######## spi_slave_rx ########
<file path="src/rtl/spi_slave_rx.sv">
// SPI (CPOL=1) slave receiver: oversamples cs/sck/mosi on clk, emits each MSB-first word with a one-cycle strobe.
// Optional reply path on miso under SPI_SLAVE_RX_MISO_EN; without it miso is tied high and tx_data is ignored.
module spi_slave_rx #(
    parameter int DATA_WIDTH  = 8,
    parameter int SYNC_STAGES = 2
) (
    input  logic                  clk,
    input  logic                  reset,
    input  logic                  cs,
    input  logic                  sck,
    input  logic                  mosi,
    output logic [DATA_WIDTH-1:0] rx_data,
    output logic                  rx_valid,
    output logic                  frame_err,
    output logic                  busy,
    output logic                  miso,
    input  logic [DATA_WIDTH-1:0] tx_data
);
    localparam int            CW         = $clog2(DATA_WIDTH + 1);
    localparam logic [CW-1:0] LAST_BIT   = CW'(DATA_WIDTH - 1);
    localparam logic [1:0]    FLUSH_DONE = 2'(SYNC_STAGES);

    typedef enum logic {IDLE, SHIFT} state_t;

    state_t                  state_q, state_d;
    logic [SYNC_STAGES-1:0]  cs_sync_q, cs_sync_d;
    logic [SYNC_STAGES-1:0]  sck_sync_q, sck_sync_d;
    logic [SYNC_STAGES-1:0]  mosi_sync_q, mosi_sync_d;
    logic                    cs_prev_q, cs_prev_d;
    logic                    sck_prev_q, sck_prev_d;
    logic [CW-1:0]           cnt_q, cnt_d;
    logic [DATA_WIDTH-1:0]   shift_q, shift_d;
    logic [DATA_WIDTH-1:0]   rx_data_q, rx_data_d;
    logic                    done_q, done_d;
    logic                    rx_valid_q, rx_valid_d;
    logic                    frame_err_q, frame_err_d;
    logic                    armed_q, armed_d;
    logic [1:0]              flush_q, flush_d;

    logic cs_s, sck_s, mosi_s;
    logic cs_fall, cs_rise, sck_fall, sck_rise;
    logic frame_start, word_done;

    assign cs_s     = cs_sync_q[SYNC_STAGES-1];
    assign sck_s    = sck_sync_q[SYNC_STAGES-1];
    assign mosi_s   = mosi_sync_q[SYNC_STAGES-1];
    assign cs_fall  = ~cs_s & cs_prev_q;
    assign cs_rise  = cs_s & ~cs_prev_q;
    assign sck_fall = ~sck_s & sck_prev_q;
    assign sck_rise = sck_s & ~sck_prev_q;

    // The preset synchronizer would fake a cs fall if reset lands mid-frame; only accept
    // a frame start once the chain has flushed and cs has been seen high.
    assign frame_start = (state_q == IDLE) && cs_fall && armed_q;
    assign word_done   = (state_q == SHIFT) && sck_rise && (cnt_q == LAST_BIT);

    always_comb begin
        cs_sync_d   = {cs_sync_q[SYNC_STAGES-2:0], cs};
        sck_sync_d  = {sck_sync_q[SYNC_STAGES-2:0], sck};
        mosi_sync_d = {mosi_sync_q[SYNC_STAGES-2:0], mosi};
        cs_prev_d   = cs_s;
        sck_prev_d  = sck_s;
        state_d     = state_q;
        cnt_d       = cnt_q;
        shift_d     = shift_q;
        rx_data_d   = rx_data_q;
        done_d      = 1'b0;
        rx_valid_d  = done_q;
        frame_err_d = 1'b0;
        flush_d     = (flush_q == FLUSH_DONE) ? flush_q : flush_q + 2'd1;
        armed_d     = armed_q | ((flush_q == FLUSH_DONE) & cs_s);

        case (state_q)
            IDLE: begin
                if (frame_start) begin
                    state_d = SHIFT;
                    cnt_d   = '0;
                    shift_d = '0;
                end
            end
            SHIFT: begin
                if (sck_rise) begin
                    shift_d = {shift_q[DATA_WIDTH-2:0], mosi_s};
                    if (word_done) begin
                        cnt_d     = '0;
                        rx_data_d = shift_d;
                        done_d    = 1'b1;
                    end else begin
                        cnt_d = cnt_q + CW'(1);
                    end
                end
                if (cs_rise) begin
                    state_d     = IDLE;
                    frame_err_d = (cnt_d != '0);
                end
            end
            default: state_d = IDLE;
        endcase
    end

    always_ff @(posedge clk) begin
        if (reset) begin
            cs_sync_q   <= '1;
            sck_sync_q  <= '1;
            mosi_sync_q <= '1;
            cs_prev_q   <= 1'b1;
            sck_prev_q  <= 1'b1;
            state_q     <= IDLE;
            cnt_q       <= '0;
            shift_q     <= '0;
            rx_data_q   <= '0;
            done_q      <= 1'b0;
            rx_valid_q  <= 1'b0;
            frame_err_q <= 1'b0;
            armed_q     <= 1'b0;
            flush_q     <= 2'd0;
        end else begin
            cs_sync_q   <= cs_sync_d;
            sck_sync_q  <= sck_sync_d;
            mosi_sync_q <= mosi_sync_d;
            cs_prev_q   <= cs_prev_d;
            sck_prev_q  <= sck_prev_d;
            state_q     <= state_d;
            cnt_q       <= cnt_d;
            shift_q     <= shift_d;
            rx_data_q   <= rx_data_d;
            done_q      <= done_d;
            rx_valid_q  <= rx_valid_d;
            frame_err_q <= frame_err_d;
            armed_q     <= armed_d;
            flush_q     <= flush_d;
        end
    end

    assign rx_data   = rx_data_q;
    assign rx_valid  = rx_valid_q;
    assign frame_err = frame_err_q;
    assign busy      = (state_q == SHIFT);

`ifdef SPI_SLAVE_RX_MISO_EN
    logic [DATA_WIDTH-1:0] tx_q, tx_d;

    // With CPOL=1 every bit starts with an sck fall, so the first fall of a word must
    // not shift or the MSB presented at load would be lost.
    always_comb begin
        tx_d = tx_q;
        if (frame_start || word_done) begin
            tx_d = tx_data;
        end else if ((state_q == SHIFT) && sck_fall && (cnt_q != '0)) begin
            tx_d = {tx_q[DATA_WIDTH-2:0], 1'b1};
        end
    end

    always_ff @(posedge clk) begin
        if (reset) begin
            tx_q <= '1;
        end else begin
            tx_q <= tx_d;
        end
    end

    assign miso = (state_q == SHIFT) ? tx_q[DATA_WIDTH-1] : 1'b1;
`else
    logic unused_tx;
    assign unused_tx = ^tx_data;
    assign miso      = 1'b1;
`endif
endmodule

</file>
<file path="config.mk">
export PLATFORM = sky130hd
export DESIGN_NAME = spi_slave_rx
export DESIGN_NICKNAME = d
export VERILOG_FILES = /design/src/rtl/spi_slave_rx.sv
export SDC_FILE = /design/constraint.sdc
export NUM_CORES = 1
export LEC_CHECK = 0
export ABC_AREA = 1
export CELL_PAD_IN_SITES_DETAIL_PLACEMENT = 1
export CELL_PAD_IN_SITES_GLOBAL_PLACEMENT = 2
export CORE_MARGIN = 3
export CORE_UTILIZATION = 26
export DETAILED_ROUTE_END_ITERATION = 16
export PLACE_DENSITY = 0.76
export SETUP_SLACK_MARGIN = 0.3
export SLEW_MARGIN = 20
export SYNTH_ARGS = -nofsm -noshare
export SYNTH_HDL_FRONTEND = slang
export SYNTH_SLANG_ARGS = --single-unit
</file>
<file path="constraint.sdc">
create_clock -name clk -period 1.1 [get_ports clk]
set_input_delay 0.22 -clock clk [delete_from_list [all_inputs] [get_ports clk]]
set_output_delay 0.22 -clock clk [all_outputs]
set_load 0.1 [all_outputs]
</file>
######## capture_snaplen ########
==> src/rtl/capture_snaplen.sv <==
// Truncates capture-path packets to a programmable snap length, rewriting the
// tuser length on the head beat and silently discarding bytes past the snap point.
module capture_snaplen #(
   parameter int C_M_AXIS_DATA_WIDTH  = 256,
   parameter int C_S_AXIS_DATA_WIDTH  = 256,
   parameter int C_M_AXIS_TUSER_WIDTH = 128,
   parameter int C_S_AXIS_TUSER_WIDTH = 128,
   parameter int C_S_AXI_DATA_WIDTH   = 32,
   parameter int NUM_RW_REGS          = 1,
   parameter int NUM_RO_REGS          = 2
) (
   input  logic                                      axi_aclk,
   input  logic                                      axi_reset,

   input  logic [C_S_AXIS_DATA_WIDTH-1:0]            s_axis_tdata,
   input  logic [C_S_AXIS_DATA_WIDTH/8-1:0]          s_axis_tstrb,
   input  logic [C_S_AXIS_TUSER_WIDTH-1:0]           s_axis_tuser,
   input  logic                                      s_axis_tvalid,
   output logic                                      s_axis_tready,
   input  logic                                      s_axis_tlast,

   output logic [C_M_AXIS_DATA_WIDTH-1:0]            m_axis_tdata,
   output logic [C_M_AXIS_DATA_WIDTH/8-1:0]          m_axis_tstrb,
   output logic [C_M_AXIS_TUSER_WIDTH-1:0]           m_axis_tuser,
   output logic                                      m_axis_tvalid,
   input  logic                                      m_axis_tready,
   output logic                                      m_axis_tlast,

   input  logic [NUM_RW_REGS*C_S_AXI_DATA_WIDTH-1:0] rw_regs,
   output logic [NUM_RW_REGS*C_S_AXI_DATA_WIDTH-1:0] rw_defaults,
   output logic [NUM_RO_REGS*C_S_AXI_DATA_WIDTH-1:0] ro_regs
);

   localparam int unsigned B = C_M_AXIS_DATA_WIDTH / 8;

   localparam logic [1:0] HEAD = 2'd0;
   localparam logic [1:0] BODY = 2'd1;
   localparam logic [1:0] DROP = 2'd2;

   logic [1:0]  state;
   logic [15:0] snap_q;
   logic        active_q;
   logic [15:0] cnt_q;
   logic [31:0] pkts_out;
   logic [31:0] pkts_trunc;

   logic        is_head;
   logic [15:0] snap_eff;
   logic        active_eff;
   logic [15:0] cnt_eff;
   logic [16:0] nbytes;
   logic [16:0] sum;
   logic [16:0] rem;
   logic        reach;
   logic        cut;
   logic        accept;
   logic        fwd;
   logic [B-1:0] strb_mask;
   logic [15:0] len_in;
   logic [C_M_AXIS_TUSER_WIDTH-1:0] user_out;
   logic        unused_rw_bits;

   assign unused_rw_bits = ^rw_regs[NUM_RW_REGS*C_S_AXI_DATA_WIDTH-1:17];
   assign rw_defaults    = '0;
   assign ro_regs        = {pkts_trunc, pkts_out};

   assign s_axis_tready = (state == DROP) | ~m_axis_tvalid | m_axis_tready;
   assign accept        = s_axis_tvalid & s_axis_tready;
   assign fwd           = accept & (state != DROP);

   // Head beats take snap/enable straight from the register so the latched copy
   // and the decision for the first beat agree.
   always_comb begin
      is_head    = (state == HEAD);
      snap_eff   = is_head ? rw_regs[15:0] : snap_q;
      active_eff = is_head ? (rw_regs[16] & (|rw_regs[15:0])) : active_q;
      cnt_eff    = is_head ? '0 : cnt_q;

      nbytes = '0;
      for (int unsigned i = 0; i < B; i++)
         nbytes = nbytes + 17'(s_axis_tstrb[i]);

      sum   = {1'b0, cnt_eff} + nbytes;
      rem   = {1'b0, snap_eff} - {1'b0, cnt_eff};
      reach = active_eff & (sum >= {1'b0, snap_eff});
      cut   = reach & ((sum > {1'b0, snap_eff}) | ~s_axis_tlast);

      strb_mask = '0;
      for (int unsigned i = 0; i < B; i++)
         strb_mask[i] = (17'(i) < rem);

      len_in   = s_axis_tuser[15:0];
      user_out = s_axis_tuser;
      if (is_head && active_eff)
         user_out[15:0] = (len_in < snap_eff) ? len_in : snap_eff;
   end

   always_ff @(posedge axi_aclk) begin
      if (axi_reset) begin
         state         <= HEAD;
         snap_q        <= '0;
         active_q      <= 1'b0;
         cnt_q         <= '0;
         m_axis_tdata  <= '0;
         m_axis_tstrb  <= '0;
         m_axis_tuser  <= '0;
         m_axis_tlast  <= 1'b0;
         m_axis_tvalid <= 1'b0;
         pkts_out      <= '0;
         pkts_trunc    <= '0;
      end else begin
         if (fwd) begin
            m_axis_tdata  <= s_axis_tdata;
            m_axis_tstrb  <= cut ? strb_mask : s_axis_tstrb;
            m_axis_tuser  <= user_out;
            m_axis_tlast  <= reach | s_axis_tlast;
            m_axis_tvalid <= 1'b1;
         end else if (m_axis_tready) begin
            m_axis_tvalid <= 1'b0;
         end

         if (m_axis_tvalid && m_axis_tready && m_axis_tlast)
            pkts_out <= pkts_out + 32'd1;
         if (fwd && cut)
            pkts_trunc <= pkts_trunc + 32'd1;

         if (accept && is_head) begin
            snap_q   <= rw_regs[15:0];
            active_q <= rw_regs[16] & (|rw_regs[15:0]);
         end

         if (fwd && !reach)
            cnt_q <= sum[15:0];

         if (accept) begin
            case (state)
               DROP:    state <= s_axis_tlast ? HEAD : DROP;
               default: begin
                  if (reach)
                     state <= s_axis_tlast ? HEAD : DROP;
                  else
                     state <= s_axis_tlast ? HEAD : BODY;
               end
            endcase
         end
      end
   end

endmodule

==> config.mk <==
export PLATFORM = sky130hd
export DESIGN_NAME = capture_snaplen
export DESIGN_NICKNAME = d
export VERILOG_FILES = /design/src/rtl/capture_snaplen.sv
export SDC_FILE = /design/constraint.sdc
export NUM_CORES = 1
export LEC_CHECK = 0
export ABC_AREA = 1
export CAP_MARGIN = 15
export CORE_AREA = 2 2 375 377
export CTS_CLUSTER_DIAMETER = 30
export DETAILED_ROUTE_END_ITERATION = 7
export DIE_AREA = 0 0 377 379
export SLEW_MARGIN = 0
export SYNTH_ARGS = -nofsm -noshare
export SYNTH_HDL_FRONTEND = slang
export SYNTH_SLANG_ARGS = --single-unit
==> constraint.sdc <==
create_clock -name axi_aclk -period 8.92 [get_ports axi_aclk]
set_input_delay 2.676 -clock axi_aclk [delete_from_list [all_inputs] [get_ports axi_aclk]]
set_output_delay 2.676 -clock axi_aclk [all_outputs]
set_load 0.01 [all_outputs]
######## carry_look_ahead_generator_flat ########
$ cat config.mk
export PLATFORM = sky130hd
export DESIGN_NAME = carry_look_ahead_generator_flat
export DESIGN_NICKNAME = d
export VERILOG_FILES = /design/src/rtl/cla_pkg.sv /design/src/rtl/carry_look_ahead_generator_if.sv /design/src/rtl/cla_4bit_block.sv /design/src/rtl/carry_look_ahead_generator.sv /design/src/flat_wrapper.sv
export SDC_FILE = /design/constraint.sdc
export NUM_CORES = 1
export LEC_CHECK = 0
export ABC_AREA = 1
export ABC_CLOCK_PERIOD_IN_PS = 800
export CORE_AREA = 2 2 39 41
export CTS_CLUSTER_SIZE = 16
export DETAILED_ROUTE_END_ITERATION = 8
export DIE_AREA = 0 0 41 43
export PLACE_DENSITY = 0.66
export SLEW_MARGIN = 20
export SYNTH_ARGS = -nofsm -noshare
export SYNTH_HDL_FRONTEND = slang
export SYNTH_SLANG_ARGS = --single-unit
$ cat constraint.sdc
create_clock -name clk -period 0.8 [get_ports clk]
set_input_delay 0.12 -clock clk [delete_from_list [all_inputs] [get_ports clk]]
set_output_delay 0.12 -clock clk [all_outputs]
set_load 0.02 [all_outputs]
$ cat src/rtl/cla_pkg.sv
// Shared types and constants for the carry-look-ahead adder.
package cla_pkg;

  localparam int unsigned GROUP_W = 4;

  // Group-level propagate/generate pair exchanged between look-ahead levels
  typedef struct packed {
    logic p;
    logic g;
  } pg_t;

endpackage

$ cat src/rtl/carry_look_ahead_generator_if.sv
// Operand/result bundle for the registered CLA adder.
interface carry_look_ahead_generator_if #(
  parameter int unsigned WIDTH = 4
);

  logic [WIDTH-1:0] a;
  logic [WIDTH-1:0] b;
  logic             cin;
  logic [WIDTH-1:0] sum;
  logic             cout;
  logic             grp_p;
  logic             grp_g;

  modport master (
    output a, b, cin,
    input  sum, cout, grp_p, grp_g
  );

  modport slave (
    input  a, b, cin,
    output sum, cout, grp_p, grp_g
  );

endinterface

$ cat src/rtl/cla_4bit_block.sv
// 4-bit look-ahead slice: flat sum-of-products carries plus group propagate/generate.
module cla_4bit_block
  import cla_pkg::*;
(
  input  logic [3:0] a,
  input  logic [3:0] b,
  input  logic       c0,
  output logic [3:0] s,
  output logic       c4,
  output pg_t        pg
);

  logic [3:0] p;
  logic [3:0] g;
  logic       c1;
  logic       c2;
  logic       c3;

  assign p = a ^ b;
  assign g = a & b;

  // Every carry is a flat product sum of the group carry-in, never chained
  assign c1 = g[0] | (p[0] & c0);
  assign c2 = g[1] | (p[1] & g[0]) | (p[1] & p[0] & c0);
  assign c3 = g[2] | (p[2] & g[1]) | (p[2] & p[1] & g[0]) | (p[2] & p[1] & p[0] & c0);
  assign c4 = g[3] | (p[3] & g[2]) | (p[3] & p[2] & g[1]) | (p[3] & p[2] & p[1] & g[0])
            | (p[3] & p[2] & p[1] & p[0] & c0);

  assign s = p ^ {c3, c2, c1, c0};

  assign pg.p = &p;
  assign pg.g = g[3] | (p[3] & g[2]) | (p[3] & p[2] & g[1]) | (p[3] & p[2] & p[1] & g[0]);

endmodule

$ cat src/rtl/carry_look_ahead_generator.sv
// Registered carry-look-ahead adder: {cout,sum} = a + b + cin, one cycle of latency.
module carry_look_ahead_generator
  import cla_pkg::*;
#(
  parameter int unsigned WIDTH = 4
) (
  input  logic                          clk,
  input  logic                          rst_n,
  carry_look_ahead_generator_if.slave   bus
);

  localparam int unsigned NG = WIDTH / GROUP_W;

  if ((WIDTH % GROUP_W) != 0 || WIDTH == 0) begin : g_width_chk
    $error("carry_look_ahead_generator: WIDTH must be a non-zero multiple of GROUP_W");
  end

  pg_t  [NG-1:0]    grp_pg;
  logic [NG-1:0]    grp_c;
  logic [NG-1:0]    grp_c4;
  logic [WIDTH-1:0] s_c;
  logic             blk_p_c;
  logic             blk_g_c;
  logic             cout_c;

  // Second-level carry into group k as a flat OR of products over group P/G
  function automatic logic lookahead(input int unsigned k, input pg_t [NG-1:0] pg,
                                     input logic ci);
    logic res;
    logic prod;
    res  = ci;
    prod = 1'b0;
    for (int unsigned j = 0; j < k; j++) res = res & pg[j].p;
    for (int unsigned j = 0; j < k; j++) begin
      prod = pg[j].g;
      for (int unsigned m = j + 1; m < k; m++) prod = prod & pg[m].p;
      res = res | prod;
    end
    return res;
  endfunction

  for (genvar i = 0; i < NG; i++) begin : g_blk
    cla_4bit_block u_blk (
      .a  (bus.a[i*GROUP_W +: GROUP_W]),
      .b  (bus.b[i*GROUP_W +: GROUP_W]),
      .c0 (grp_c[i]),
      .s  (s_c[i*GROUP_W +: GROUP_W]),
      .c4 (grp_c4[i]),
      .pg (grp_pg[i])
    );
  end

  always_comb begin
    grp_c   = '0;
    blk_p_c = 1'b1;
    for (int unsigned k = 0; k < NG; k++) begin
      grp_c[k] = lookahead(k, grp_pg, bus.cin);
      blk_p_c  = blk_p_c & grp_pg[k].p;
    end
    // Block generate ignores cin by construction
    blk_g_c = lookahead(NG, grp_pg, 1'b0);
    cout_c  = grp_c4[NG-1];
  end

  always_ff @(posedge clk or negedge rst_n) begin
    if (!rst_n) begin
      bus.sum   <= '0;
      bus.cout  <= 1'b0;
      bus.grp_p <= 1'b0;
      bus.grp_g <= 1'b0;
    end else begin
      bus.sum   <= s_c;
      bus.cout  <= cout_c;
      bus.grp_p <= blk_p_c;
      bus.grp_g <= blk_g_c;
    end
  end

endmodule

$ cat src/flat_wrapper.sv
// flat-port wrapper written by rule: the top's interface ports become plain ports
module carry_look_ahead_generator_flat import cla_pkg::*;
#(
  parameter int unsigned WIDTH = 4
)
  (clk, rst_n, bus_a, bus_b, bus_cin, bus_sum, bus_cout, bus_grp_p, bus_grp_g);
  carry_look_ahead_generator_if #(.WIDTH(WIDTH)) bus_i ();
  input  logic clk;
  input  logic rst_n;
  input wire logic [$bits(bus_i.a)-1:0] bus_a;
  input wire logic [$bits(bus_i.b)-1:0] bus_b;
  input wire logic [$bits(bus_i.cin)-1:0] bus_cin;
  output wire logic [$bits(bus_i.sum)-1:0] bus_sum;
  output wire logic [$bits(bus_i.cout)-1:0] bus_cout;
  output wire logic [$bits(bus_i.grp_p)-1:0] bus_grp_p;
  output wire logic [$bits(bus_i.grp_g)-1:0] bus_grp_g;
  assign bus_i.a = bus_a;
  assign bus_i.b = bus_b;
  assign bus_i.cin = bus_cin;
  assign bus_sum = bus_i.sum;
  assign bus_cout = bus_i.cout;
  assign bus_grp_p = bus_i.grp_p;
  assign bus_grp_g = bus_i.grp_g;
  carry_look_ahead_generator #(.WIDTH(WIDTH)) u_core (.clk(clk), .rst_n(rst_n), .bus(bus_i));
endmodule
######## inorder_commit_engine ########
### config.mk
export PLATFORM = sky130hd
export DESIGN_NAME = inorder_commit_engine
export DESIGN_NICKNAME = d
export VERILOG_FILES = /design/src/rtl/common_function_def.sv /design/src/rtl/transport_subsystem_def.sv /design/src/rtl/inorder_commit_engine.sv
export SDC_FILE = /design/constraint.sdc
export NUM_CORES = 1
export LEC_CHECK = 0
export CORE_AREA = 2 2 519 521
export DETAILED_ROUTE_END_ITERATION = 8
export DIE_AREA = 0 0 521 523
export PLACE_DENSITY = 0.3
export SYNTH_ARGS = -nofsm -noshare
export SYNTH_HDL_FRONTEND = slang
export SYNTH_SLANG_ARGS = --single-unit
export TNS_END_PERCENT = 5
### constraint.sdc
create_clock -name clk -period 2.45 [get_ports clk]
set_input_delay 0.3675 -clock clk [delete_from_list [all_inputs] [get_ports clk]]
set_output_delay 0.3675 -clock clk [all_outputs]
set_load 0.02 [all_outputs]
### src/rtl/common_function_def.sv
// Small arithmetic helpers shared across the transport subsystem.
package common_function_def;

  // Increment modulo 2^w, for sequence counters up to 32 bits wide.
  function automatic logic [31:0] psn_inc(input logic [31:0] psn,
                                          input int unsigned w);
    logic [31:0] mask;
    mask = (w >= 32) ? 32'hFFFF_FFFF : ((32'd1 << w) - 32'd1);
    return (psn + 32'd1) & mask;
  endfunction

endpackage

### src/rtl/transport_subsystem_def.sv
// Shared transport-subsystem definitions: commit FSM state encodings and
// bit offsets of the metadata word and the find-response word.
package transport_subsystem_def;

  typedef enum logic [2:0] {
    IDLE    = 3'd0,
    EPSN_RD = 3'd1,
    FIND    = 3'd2,
    DELETE  = 3'd3,
    STREAM  = 3'd4,
    EPSN_WR = 3'd5
  } commit_state_t;

  // Metadata word layout is {upper, lower, qpn}, qpn in the low bits.
  localparam int unsigned META_QPN_LSB = 0;

  function automatic int unsigned meta_lower_lsb(input int unsigned qpn_w);
    return qpn_w;
  endfunction

  function automatic int unsigned meta_upper_lsb(input int unsigned qpn_w,
                                                 input int unsigned psn_w);
    return qpn_w + psn_w;
  endfunction

  // Find response is {hit, slot}: the hit flag sits just above the slot.
  function automatic int unsigned find_hit_bit(input int unsigned slot_w);
    return slot_w;
  endfunction

endpackage

### src/rtl/inorder_commit_engine.sv
// Commits buffered packets of a QP strictly in PSN order: pops a metadata range,
// checks it against the expected PSN, then finds/deletes/streams packet by packet.
module inorder_commit_engine
  import transport_subsystem_def::*, common_function_def::*;
#(
  parameter int QPN_W     = 24,
  parameter int PSN_W     = 24,
  parameter int SLOT_W    = 12,
  parameter int HEAD_W    = 256,
  parameter int DATA_W    = 256,
  parameter int MAX_BURST = 16,
  parameter int HDR_TRIM  = 3
) (
  input  logic                            clk,
  input  logic                            rst,
  input  logic                            i_pkt_meta_empty,
  input  logic [QPN_W+2*PSN_W-1:0]        iv_pkt_meta_dout,
  output logic                            o_pkt_meta_rd_en,
  output logic                            o_find_req_valid,
  output logic [QPN_W+PSN_W-1:0]          ov_find_req_head,
  input  logic                            i_find_resp_valid,
  input  logic [SLOT_W:0]                 iv_find_resp_data,
  output logic                            o_delete_req_valid,
  output logic [SLOT_W+PSN_W+QPN_W-1:0]   ov_delete_req_head,
  input  logic                            i_delete_req_ready,
  input  logic                            i_delete_resp_valid,
  input  logic                            i_delete_resp_start,
  input  logic                            i_delete_resp_last,
  input  logic [HEAD_W-1:0]               iv_delete_resp_head,
  input  logic [DATA_W-1:0]               iv_delete_resp_data,
  output logic                            o_delete_resp_ready,
  output logic [QPN_W-1:0]                ov_epsn_rd_index,
  input  logic [PSN_W-1:0]                iv_epsn_rd_data,
  output logic                            o_epsn_wr_en,
  output logic [QPN_W-1:0]                ov_epsn_wr_index,
  output logic [PSN_W-1:0]                ov_epsn_wr_data,
  output logic                            o_commit_valid,
  output logic                            o_commit_start,
  output logic                            o_commit_last,
  output logic [HEAD_W-1:0]               ov_commit_head,
  output logic [DATA_W-1:0]               ov_commit_data,
  input  logic                            i_commit_ready
);

  localparam int unsigned QPN_LSB   = META_QPN_LSB;
  localparam int unsigned LOWER_LSB = meta_lower_lsb(QPN_W);
  localparam int unsigned UPPER_LSB = meta_upper_lsb(QPN_W, PSN_W);
  localparam int unsigned HIT_BIT   = find_hit_bit(SLOT_W);
  localparam int          CNT_W     = $clog2(MAX_BURST + 1);

  commit_state_t      state_reg;
  logic [QPN_W-1:0]   qpn_reg;
  logic [PSN_W-1:0]   lower_reg;
  logic [PSN_W-1:0]   upper_reg;
  logic [PSN_W-1:0]   cur_psn_reg;
  logic [SLOT_W-1:0]  slot_reg;
  logic [CNT_W-1:0]   cnt_reg;
  logic               rd_wait_reg;
  logic               find_wait_reg;

  logic               in_stream;
  logic               last_fire;
  logic [PSN_W-1:0]   next_psn;

  assign in_stream = (state_reg == STREAM);
  assign last_fire = in_stream & i_delete_resp_valid & i_delete_resp_last & i_commit_ready;
  assign next_psn  = PSN_W'(psn_inc(32'(cur_psn_reg), PSN_W));

  // The FIFO is first-word-fall-through, so the pop has to coincide with the latch.
  assign o_pkt_meta_rd_en = rst & (state_reg == IDLE) & ~i_pkt_meta_empty;

  assign ov_epsn_rd_index = (state_reg == EPSN_RD) ? qpn_reg : '0;

  assign o_find_req_valid = (state_reg == FIND) & ~find_wait_reg;
  assign ov_find_req_head = o_find_req_valid ? {cur_psn_reg, qpn_reg} : '0;

  assign o_delete_req_valid = (state_reg == DELETE);
  assign ov_delete_req_head = o_delete_req_valid ? {slot_reg, cur_psn_reg, qpn_reg} : '0;

  // Zero-latency pass-through while streaming; backpressure goes straight upstream.
  assign o_commit_valid      = in_stream & i_delete_resp_valid;
  assign o_commit_start      = in_stream & i_delete_resp_start;
  assign o_commit_last       = in_stream & i_delete_resp_last;
  assign ov_commit_data      = in_stream ? iv_delete_resp_data : '0;
  assign o_delete_resp_ready = in_stream & i_commit_ready;
  assign ov_commit_head      = (in_stream & i_delete_resp_start)
                             ? {iv_delete_resp_head[HEAD_W-1:8],
                                iv_delete_resp_head[7:0] - 8'(HDR_TRIM)}
                             : '0;

  assign o_epsn_wr_en     = (state_reg == EPSN_WR);
  assign ov_epsn_wr_index = o_epsn_wr_en ? qpn_reg : '0;
  assign ov_epsn_wr_data  = o_epsn_wr_en ? cur_psn_reg : '0;

  always_ff @(posedge clk) begin
    if (!rst) begin
      state_reg     <= IDLE;
      qpn_reg       <= '0;
      lower_reg     <= '0;
      upper_reg     <= '0;
      cur_psn_reg   <= '0;
      slot_reg      <= '0;
      cnt_reg       <= '0;
      rd_wait_reg   <= 1'b0;
      find_wait_reg <= 1'b0;
    end else begin
      case (state_reg)
        IDLE: begin
          if (!i_pkt_meta_empty) begin
            qpn_reg     <= iv_pkt_meta_dout[QPN_LSB +: QPN_W];
            lower_reg   <= iv_pkt_meta_dout[LOWER_LSB +: PSN_W];
            upper_reg   <= iv_pkt_meta_dout[UPPER_LSB +: PSN_W];
            cnt_reg     <= '0;
            rd_wait_reg <= 1'b0;
            state_reg   <= EPSN_RD;
          end
        end
        EPSN_RD: begin
          // First cycle presents the index, second cycle consumes the read data.
          if (!rd_wait_reg) begin
            rd_wait_reg <= 1'b1;
          end else begin
            rd_wait_reg <= 1'b0;
            if (iv_epsn_rd_data != lower_reg) begin
              state_reg <= IDLE;
            end else begin
              cur_psn_reg   <= iv_epsn_rd_data;
              find_wait_reg <= 1'b0;
              state_reg     <= FIND;
            end
          end
        end
        FIND: begin
          if (!find_wait_reg) begin
            find_wait_reg <= 1'b1;
          end else if (i_find_resp_valid) begin
            find_wait_reg <= 1'b0;
            if (iv_find_resp_data[HIT_BIT]) begin
              slot_reg  <= iv_find_resp_data[SLOT_W-1:0];
              state_reg <= DELETE;
            end else begin
              state_reg <= EPSN_WR;
            end
          end
        end
        DELETE: begin
          if (i_delete_req_ready) state_reg <= STREAM;
        end
        STREAM: begin
          if (last_fire) begin
            cur_psn_reg <= next_psn;
            cnt_reg     <= cnt_reg + CNT_W'(1);
            if (cur_psn_reg == upper_reg || cnt_reg == CNT_W'(MAX_BURST - 1))
              state_reg <= EPSN_WR;
            else
              state_reg <= FIND;
          end
        end
        EPSN_WR: begin
          state_reg <= IDLE;
        end
        default: state_reg <= IDLE;
      endcase
    end
  end

endmodule


==> gallery <==
I/O pins on the die edge.
Pins as bars across the die edge, other pins in gray.
picture 1
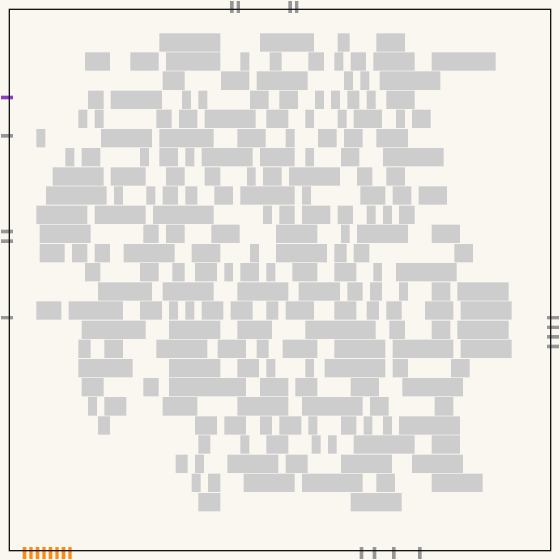
picture 2
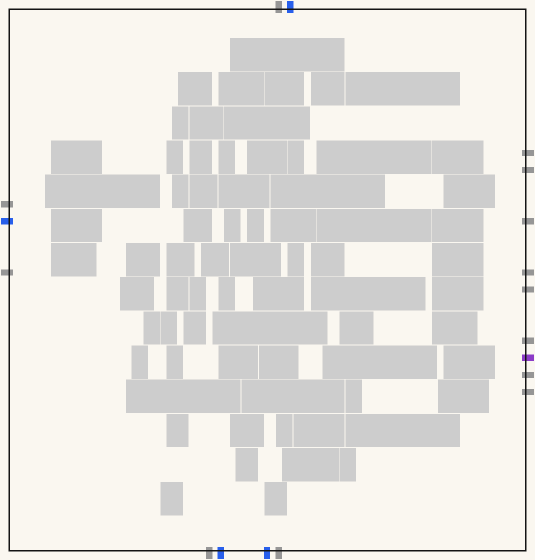
picture 3
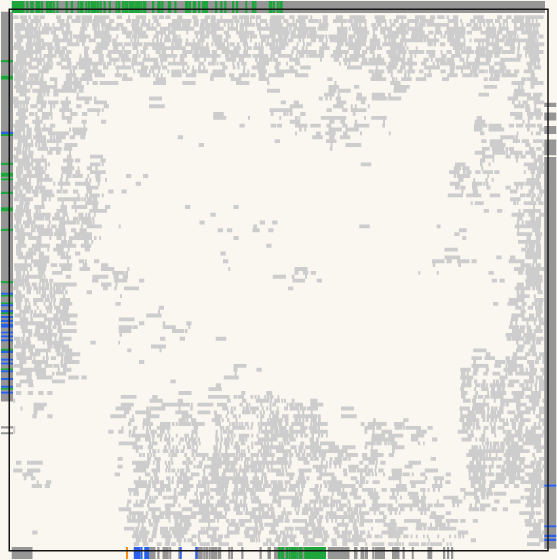
picture 4
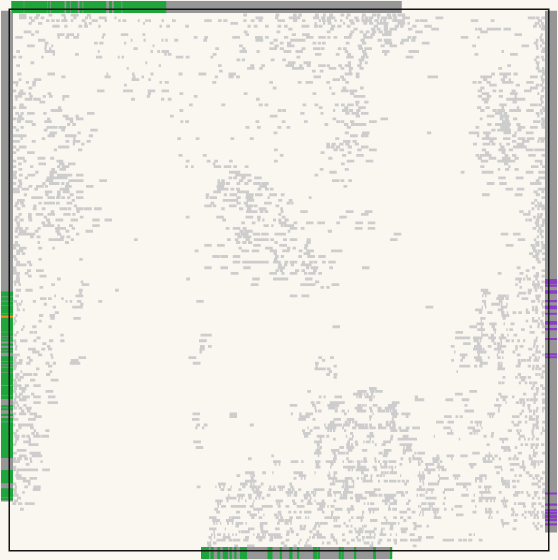
| from | picture |
|---|---|
| carry_look_ahead_generator_flat | picture 2 |
| spi_slave_rx | picture 1 |
| inorder_commit_engine | picture 4 |
| capture_snaplen | picture 3 |
- most pins: picture 4
- fewest pins: picture 2

Key to picture 4:
| color | port | pins | direction | edge |
|---|---|---|---|---|
| orange | rst | 1 | input | left |
| green | ov_commit_data | 256 | output | 120 top, 100 left, 36 bottom |
| purple | ov_epsn_wr_data | 24 | output | right |

inorder_commit_engine, clock network drawn from the DEF:
Bar = 200 microns.
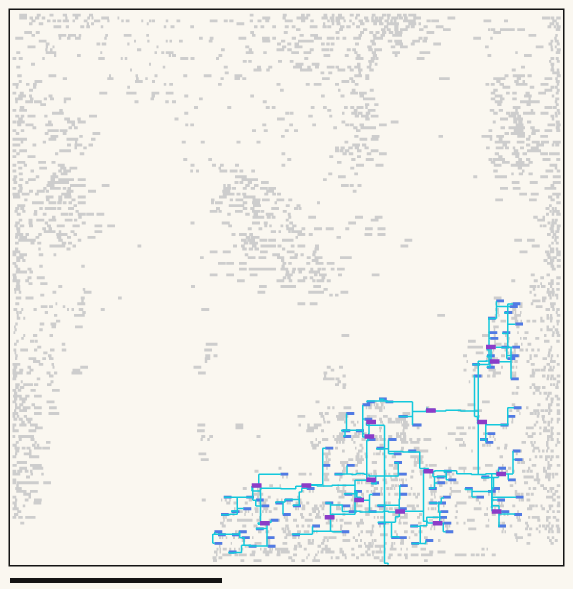
[blue] flip-flops | count: 118
[cyan] clock wires | length: 2650 microns
[purple] clock drivers | count: 17
routed clock nets: 18
power in the clock group: 0.00270 W
clock network fraction of total power: 34.2%
clk latency of the worst-skew pair: 0.48 ns

==> reports/results.tsv, inorder_commit_engine <==
stage	metric	value	unit
final_timing	worst setup margin	-0.180	ns
final_timing	total of endpoints with negative setup slack in the final report	334	
critical_path	cell count of the worst reg-to-reg path	9	
yosys	Syn Nets	2185	
grt	wire length of the first global-routing pass	288	mm
finish	final core occ	13.3	%
power_and_ir_drop	IR drop worst, VDD	0.599	mV
yosys	number of synthesis warnings	0	
final_timing	Slew Limit Fails	0	
status	failing checks	setup timing	
status	status	complete, but fails checks	
yosys	post-synthesis async set-or-reset flop share	0	%
finish	post-route non-filler standard cell count	6631	
yosys	mean instance size in the synthesized netlist	6.73	sq um
floorplan	Chip Footprint	272000	sq um
detailed_routing	number of detailed-routing iterations run before antenna repair	5	
==> inorder_commit_engine: where the power goes <==
part	internal, W	switching, W	total, W
sequential	0.00208	0.000213	0.00230
clock	0.00156	0.00115	0.00270
combinational	0.00148	0.00143	0.00291
==> inorder_commit_engine: area by class of cell <==
cell class / instances / area, sq um
antenna: 98 / 245
clock buffer: 19 / 453
clock inverter: 13 / 146
fill: 30500 / 231000
inverter: 8 / 35.0
multi-input combinational: 1268 / 8700
sequential: 118 / 2370
tap: 3552 / 4440
timing repair buffer: 1555 / 19100
==> inorder_commit_engine: stage by stage <==
step / setup TNS [ns] / hold slack, ns
after CTS: -78.18 / 0.397
final: -25.79 / 0.438
after detailed placement: -14.62 / 0.445
after global placement: -16.67 / 0.449
after floorplan: 0 / 0.432
after global routing: -63.92 / 0.434
==> inorder_commit_engine: metal layers <==
metal / up-vias / track usage, %
met1: 8842 / 17.4
met5: - / 0
met2: 1350 / 30.7
li1: 8133 / -
met4: 104 / 4.43
met3: 445 / 10.4
==> inorder_commit_engine: repair_timing <==
item | in CTS | in global routing
cloned | 7 | 9
setup buffers | 10 | 15
gates resized | 691 | 534
setup endpoints to repair | 668 | 649
pin swaps | 7 | 135
hold buffers | 0 | 0
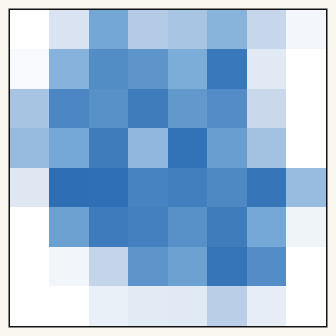
spi_slave_rx: placement density heat map
8 x 8 tiles, from white (low) to dark blue (high), 0 to 100% covered.
densest ninth of the die: center
emptiest ninth of the die: lower left
tiles over 75% full: 1.6%
fullest tile: 75%
area of the core: 4790 sq um
final core occ: 49.1%
pre-placement core utilization: 27.1%

spi_slave_rx, met3 routing:
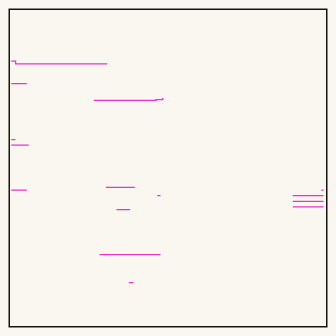
share of all routed wire: 2.6%
longest straight run: 22.1 microns
wire length on this layer: 98.9 microns
nets with wire on the layer: 11
detailed-route wire length: 3.80 mm
total via count after detailed routing: 1226
met3 Track Usage GR: 3.64%

==> reports/results.tsv, spi_slave_rx <==
stage	metric	value	unit
status	failing checks	setup timing	
final_timing	worst setup margin	-0.140	ns
floorplan	horizontal die dimension	76.7	microns
finish	multi-input gate share of total cell area	33.0	%
finish	area-dominant cell class after layout	multi-input combinational cells	
run	Max-cap violations	0	
power_and_ir_drop	clock network fraction of total power	39.9	%
power_and_ir_drop	static power due to leakage	0.933	nW
power_and_ir_drop	sw power	0.000725	W
finish	commonest non-fill, non-tap cells in the layout	buf_4 (23), nor2_1 (19), dfxtp_1 (15), dfxtp_4 (13), buf_12 (13)	
floorplan	num tapcells	67	
critical_path	ordered list of cells on the worst path	ha_4 -> nand3_2 -> inv_2 -> nand2_8 -> buf_12 -> o21ai_4 -> nor2_2	
final_timing	Slew Limit Fails	0	
detailed_routing	metal2 WL	2.15	mm
final_timing	total of endpoints with negative setup slack in the final report	19	
grt	met2 Track Usage GR	25.2	%
status	status	complete, but fails checks	
clocking	number of levels the H-tree was split into	2	
finish	cell area after layout	2350	sq um
critical_path	max incr delay on CP	0.37	ns
critical_path	delay-heaviest family, CP	flip-flops	
yosys	most numerous cell in the Yosys netlist	dfxtp_1	
grt	total routing usage reported by global routing	13.3	%
finish	Signal buffers	46	
yosys	number of synthesis warnings	0	
==> spi_slave_rx: state kept, by name, indices dropped and copies added (netlist names) <==
register,flops
shift_q,7
sck_prev_q,1
flush_q,2
cs_sync_q,2
sck_sync_q,2
frame_err,1
armed_q,1
rx_valid,1
cs_prev_q,1
busy,1
done_q,1
rx_data,8
mosi_sync_q,2
cnt_q,4
==> spi_slave_rx: worst paths after layout <==
check | from | endpoint | slack [ns] | cells after the start
setup / recovery | cnt_q[0]$_SDFFE_PP0P_ | rx_data[7]$_SDFFE_PP0P_ | -0.14 | 7
hold / removal | reset | cnt_q[2]$_SDFFE_PP0P_ | 0.28 | 3
setup reg to reg | cnt_q[0]$_SDFFE_PP0P_ | rx_data[7]$_SDFFE_PP0P_ | -0.14 | 7
hold reg to reg | done_q$_SDFF_PP0_ | rx_valid$_SDFF_PP0_ | 0.41 | 2
==> spi_slave_rx: metrics by stage <==
step | cells | total power, W
2_1_floorplan | 163 | 0.00153
3_3_place_gp | 256 | 0.00161
3_5_place_dp | 256 | 0.00164
4_1_cts | 274 | 0.00285
5_1_grt | 278 | 0.00299
6_report | 278 | 0.00285
capture_snaplen, placement density heat map:
38 x 38 tiles, from white (low) to dark blue (high), 0 to 100% covered.
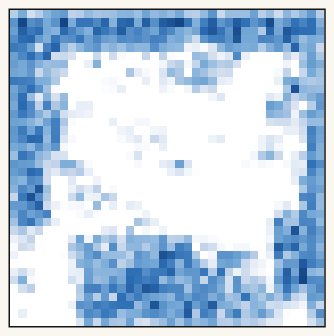
mean over tiles: 27%
emptiest ninth of the die: center
fullest tile: 92%
nearly empty tiles: 37%
densest ninth of the die: bottom center
pre-placement core utilization: 17.1%
area of the core: 139000 sq um
final core occ: 29.6%

==> reports/results.tsv, capture_snaplen <==
stage	metric	value	unit
yosys	biggest area consumer among synthesized cells	dfxtp_1	
detailed_routing	routed length on met3	11.9	mm
critical_path	kind of end point of the critical path	flip-flop	
power_and_ir_drop	clock network fraction of total power	54.6	%
detailed_routing	routed metal-1 wirelength	52.5	mm
finish	commonest non-fill, non-tap cells in the layout	nand2_1 (1134), clkdlybuf4s50_1 (904), dfxtp_1 (517), a21oi_1 (483), inv_1 (236)	
clocking	clk latency of the worst-skew pair	0.76	ns
clocking	Clk Tree Root Cell	clkbuf_16	
finish	multi-input gate share of total cell area	28.6	%
clocking	Post CTS Setup Buffer Count	8	
detailed_routing	metal2 WL	55.4	mm
yosys	main area contributors after synthesis	dfxtp_1 (44%), nand2_1 (18%), a21oi_1 (10%), inv_1 (3.8%), ha_1 (3.4%)	
run	number of logged tool warnings	59	
power_and_ir_drop	post-route total power	0.0110	W
grt	overall overflow remaining after global route	0	
final_timing	Final Cycle Share	99.2	%
floorplan	number of rows in the core area	137	
detailed_routing	number of detailed-routing iterations run before antenna repair	5	
final_timing	Relative slew margins	14.8	%
clocking	number of levels the H-tree was split into	4	
yosys	number of instances in the synthesized netlist	3280	
run	Max-cap violations	0	
power_and_ir_drop	group drawing the most power	clock	
finish	post-route non-filler standard cell count	6214	
finish	Signal buffers	1000	
clocking	CTS Buffer Depth	3	
grt	antenna violations before repair	50	
power_and_ir_drop	Comb power frac	22.0	%
floorplan	Chip Footprint	143000	sq um
detailed_routing	detailed-route wire length	123	mm
status	status	finished, final reports clean	
final_timing	Hold WS	0.453	ns
finish	Area growth syn-to-layout	73.2	%
yosys	Cell Area, Synth	23700	sq um
[capture_snaplen: worst paths after layout]
kind                          startpoint  depth (start not counted)  slack (ns)                     endpoint
setup / recovery         s_axis_tstrb[7]                         36        0.07  pkts_trunc[15]$_SDFFE_PP0P_
hold / removal    cnt_q[14]$_SDFFE_PP0P_                          2        0.45       cnt_q[14]$_SDFFE_PP0P_
setup reg to reg   state[0]$_SDFFE_PP0P_                         36        1.99  pkts_trunc[15]$_SDFFE_PP0P_
hold reg to reg   cnt_q[14]$_SDFFE_PP0P_                          2        0.45       cnt_q[14]$_SDFFE_PP0P_
[capture_snaplen: layer usage]
metal,vias to the layer above,GRT usage [%]
met4,18,5.55
met1,12000,20.4
met3,256,6.28
met2,1031,25.1
met5,-,0
li1,12500,-
[capture_snaplen: kinds of logic (layout without fill, tap and decap cells)]
kind of cell,count (synthesis),count (layout),synth area share (%)
xor+xnor,46,46,1.70
flops,517,517,43.7
other cells,1,48,0.0158
buf+inv,455,1535,8.38
fa+ha+maj,91,91,5.66
compound gates,623,623,14.0
simple gates,1547,1547,26.6
carry_look_ahead_generator_flat, clock network drawn from the DEF:
Bar = 10 microns.
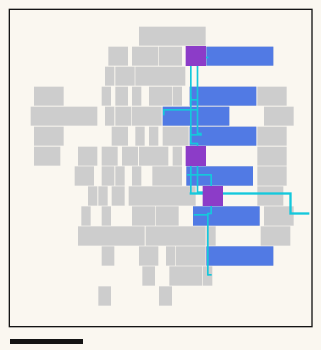
[purple] clock drivers | count: 3
[blue] flip-flops | count: 7
[cyan] clock wires | length: 85.1 microns
routed clock nets: 4
power in the clock group: 0.000302 W
clock network fraction of total power: 24.9%

==> reports/results.tsv, carry_look_ahead_generator_flat <==
stage	metric	value	unit
status	status	complete, but fails checks	
status	failing checks	setup timing	
yosys	main combinational cell family by area after synthesis	simple AND/OR/NAND/NOR gates	
power_and_ir_drop	Internal Power	0.000849	W
clocking	CTS resizes	74	
detailed_routing	detailed-route wire length	813	microns
final_timing	setup repair after global routing missed its margin	true	
final_timing	final critical-path required period	0.862	ns
clocking	number of buffers created by CTS	3	
finish	commonest non-fill, non-tap cells in the layout	nand2_1 (9), buf_6 (9), dfrtp_1 (7), buf_4 (5)	
clocking	Hold Buf Count CTS	0	
worst_hold_path	Hold Crit Class	input port to asynchronous set/reset pin	
final_timing	total of endpoints with negative setup slack in the final report	7	
final_timing	worst setup margin	-0.0624	ns
yosys	Seq share, synth	43.6	%
grt	vias in the first global route	334	
[carry_look_ahead_generator_flat: metrics by stage]
step,setup WS [ns],total power [W]
after floorplan,-0.0456,0.000626
after global placement,-0.656,0.000823
after global routing,-0.0921,0.00129
after detailed placement,-0.679,0.000828
after CTS,-0.0796,0.00119
final,-0.0624,0.00121
[carry_look_ahead_generator_flat: cells in the mapped netlist (all sizes together)]
master   n
nand4    1
inv      7
xnor2    1
ha       5
o21bai   1
dfrtp    7
a21oi    2
nand3    4
or2      1
nand2   13
fa       1
nor2     2
[carry_look_ahead_generator_flat: flip-flops by register name (all words and copies together) (netlist names)]
signal	flops
u_core.bus.grp_p	1
u_core.bus.cout	1
u_core.bus.grp_g	1
u_core.bus.sum	4
[carry_look_ahead_generator_flat: layout make-up]
cell class	count	area share, %
multi-input cells	31	40.0
well taps	16	2.65
repair buffers	22	26.2
clock buffers	4	3.48
flip-flops and latches	7	23.2
inverters	7	4.48
[carry_look_ahead_generator_flat: metal layers]
metal  wire (microns)  up-vias
li1                 -      192
met1              322      169
met2              438       12
met3               52        0
met4                0        0
met5                0        -

######## ifmap_output_fsm ########
ifmap_output_fsm, I/O pins on the die edge:
Pins as bars across the die edge, other pins in gray.
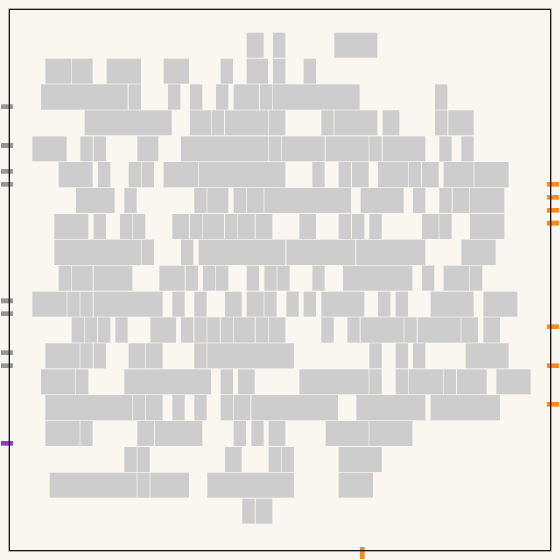

## src/rtl/ifmap_output_fsm.sv

```systemverilog
// Read-side controller for the ifmap double buffer: sweeps the read bank in
// conv-window order after each switch and streams words under valid/ready.
module ifmap_output_fsm #(
  parameter int BANK_ADDR_WIDTH = 8,
  parameter int OX0             = 3,
  parameter int OY0             = 3,
  parameter int FX              = 3,
  parameter int FY              = 3,
  parameter int IC1             = 2,
  parameter int STRIDE          = 1
) (
  input  logic                       clk,
  input  logic                       rst,
  input  logic                       switch,
  input  logic                       out_ready,
  output logic                       ren,
  output logic [BANK_ADDR_WIDTH-1:0] raddr,
  output logic                       out_valid,
  output logic                       reading_last,
  output logic                       ready_to_switch,
  output logic                       err_switch
);
  localparam int IX0  = (OX0-1)*STRIDE+FX;
  localparam int IY0  = (OY0-1)*STRIDE+FY;
  localparam int M0   = (OX0 > OY0) ? OX0 : OY0;
  localparam int M1   = (FX > FY) ? FX : FY;
  localparam int M2   = (M0 > M1) ? M0 : M1;
  localparam int MAXD = (M2 > IC1) ? M2 : IC1;
  localparam int CW   = (MAXD > 1) ? $clog2(MAXD) : 1;
  localparam int AW   = BANK_ADDR_WIDTH;

  typedef enum logic [1:0] {WAIT_SWITCH, READ, DRAIN} state_t;

  typedef struct packed {
    logic [CW-1:0] ic1;
    logic [CW-1:0] fy;
    logic [CW-1:0] fx;
    logic [CW-1:0] oy0;
    logic [CW-1:0] ox0;
  } cnt_t;

  state_t state, state_nxt;
  cnt_t   cnt, cnt_nxt;
  logic   ov_nxt, err_nxt;
  logic   l_ox, l_oy, l_fx, l_fy, l_ic, all_last;

  assign l_ox     = (cnt.ox0 == CW'(OX0-1));
  assign l_oy     = (cnt.oy0 == CW'(OY0-1));
  assign l_fx     = (cnt.fx  == CW'(FX-1));
  assign l_fy     = (cnt.fy  == CW'(FY-1));
  assign l_ic     = (cnt.ic1 == CW'(IC1-1));
  assign all_last = l_ox & l_oy & l_fx & l_fy & l_ic;

  // Window address: channel-block base + input row + input column.
  assign raddr = AW'(cnt.ic1) * AW'(IX0*IY0)
               + (AW'(cnt.oy0) * AW'(STRIDE) + AW'(cnt.fy)) * AW'(IX0)
               + AW'(cnt.ox0) * AW'(STRIDE) + AW'(cnt.fx);

  always_comb begin
    state_nxt       = state;
    cnt_nxt         = cnt;
    ren             = 1'b0;
    ready_to_switch = 1'b0;
    case (state)
      WAIT_SWITCH: begin
        ready_to_switch = 1'b1;
        if (switch) begin
          state_nxt = READ;
          cnt_nxt   = '0;
        end
      end
      READ: begin
        // A word parked on the buffer output blocks the next read.
        ren = !out_valid || out_ready;
        if (ren) begin
          if (!l_ox) cnt_nxt.ox0 = cnt.ox0 + 1'b1;
          else begin
            cnt_nxt.ox0 = '0;
            if (!l_oy) cnt_nxt.oy0 = cnt.oy0 + 1'b1;
            else begin
              cnt_nxt.oy0 = '0;
              if (!l_fx) cnt_nxt.fx = cnt.fx + 1'b1;
              else begin
                cnt_nxt.fx = '0;
                if (!l_fy) cnt_nxt.fy = cnt.fy + 1'b1;
                else begin
                  cnt_nxt.fy = '0;
                  if (!l_ic) cnt_nxt.ic1 = cnt.ic1 + 1'b1;
                  else       cnt_nxt.ic1 = '0;
                end
              end
            end
          end
          if (all_last) state_nxt = DRAIN;
        end
      end
      DRAIN: begin
        if (!out_valid || out_ready) state_nxt = WAIT_SWITCH;
      end
      default: state_nxt = WAIT_SWITCH;
    endcase
    reading_last = ren && all_last;
    if (ren)                         ov_nxt = 1'b1;
    else if (out_valid && out_ready) ov_nxt = 1'b0;
    else                             ov_nxt = out_valid;
    err_nxt = err_switch || (switch && (state != WAIT_SWITCH));
  end

  always_ff @(posedge clk or posedge rst) begin
    if (rst) begin
      state      <= WAIT_SWITCH;
      cnt        <= '0;
      out_valid  <= 1'b0;
      err_switch <= 1'b0;
    end else begin
      state      <= state_nxt;
      cnt        <= cnt_nxt;
      out_valid  <= ov_nxt;
      err_switch <= err_nxt;
    end
  end
endmodule

```

## config.mk

```make
export PLATFORM = sky130hd
export DESIGN_NAME = ifmap_output_fsm
export DESIGN_NICKNAME = d
export VERILOG_FILES = /design/src/rtl/ifmap_output_fsm.sv
export SDC_FILE = /design/constraint.sdc
export NUM_CORES = 1
export LEC_CHECK = 0
export ABC_AREA = 1
export CORE_MARGIN = 2
export CORE_UTILIZATION = 48
export CTS_CLUSTER_SIZE = 30
export DETAILED_ROUTE_END_ITERATION = 8
export GPL_ROUTABILITY_DRIVEN = 0
export PLACE_DENSITY = 0.74
export SLEW_MARGIN = 20
export SYNTH_ARGS = -nofsm -noshare
export SYNTH_HDL_FRONTEND = slang
export SYNTH_SLANG_ARGS = --single-unit
```

## constraint.sdc

```tcl
create_clock -name clk -period 10.38 [get_ports clk]
set_clock_uncertainty 0.15 [all_clocks]
set_input_delay 2.076 -clock clk [delete_from_list [all_inputs] [get_ports clk]]
set_output_delay 2.076 -clock clk [all_outputs]
set_load 0.005 [all_outputs]
```

######## cnn_loop_scheduler ########
===== src/rtl/cnn_loop_scheduler.sv =====
// Loop-nest sequencer for the tiled convolution datapath.
// Emits one registered index beat per valid/ready handshake.
module cnn_loop_scheduler #(
  parameter int N_p  = 4,
  parameter int M_p  = 4,
  parameter int K_p  = 2,
  parameter int R_p  = 16,
  parameter int C_p  = 16,
  parameter int S_p  = 1,
  parameter int Tn_p = 2,
  parameter int Tm_p = 2,
  localparam int MW  = (M_p > 2) ? $clog2(M_p) : 1,
  localparam int NW  = (N_p > 2) ? $clog2(N_p) : 1,
  localparam int RW  = (R_p > 2) ? $clog2(R_p) : 1,
  localparam int CW  = (C_p > 2) ? $clog2(C_p) : 1,
  localparam int KW  = (K_p > 2) ? $clog2(K_p) : 1,
  localparam int IRX = (R_p - 1) * S_p + K_p,
  localparam int ICX = (C_p - 1) * S_p + K_p,
  localparam int IRW = (IRX > 2) ? $clog2(IRX) : 1,
  localparam int ICW = (ICX > 2) ? $clog2(ICX) : 1
) (
  input  logic           clk_i,
  input  logic           reset_n_i,
  input  logic           start_i,
  output logic           busy_o,
  output logic           done_o,
  output logic           valid_o,
  input  logic           ready_i,
  output logic [MW-1:0]  to_o,
  output logic [NW-1:0]  ti_o,
  output logic [RW-1:0]  row_o,
  output logic [CW-1:0]  col_o,
  output logic [KW-1:0]  i_o,
  output logic [KW-1:0]  j_o,
  output logic [IRW-1:0] in_row_o,
  output logic [ICW-1:0] in_col_o,
  output logic           first_o,
  output logic           last_o
);

  typedef enum logic [1:0] {
    IDLE,
    RUN,
    DONE
  } state_t;

  localparam logic [KW-1:0] K_MAX   = KW'(K_p - 1);
  localparam logic [CW-1:0] C_MAX   = CW'(C_p - 1);
  localparam logic [RW-1:0] R_MAX   = RW'(R_p - 1);
  localparam logic [NW-1:0] TI_MAX  = NW'(N_p - Tn_p);
  localparam logic [MW-1:0] TO_MAX  = MW'(M_p - Tm_p);
  localparam logic [NW-1:0] TI_STEP = NW'(Tn_p);
  localparam logic [MW-1:0] TO_STEP = MW'(Tm_p);
  localparam logic          LAST0   = (N_p == Tn_p) && (K_p == 1);

  state_t         r_state;
  logic           r_busy;
  logic           r_done;
  logic           r_valid;
  logic [MW-1:0]  r_to;
  logic [NW-1:0]  r_ti;
  logic [RW-1:0]  r_row;
  logic [CW-1:0]  r_col;
  logic [KW-1:0]  r_i;
  logic [KW-1:0]  r_j;
  logic [IRW-1:0] r_irow;
  logic [ICW-1:0] r_icol;
  logic           r_first;
  logic           r_last;

  logic           w_wj, w_wi, w_wc, w_wr, w_wti, w_wto;
  logic           w_c2, w_c3, w_c4, w_c5, w_final;
  logic [MW-1:0]  w_to_n;
  logic [NW-1:0]  w_ti_n;
  logic [RW-1:0]  w_row_n;
  logic [CW-1:0]  w_col_n;
  logic [KW-1:0]  w_i_n;
  logic [KW-1:0]  w_j_n;
  logic [IRW-1:0] w_irow_n;
  logic [ICW-1:0] w_icol_n;
  logic           w_first_n;
  logic           w_last_n;

  // Odometer: each counter advances only when every inner one wraps.
  always_comb begin
    w_wj    = (r_j == K_MAX);
    w_wi    = (r_i == K_MAX);
    w_wc    = (r_col == C_MAX);
    w_wr    = (r_row == R_MAX);
    w_wti   = (r_ti == TI_MAX);
    w_wto   = (r_to == TO_MAX);
    w_c2    = w_wj & w_wi;
    w_c3    = w_c2 & w_wc;
    w_c4    = w_c3 & w_wr;
    w_c5    = w_c4 & w_wti;
    w_final = w_c5 & w_wto;
    w_j_n   = w_wj ? '0 : r_j + 1'b1;
    w_i_n   = !w_wj ? r_i
            : (w_wi ? '0 : r_i + 1'b1);
    w_col_n = !w_c2 ? r_col
            : (w_wc ? '0 : r_col + 1'b1);
    w_row_n = !w_c3 ? r_row
            : (w_wr ? '0 : r_row + 1'b1);
    w_ti_n  = !w_c4 ? r_ti
            : (w_wti ? '0 : r_ti + TI_STEP);
    w_to_n  = !w_c5 ? r_to
            : (w_wto ? '0 : r_to + TO_STEP);
    w_irow_n  = IRW'(w_row_n * S_p + w_i_n);
    w_icol_n  = ICW'(w_col_n * S_p + w_j_n);
    w_first_n = (w_ti_n == '0) && (w_i_n == '0)
             && (w_j_n == '0);
    w_last_n  = (w_ti_n == TI_MAX) && (w_i_n == K_MAX)
             && (w_j_n == K_MAX);
  end

  always_ff @(posedge clk_i or negedge reset_n_i) begin
    if (!reset_n_i) begin
      r_state <= IDLE;
      r_busy  <= 1'b0;
      r_done  <= 1'b0;
      r_valid <= 1'b0;
      r_to    <= '0;
      r_ti    <= '0;
      r_row   <= '0;
      r_col   <= '0;
      r_i     <= '0;
      r_j     <= '0;
      r_irow  <= '0;
      r_icol  <= '0;
      r_first <= 1'b0;
      r_last  <= 1'b0;
    end else begin
      r_done <= 1'b0;
      unique case (r_state)
        IDLE: begin
          if (start_i) begin
            r_state <= RUN;
            r_busy  <= 1'b1;
            r_valid <= 1'b1;
            r_first <= 1'b1;
            r_last  <= LAST0;
          end
        end
        RUN: begin
          if (r_valid && ready_i) begin
            if (w_final) begin
              r_state <= DONE;
              r_busy  <= 1'b0;
              r_valid <= 1'b0;
              r_done  <= 1'b1;
              r_to    <= '0;
              r_ti    <= '0;
              r_row   <= '0;
              r_col   <= '0;
              r_i     <= '0;
              r_j     <= '0;
              r_irow  <= '0;
              r_icol  <= '0;
              r_first <= 1'b0;
              r_last  <= 1'b0;
            end else begin
              r_to    <= w_to_n;
              r_ti    <= w_ti_n;
              r_row   <= w_row_n;
              r_col   <= w_col_n;
              r_i     <= w_i_n;
              r_j     <= w_j_n;
              r_irow  <= w_irow_n;
              r_icol  <= w_icol_n;
              r_first <= w_first_n;
              r_last  <= w_last_n;
            end
          end
        end
        DONE: r_state <= IDLE;
        default: r_state <= IDLE;
      endcase
    end
  end

  assign busy_o   = r_busy;
  assign done_o   = r_done;
  assign valid_o  = r_valid;
  assign to_o     = r_to;
  assign ti_o     = r_ti;
  assign row_o    = r_row;
  assign col_o    = r_col;
  assign i_o      = r_i;
  assign j_o      = r_j;
  assign in_row_o = r_irow;
  assign in_col_o = r_icol;
  assign first_o  = r_first;
  assign last_o   = r_last;

endmodule


===== config.mk =====
export PLATFORM = sky130hd
export DESIGN_NAME = cnn_loop_scheduler
export DESIGN_NICKNAME = d
export VERILOG_FILES = /design/src/rtl/cnn_loop_scheduler.sv
export SDC_FILE = /design/constraint.sdc
export NUM_CORES = 1
export LEC_CHECK = 0
export CAP_MARGIN = 20
export CORE_MARGIN = 5
export CORE_UTILIZATION = 30
export CTS_CLUSTER_DIAMETER = 150
export DETAILED_ROUTE_END_ITERATION = 6
export HOLD_SLACK_MARGIN = 0.1
export PLACE_DENSITY_LB_ADDON = 0.2
export SLEW_MARGIN = 20
export SYNTH_ARGS = -nofsm -noshare
export SYNTH_HDL_FRONTEND = slang
export SYNTH_SLANG_ARGS = --single-unit
export TNS_END_PERCENT = 1

===== constraint.sdc =====
create_clock -name clk_i -period 2.2 [get_ports clk_i]
set_input_delay 0.22 -clock clk_i [delete_from_list [all_inputs] [get_ports clk_i]]
set_output_delay 0.22 -clock clk_i [all_outputs]
set_load 0.005 [all_outputs]

######## parity_frame_tx_flat ########
--- config.mk ---
export PLATFORM = sky130hd
export DESIGN_NAME = parity_frame_tx_flat
export DESIGN_NICKNAME = d
export VERILOG_FILES = /design/src/rtl/parity_frame_tx_if.sv /design/src/rtl/parity_frame_tx.sv /design/src/flat_wrapper.sv
export SDC_FILE = /design/constraint.sdc
export NUM_CORES = 1
export LEC_CHECK = 0
export ABC_AREA = 1
export CAP_MARGIN = 20
export CELL_PAD_IN_SITES_DETAIL_PLACEMENT = 2
export CELL_PAD_IN_SITES_GLOBAL_PLACEMENT = 2
export CORE_ASPECT_RATIO = 0.75
export CORE_UTILIZATION = 37
export CTS_CLUSTER_DIAMETER = 80
export CTS_CLUSTER_SIZE = 8
export DETAILED_ROUTE_END_ITERATION = 6
export PLACE_DENSITY = 0.94
export SLEW_MARGIN = 0
export SYNTH_ARGS = -nofsm -noshare
export SYNTH_HDL_FRONTEND = slang
export SYNTH_SLANG_ARGS = --single-unit
--- constraint.sdc ---
create_clock -name clk -period 4.54 [get_ports clk]
set_input_delay 0.454 -clock clk [delete_from_list [all_inputs] [get_ports clk]]
set_output_delay 0.454 -clock clk [all_outputs]
set_load 0.01 [all_outputs]
--- src/rtl/parity_frame_tx_if.sv ---
// Valid/ready handshake carrying the 9-bit parity-protected word
// from the parity encoder into the serial transmit stage.
interface parity_frame_tx_if;
  logic [8:0] in_data;
  logic       in_valid;
  logic       in_ready;

  modport master (output in_data, output in_valid, input in_ready);
  modport slave  (input in_data, input in_valid, output in_ready);
endinterface

--- src/rtl/parity_frame_tx.sv ---
// Serial frame transmitter: start bit, 9 data bits LSB first, stop bit(s),
// with a one-entry holding register so consecutive frames run gap-free.
//
// state | meaning
// IDLE  | line high, waiting for the holding register to fill
// START | start bit (low) for CLKS_PER_BIT cycles
// DATA  | 9 data bits, LSB first, CLKS_PER_BIT cycles each
// STOP  | stop bit(s) high; done on the final cycle
module parity_frame_tx #(
  parameter int CLKS_PER_BIT = 4,
  parameter int STOP_BITS    = 1
) (
  input  logic               clk,
  input  logic               rst_n,
  parity_frame_tx_if.slave   up,
  output logic               tx,
  output logic               busy,
  output logic               done
);

  localparam int             CW        = (CLKS_PER_BIT > 1) ? $clog2(CLKS_PER_BIT) : 1;
  localparam logic [CW-1:0]  CYC_LAST  = CW'(CLKS_PER_BIT - 1);
  localparam logic           STOP_LAST = 1'(STOP_BITS - 1);

  typedef enum logic [1:0] {IDLE, START, DATA, STOP} state_t;

  state_t        state, state_n;
  logic [CW-1:0] cyc_cnt, cyc_n;
  logic [3:0]    bit_cnt, bit_n;
  logic          stop_idx, stop_n;
  logic [8:0]    shift, shift_n;
  logic          tx_n;
  logic          hold_full;
  logic [8:0]    hold_data;
  logic          drain;
  logic          cyc_last;

  // in_ready depends only on the holding flag, never on in_valid.
  assign up.in_ready = ~hold_full;
  assign busy        = (state != IDLE);
  assign cyc_last    = (cyc_cnt == CYC_LAST);

  always_ff @(posedge clk or negedge rst_n) begin
    if (!rst_n) begin
      hold_full <= 1'b0;
      hold_data <= '0;
    end else if (drain) begin
      hold_full <= 1'b0;
    end else if (up.in_valid && !hold_full) begin
      hold_full <= 1'b1;
      hold_data <= up.in_data;
    end
  end

  always_ff @(posedge clk or negedge rst_n) begin
    if (!rst_n) begin
      state    <= IDLE;
      cyc_cnt  <= '0;
      bit_cnt  <= '0;
      stop_idx <= 1'b0;
      shift    <= '0;
      tx       <= 1'b1;
    end else begin
      state    <= state_n;
      cyc_cnt  <= cyc_n;
      bit_cnt  <= bit_n;
      stop_idx <= stop_n;
      shift    <= shift_n;
      tx       <= tx_n;
    end
  end

  always_comb begin
    state_n = state;
    cyc_n   = cyc_cnt;
    bit_n   = bit_cnt;
    stop_n  = stop_idx;
    shift_n = shift;
    tx_n    = tx;
    drain   = 1'b0;
    done    = 1'b0;
    unique case (state)
      IDLE: begin
        tx_n = 1'b1;
        if (hold_full) begin
          shift_n = hold_data;
          drain   = 1'b1;
          state_n = START;
          tx_n    = 1'b0;
          cyc_n   = '0;
          bit_n   = '0;
        end
      end
      START: begin
        if (cyc_last) begin
          cyc_n   = '0;
          bit_n   = '0;
          state_n = DATA;
          tx_n    = shift[0];
        end else begin
          cyc_n = cyc_cnt + CW'(1);
        end
      end
      DATA: begin
        if (cyc_last) begin
          cyc_n = '0;
          if (bit_cnt == 4'd8) begin
            state_n = STOP;
            stop_n  = 1'b0;
            tx_n    = 1'b1;
          end else begin
            bit_n   = bit_cnt + 4'd1;
            shift_n = {1'b0, shift[8:1]};
            tx_n    = shift[1];
          end
        end else begin
          cyc_n = cyc_cnt + CW'(1);
        end
      end
      STOP: begin
        tx_n = 1'b1;
        if (cyc_last) begin
          cyc_n = '0;
          if (stop_idx == STOP_LAST) begin
            done   = 1'b1;
            bit_n  = '0;
            stop_n = 1'b0;
            // A queued word starts its start bit on this same edge.
            if (hold_full) begin
              shift_n = hold_data;
              drain   = 1'b1;
              state_n = START;
              tx_n    = 1'b0;
            end else begin
              state_n = IDLE;
            end
          end else begin
            stop_n = 1'b1;
          end
        end else begin
          cyc_n = cyc_cnt + CW'(1);
        end
      end
      default: state_n = IDLE;
    endcase
  end

endmodule

--- src/flat_wrapper.sv ---
// flat-port wrapper written by rule: the top's interface ports become plain ports
module parity_frame_tx_flat 
#(
  parameter int CLKS_PER_BIT = 4,
  parameter int STOP_BITS    = 1
)
  (clk, rst_n, tx, busy, done, up_in_data, up_in_valid, up_in_ready);
  parity_frame_tx_if up_i ();
  input  logic clk;
  input  logic rst_n;
  output logic tx;
  output logic busy;
  output logic done;
  input wire logic [$bits(up_i.in_data)-1:0] up_in_data;
  input wire logic [$bits(up_i.in_valid)-1:0] up_in_valid;
  output wire logic [$bits(up_i.in_ready)-1:0] up_in_ready;
  assign up_i.in_data = up_in_data;
  assign up_i.in_valid = up_in_valid;
  assign up_in_ready = up_i.in_ready;
  parity_frame_tx #(.CLKS_PER_BIT(CLKS_PER_BIT), .STOP_BITS(STOP_BITS)) u_core (.clk(clk), .rst_n(rst_n), .up(up_i), .tx(tx), .busy(busy), .done(done));
endmodule
######## tp_rd_ctrl ########
### config.mk
export PLATFORM = sky130hd
export DESIGN_NAME = tp_rd_ctrl
export DESIGN_NICKNAME = d
export VERILOG_FILES = /design/src/rtl/tp_pkg.sv /design/src/rtl/tp_lat_pipe.sv /design/src/rtl/tp_rd_ctrl.sv
export SDC_FILE = /design/constraint.sdc
export NUM_CORES = 1
export LEC_CHECK = 0
export ABC_AREA = 1
export CAP_MARGIN = 40
export CORE_UTILIZATION = 30
export DETAILED_ROUTE_END_ITERATION = 6
export PLACE_DENSITY = 0.57
export SKIP_LAST_GASP = 1
export SLEW_MARGIN = 30
export SYNTH_ARGS = -nofsm -noshare
export SYNTH_HDL_FRONTEND = slang
export SYNTH_HIERARCHICAL = 1
export SYNTH_SLANG_ARGS = --single-unit
export TNS_END_PERCENT = 5
### constraint.sdc
create_clock -name clk -period 2.8 [get_ports clk]
set_input_delay 0.28 -clock clk [delete_from_list [all_inputs] [get_ports clk]]
set_output_delay 0.28 -clock clk [all_outputs]
set_load 0.05 [all_outputs]
### src/rtl/tp_pkg.sv
// Shared types and width helpers for the transpose read controller.
package tp_pkg;

  typedef enum logic {
    MODE_COL = 1'b0,
    MODE_ROW = 1'b1
  } rd_mode_e;

  typedef enum logic [1:0] {
    IDLE  = 2'd0,
    RUN   = 2'd1,
    DRAIN = 2'd2
  } rd_state_e;

  // Counter width that stays legal for a dimension of 1.
  function automatic int cnt_w(input int n);
    return (n > 1) ? $clog2(n) : 1;
  endfunction

  // Counter widths for the default 64 x 2400 frame geometry.
  localparam int ROW_W = $clog2(64);
  localparam int COL_W = $clog2(2400);

endpackage

### src/rtl/tp_lat_pipe.sv
// RD_LAT-deep shift register carrying {valid, sof, eol} alongside the RAM read,
// with a synchronous flush that empties every stage.
module tp_lat_pipe #(
  parameter int DEPTH = 1,
  parameter int W     = 3
) (
  input  logic         clk,
  input  logic         rst,
  input  logic         flush,
  input  logic [W-1:0] din,
  output logic [W-1:0] dout
);

  logic [W-1:0] stage [DEPTH];

  always_ff @(posedge clk or posedge rst) begin
    if (rst) begin
      for (int i = 0; i < DEPTH; i++) stage[i] <= '0;
    end else if (flush) begin
      for (int i = 0; i < DEPTH; i++) stage[i] <= '0;
    end else begin
      stage[0] <= din;
      for (int i = 1; i < DEPTH; i++) stage[i] <= stage[i-1];
    end
  end

  assign dout = stage[DEPTH-1];

endmodule

### src/rtl/tp_rd_ctrl.sv
// Frame RAM read controller: column-major (transpose) or row-major readout with sof/eol/done markers.
// Build macro TP_RD_ABORT_EN adds an abort input that cancels the frame in flight.
module tp_rd_ctrl
  import tp_pkg::*;
#(
  parameter int ADDR_WIDTH = 18,
  parameter int DATA_WIDTH = 32,
  parameter int ROW        = 64,
  parameter int COL        = 2400,
  parameter int RD_LAT     = 1
) (
  input  logic                  clk,
  input  logic                  rst,
  input  logic                  start,
  input  logic                  mode,
  input  logic                  hold,
`ifdef TP_RD_ABORT_EN
  input  logic                  abort,
`endif
  output logic                  busy,
  output logic                  rd_en,
  output logic [ADDR_WIDTH-1:0] rd_addr,
  input  logic [DATA_WIDTH-1:0] ram_rdata,
  output logic [DATA_WIDTH-1:0] dout,
  output logic                  dout_valid,
  output logic                  dout_sof,
  output logic                  dout_eol,
  output logic                  done,
  output logic                  start_err
);

  // dout_valid is a push-only stream with no ready: a word is taken in every cycle it is
  // high, and throttling happens only on the address side through hold.
  localparam int RW = cnt_w(ROW);
  localparam int CW = cnt_w(COL);
  localparam logic [RW-1:0]         ROW_LAST   = RW'(ROW - 1);
  localparam logic [CW-1:0]         COL_LAST   = CW'(COL - 1);
  localparam logic [ADDR_WIDTH-1:0] COL_STEP   = ADDR_WIDTH'(COL);
  localparam logic [2:0]            DRAIN_DONE = 3'(RD_LAT);
  localparam logic [2:0]            DRAIN_END  = 3'(RD_LAT + 1);

  rd_state_e             state;
  rd_mode_e              mode_q;
  logic                  first_q;
  logic [RW-1:0]         row_cnt, nxt_row;
  logic [CW-1:0]         col_cnt, nxt_col;
  logic [ADDR_WIDTH-1:0] nxt_addr;
  logic [2:0]            dcnt;
  logic                  rd_sof, rd_eol;
  logic                  at_first, issue, nxt_final, nxt_eol, flush;
  logic                  p_valid, p_sof, p_eol;

`ifdef TP_RD_ABORT_EN
  assign flush = abort && (state != IDLE);
`else
  assign flush = 1'b0;
`endif

  assign busy     = (state != IDLE);
  assign at_first = first_q || (state == IDLE);
  assign issue    = !hold && ((state == RUN) || (state == IDLE && start));

  // Next position from the last issued one; the column-major step is an add of COL, no multiply.
  always_comb begin
    nxt_row  = row_cnt;
    nxt_col  = col_cnt;
    nxt_addr = rd_addr;
    if (at_first) begin
      nxt_row  = '0;
      nxt_col  = '0;
      nxt_addr = '0;
    end else if (mode_q == MODE_COL) begin
      if (row_cnt == ROW_LAST) begin
        nxt_row  = '0;
        nxt_col  = col_cnt + 1'b1;
        nxt_addr = ADDR_WIDTH'(col_cnt) + 1'b1;
      end else begin
        nxt_row  = row_cnt + 1'b1;
        nxt_addr = rd_addr + COL_STEP;
      end
    end else begin
      nxt_addr = rd_addr + 1'b1;
      if (col_cnt == COL_LAST) begin
        nxt_col = '0;
        nxt_row = row_cnt + 1'b1;
      end else begin
        nxt_col = col_cnt + 1'b1;
      end
    end
  end

  assign nxt_final = (nxt_row == ROW_LAST) && (nxt_col == COL_LAST);
  assign nxt_eol   = (mode_q == MODE_COL) ? (nxt_row == ROW_LAST) : (nxt_col == COL_LAST);

  always_ff @(posedge clk or posedge rst) begin
    if (rst) begin
      state     <= IDLE;
      mode_q    <= MODE_COL;
      first_q   <= 1'b0;
      row_cnt   <= '0;
      col_cnt   <= '0;
      dcnt      <= '0;
      rd_en     <= 1'b0;
      rd_addr   <= '0;
      rd_sof    <= 1'b0;
      rd_eol    <= 1'b0;
      done      <= 1'b0;
      start_err <= 1'b0;
    end else begin
      rd_en     <= 1'b0;
      rd_sof    <= 1'b0;
      rd_eol    <= 1'b0;
      done      <= 1'b0;
      start_err <= start && busy;
      case (state)
        IDLE: begin
          if (start) begin
            state   <= RUN;
            mode_q  <= rd_mode_e'(mode);
            first_q <= 1'b1;
          end
        end
        DRAIN: begin
          rd_addr <= '0;
          dcnt    <= dcnt + 1'b1;
          if (dcnt == DRAIN_DONE) done <= 1'b1;
          if (dcnt == DRAIN_END) state <= IDLE;
        end
        default: ;
      endcase
      if (issue) begin
        rd_en   <= 1'b1;
        rd_addr <= nxt_addr;
        row_cnt <= nxt_row;
        col_cnt <= nxt_col;
        rd_sof  <= at_first;
        rd_eol  <= nxt_eol;
        first_q <= 1'b0;
        if (nxt_final) begin
          state <= DRAIN;
          dcnt  <= '0;
        end
      end
      if (flush) begin
        state   <= IDLE;
        rd_en   <= 1'b0;
        rd_addr <= '0;
        first_q <= 1'b0;
        done    <= 1'b0;
      end
    end
  end

  tp_lat_pipe #(
    .DEPTH (RD_LAT),
    .W     (3)
  ) u_lat_pipe (
    .clk   (clk),
    .rst   (rst),
    .flush (flush),
    .din   ({rd_en, rd_sof, rd_eol}),
    .dout  ({p_valid, p_sof, p_eol})
  );

  always_ff @(posedge clk or posedge rst) begin
    if (rst) begin
      dout       <= '0;
      dout_valid <= 1'b0;
      dout_sof   <= 1'b0;
      dout_eol   <= 1'b0;
    end else begin
      dout_valid <= p_valid && !flush;
      dout_sof   <= p_valid && p_sof && !flush;
      dout_eol   <= p_valid && p_eol && !flush;
      if (p_valid) dout <= ram_rdata;
    end
  end

endmodule

cnn_loop_scheduler, met3 routing:
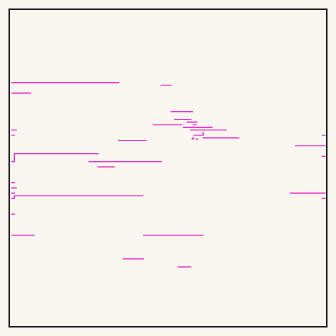
wire length on this layer: 227 microns
main direction: horizontal
share of all routed wire: 6.2%
longest straight run: 33.1 microns
nets with wire on the layer: 28
total via count after detailed routing: 1278
met3 Track Usage GR: 4.71%
detailed-route wire length: 3.64 mm

==> reports/results.tsv, cnn_loop_scheduler <==
stage	metric	value	unit
status	status	finished, final reports clean	
finish	post-route non-filler standard cell count	268	
critical_path	setup slack of the worst register-to-register path	0.15	ns
yosys	number of instances in the synthesized netlist	157	
grt	overall overflow remaining after global route	0	
finish	Signal buffers	43	
final_timing	total of endpoints with negative setup slack in the final report	0	
critical_path	cell count of the worst reg-to-reg path	8	
detailed_routing	average vias per placed instance	4.77	
final_timing	setup TNS after final layout	0	ns
final_timing	Hold WS	0.320	ns
critical_path	capturing element of the worst setup path	in_row_o[2]$_DFFE_PN0P_	
power_and_ir_drop	Internal Power	0.00158	W
critical_path	cell seen most often among critical-path stages	ha_1	
finish	final core occ	42.3	%
critical_path	CP Depth	8	
detailed_routing	detailed router's first-iteration violation count	90	
placement	routability-driven placement congestion ratio	0.875	
floorplan	area of the core	5040	sq um
final_timing	worst setup margin	0.149	ns
finish	cell area after layout	2130	sq um
clocking	TritonCTS clock tree	done	
grt	wire length of the first global-routing pass	6.24	mm
power_and_ir_drop	Comb power frac	39.5	%
detailed_routing	routed metal-1 wirelength	1.59	mm
yosys	number of synthesis warnings	0	
placement	post-placement worst setup slack	0.136	ns
clocking	number of buffers created by CTS	5	
finish	Commonest Layout Cell	clkdlybuf4s50_1	
detailed_routing	DRC Markers	0	
critical_path	kind of end point of the critical path	flip-flop	
## cnn_loop_scheduler: cell usage after synthesis (all sizes together) (3+ instances only)
master | count | area share, %
nor2 | 7 | 1.7
clkbuf | 4 | 0.97
ha | 7 | 5.7
xnor2 | 8 | 4.5
a21oi | 4 | 1.3
inv | 3 | 0.73
o21ai | 15 | 4.9
o31ai | 3 | 1.5
dfrtp | 29 | 47
xor2 | 6 | 3.4
nand2 | 30 | 7.3
a21o | 3 | 1.5
buf | 6 | 2.7
nand3 | 8 | 2.6
## cnn_loop_scheduler: power groups by stage
stage	sequential [W]	clock, W	combinational [W]
after floorplan	0.000786	0	0.000511
after global placement	0.000767	0	0.000938
after detailed placement	0.000775	0	0.000937
after CTS	0.000769	0.000679	0.000949
after global routing	0.000789	0.000705	0.00105
final	0.000769	0.000660	0.000934
## cnn_loop_scheduler: cells by family (layout without fill, tap and decap cells)
family	count (synthesis)	after routing	share of synthesized area, %
muxes	3	3	2.11
other	1	1	0.243
AOI/OAI and AO/OA	31	31	12.5
adders and majority gates	7	7	5.68
DFF	29	29	47.1
xor gates and xnor gates	14	14	7.95
buffers and inverters	13	54	4.38
and+or+nand+nor	59	59	20.1
ifmap_output_fsm, placement density heat map:
11 x 11 tiles, from white (low) to dark blue (high), 0 to 100% covered.
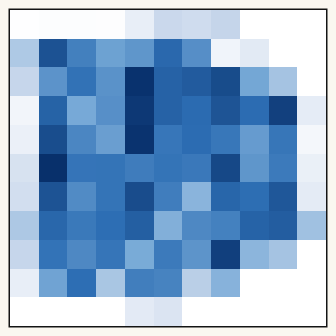
densest ninth of the die: center
nearly empty tiles: 19%
tiles over 75% full: 24%
area of the core: 2710 sq um
final core occ: 57.3%
pre-placement core utilization: 49.3%

Notes on 'I/O pins on the die edge' of ifmap_output_fsm above:
| color | port | pins | direction | edge |
|---|---|---|---|---|
| purple | rst | 1 | input | left |
| orange | raddr | 8 | output | 7 right, 1 bottom |
all pins by edge: 9 left, 7 right, 1 bottom
IO buf count: 16
chip height: 56.7 microns
horizontal die dimension: 56.7 microns

==> reports/results.tsv, ifmap_output_fsm <==
stage	metric	value	unit
power_and_ir_drop	IR drop worst, VDD	0.323	mV
grt	layer carrying the most global-route usage	met2	
worst_hold_path	number of cells on the worst hold path	1	
grt	overall overflow remaining after global route	0	
grt	antenna violations before repair	0	
power_and_ir_drop	share of total power consumed by net switching	45.9	%
floorplan	num tapcells	31	
final_timing	setup repair after global routing missed its margin	false	
yosys	number of synthesis warnings	0	
power_and_ir_drop	power in the clock group	0.0000408	W
status	status	finished, final reports clean	
yosys	number of instances in the synthesized netlist	179	
finish	fraction of final layout cells sized beyond drive strength 1	8.12	%
critical_path	Reg2Reg Launch Point	state[1]$_DFFE_PP0P_	
grt	met3 Track Usage GR	2.07	%
final_timing	Max Fclk	163	MHz
detailed_routing	total via count after detailed routing	1157	
power_and_ir_drop	sequential-cell power consumption	0.0000952	W
critical_path	end of the worst register-to-register path	cnt[8]$_DFFE_PP0P_	
detailed_routing	detail-routed net length per standard cell	11.5	microns
yosys	yosys simple share	31.3	%
finish	multi-input combinational cell count	123	
[ifmap_output_fsm: state kept, by name, indices dropped and copies added, names as in the netlist]
signal	flops
err_switch	1
out_valid	1
state	2
cnt	10
[ifmap_output_fsm: Yosys cell counts, drive strengths merged]
| library cell | n |
|---|---|
| o22ai | 1 |
| buf | 2 |
| fa | 6 |
| o21ai | 3 |
| dfrtp | 14 |
| ha | 15 |
| nand2 | 51 |
| a21oi | 6 |
| inv | 40 |
| nor3 | 10 |
| nor2 | 14 |
| xor2 | 3 |
| nand3 | 8 |
| nand4 | 2 |
| o21bai | 1 |
| nand3b | 2 |
| a21o | 1 |
[ifmap_output_fsm: worst max-delay path, cell delays in order, from the launching register on]
cell	delay, ns
dfrtp_1	0.42
ha_1	0.17
inv_1	0.05
fa_1	0.52
inv_1	0.05
ha_1	0.26
inv_1	0.05
fa_1	0.54
inv_1	0.04
ha_1	0.21
fa_1	0.41
a21o_1	0.22
a21oi_1	0.13
clkdlybuf4s50_1	0.51
tp_rd_ctrl, cell placement:
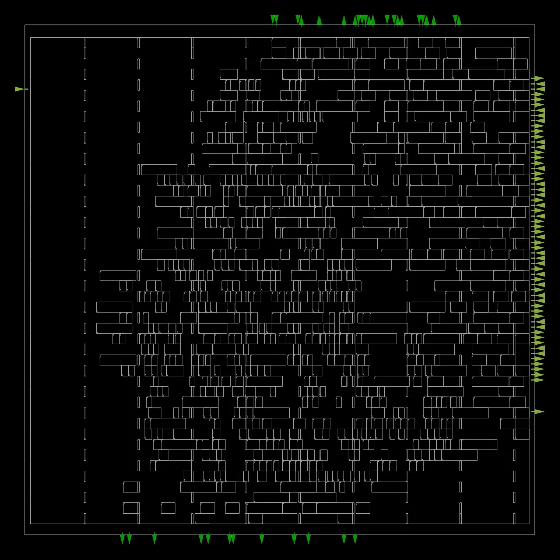
fraction of area in registers: 33.1%
flop count: 86

==> reports/results.tsv, tp_rd_ctrl <==
stage	metric	value	unit
clocking	Hold Buf Count CTS	0	
finish	NumNets Final	781	
detailed_routing	antenna viol nets, final	0	
clocking	number of buffers created by CTS	9	
critical_path	sort of element at the start of the critical path	flip-flop	
final_timing	number of endpoints with negative hold slack in the final report	0	
critical_path	cell seen most often among critical-path stages	nand2_2	
final_timing	Slew Limit Fails	0	
detailed_routing	routed metal-1 wirelength	5.90	mm
finish	Logic inverters	70	
power_and_ir_drop	power density relative to cell area	1210	nW/um^2
yosys	Synthesized registers	86	
floorplan	num tapcells	216	
finish	final core occ	40.4	%
power_and_ir_drop	static power due to leakage	2.94	nW
yosys	compound-cell area share of the yosys netlist	9.89	%
finish	commonest non-fill, non-tap cells in the layout	nand2_1 (162), clkdlybuf4s50_1 (93), dfrtp_1 (86), nor2_1 (64), inv_1 (64)	
finish	multi-input gate share of total cell area	38.4	%
critical_path	Crit Path Category	flip-flop to flip-flop	
status	status	finished, final reports clean	
finish	final-layout fill cell count	1605	
floorplan	top-level port count	94	
placement	post-detailed-placement cell area	6200	sq um
finish	post-route non-filler standard cell count	957	
finish	FF+latch area	2150	sq um
detailed_routing	routed length on met3	684	microns
-- tp_rd_ctrl: sequential cells by signal, summed over array words and instances, names as in the netlist, 2 cells and up --
signal           count
col_cnt             12
rd_addr             18
dout                32
row_cnt              6
state                2
u_lat_pipe/dout      3
dcnt                 3
-- tp_rd_ctrl: worst paths after layout --
kind,startpoint,depth (start not counted),endpoint,slack [ns]
worst min register to register,u_lat_pipe/dout[1]$_DFF_PP0_,2,dout_sof$_DFF_PP0_,0.44
worst max-delay path,row_cnt[1]$_DFFE_PP0P_,12,dcnt[0]$_DFF_PP0_,0.56
worst max register to register,row_cnt[1]$_DFFE_PP0P_,12,dcnt[0]$_DFF_PP0_,0.56
worst min-delay path,rst,2,u_lat_pipe/dout[1]$_DFF_PP0_,0.15
min in group clk,u_lat_pipe/dout[1]$_DFF_PP0_,2,dout_sof$_DFF_PP0_,0.44
max in group asynchronous,rst,3,rd_addr[11]$_DFFE_PP0P_,1.85
-- tp_rd_ctrl: metrics by stage --
stage / total power (W) / worst slack [ns]
floorplan: 0.00537 / 0.383
global placement: 0.00672 / 0.586
detailed placement: 0.00673 / 0.569
CTS: 0.00796 / 0.543
global route: 0.00855 / 0.262
finish: 0.00789 / 0.558
parity_frame_tx_flat, I/O pins on the die edge:
Pins as bars across the die edge, other pins in gray.
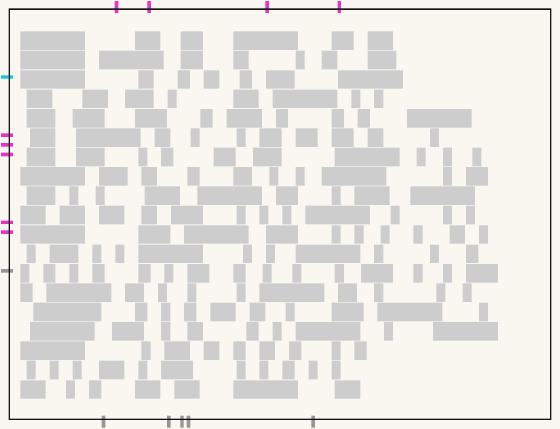
| color | port | pins | direction | edge |
|---|---|---|---|---|
| magenta | up_in_data | 9 | input | 5 left, 4 top |
| cyan | clk | 1 | input | left |
all pins by edge: 7 left, 5 bottom, 4 top
IO buf count: 15
chip height: 57.4 microns
horizontal die dimension: 75.8 microns

==> reports/results.tsv, parity_frame_tx_flat <==
stage	metric	value	unit
grt	overall overflow remaining after global route	0	
placement	post-placement worst setup slack	2.31	ns
finish	Commonest Layout Cell	nand2_1	
status	status	finished, final reports clean	
finish	cell area after layout	1760	sq um
yosys	main area contributors after synthesis	dfrtp_1 (45%), nand2_1 (10%), ha_1 (7.5%), mux2_2 (6.7%), o21ai_2 (5.2%)	
worst_hold_path	hold endpoint	u_core.tx$_DFFE_PN1P_	
yosys	yosys simple share	23.8	%
grt	total routing usage reported by global routing	23.2	%
clocking	TritonCTS clock tree	done	
placement	post-detailed-placement cell area	1710	sq um
finish	commonest non-fill, non-tap cells in the layout	nand2_1 (42), dfrtp_1 (27), clkdlybuf4s50_1 (15), inv_1 (11), o21ai_0 (10)	
critical_path	sort of element at the start of the critical path	flip-flop	
finish	final core occ	46.4	%
floorplan	Chip Footprint	4350	sq um
floorplan	area of the core	3780	sq um
placement	DP Cell Count	229	
critical_path	delay-heaviest family, CP	buffers and inverters	
clocking	number of levels the H-tree was split into	1	
parity_frame_tx_flat: layer usage:
metal	track usage [%]	up-vias
li1	-	564
met1	29.7	630
met2	40.3	18
met3	5.65	4
met4	3.70	0
met5	0	-
parity_frame_tx_flat: registers in the layout, indices dropped and copies added, names as in the netlist:
signal	cells
u_core.bit_cnt	4
u_core.hold_full	1
u_core.shift	9
u_core.hold_data	9
u_core.cyc_cnt	2
u_core.state	2
u_core.tx	1
parity_frame_tx_flat: cell type report:
cell class	count	area [sq um]	share of cell area (%)
Clock buffer	4	45.0	2.57
Tap cell	52	65.1	3.71
Sequential cell	28	702	40.0
Timing Repair Buffer	16	158	8.98
Multi-Input combinational cell	119	733	41.8
Inverter	14	52.6	2.99
parity_frame_tx_flat: metrics by stage:
| stage | hold slack [ns] | power [W] |
|---|---|---|
| after floorplan | 0.158 | 0.000912 |
| after global placement | 0.457 | 0.00103 |
| after detailed placement | 0.475 | 0.00115 |
| after CTS | 0.508 | 0.00129 |
| after global routing | 0.521 | 0.00138 |
| final | 0.502 | 0.00128 |


==> layout pictures side by side <==
Clock network drawn from the DEF.
(a)
Bar = 20 microns.
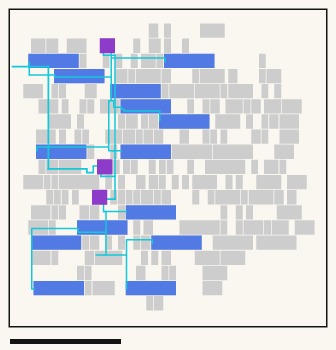
(b)
Bar = 50 microns.
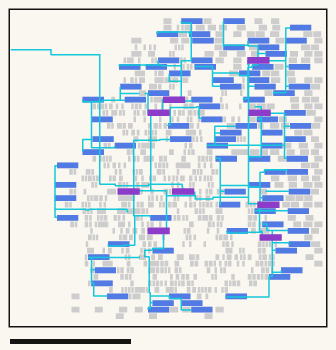
(c)
Bar = 20 microns.
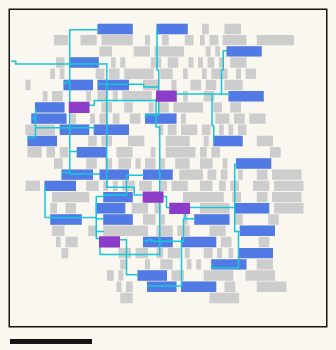
(d)
Bar = 100 microns.
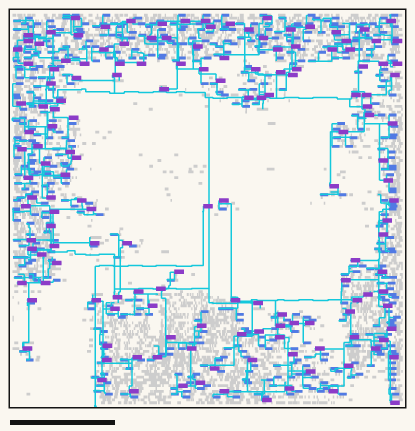
(e)
Bar = 20 microns.
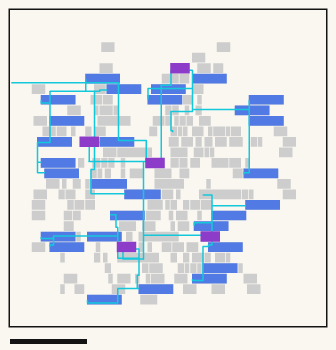
(f)
Bar = 20 microns.
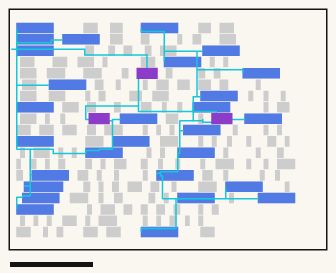
(e): cnn_loop_scheduler
(f): parity_frame_tx_flat
(d): capture_snaplen
(a): ifmap_output_fsm
(b): tp_rd_ctrl
(c): spi_slave_rx
Of these, largest die: (d)
Of these, fewest sequential cells: (a)

Key to (d):
[blue] flip-flops | count: 517
[cyan] clock wires | length: 10300 microns
[purple] clock drivers | count: 156
flops lie: all over the die
routed clock nets: 157


==> screenshots <==
Placement density heat map.
Plate I
8 x 6 tiles, from white (low) to dark blue (high), 0 to 100% covered.
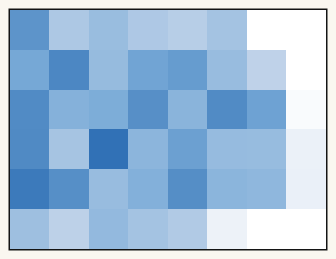
Plate II
8 x 9 tiles, from white (low) to dark blue (high), 0 to 100% covered.
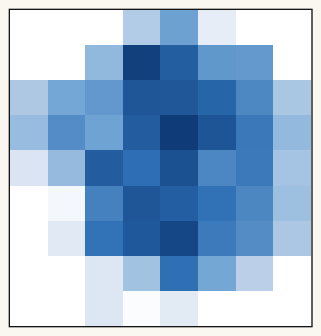
Plate III
8 x 8 tiles, from white (low) to dark blue (high), 0 to 100% covered.
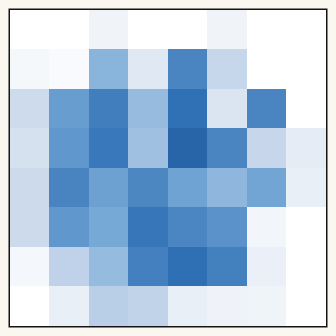
Plate IV
13 x 13 tiles, from white (low) to dark blue (high), 0 to 100% covered.
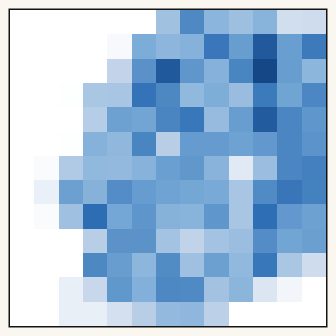
Plate V
26 x 26 tiles, from white (low) to dark blue (high), 0 to 100% covered.
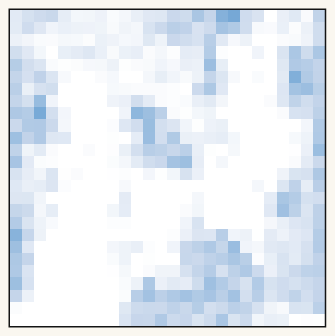
Plate I is parity_frame_tx_flat.
Plate IV is tp_rd_ctrl.
Plate V is inorder_commit_engine.
Plate III is cnn_loop_scheduler.
Plate II is carry_look_ahead_generator_flat.

Key to Plate I:
nearly empty tiles: 10%
mean over tiles: 39%
fullest tile: 74%

Power and IR drop assume default switching activity.
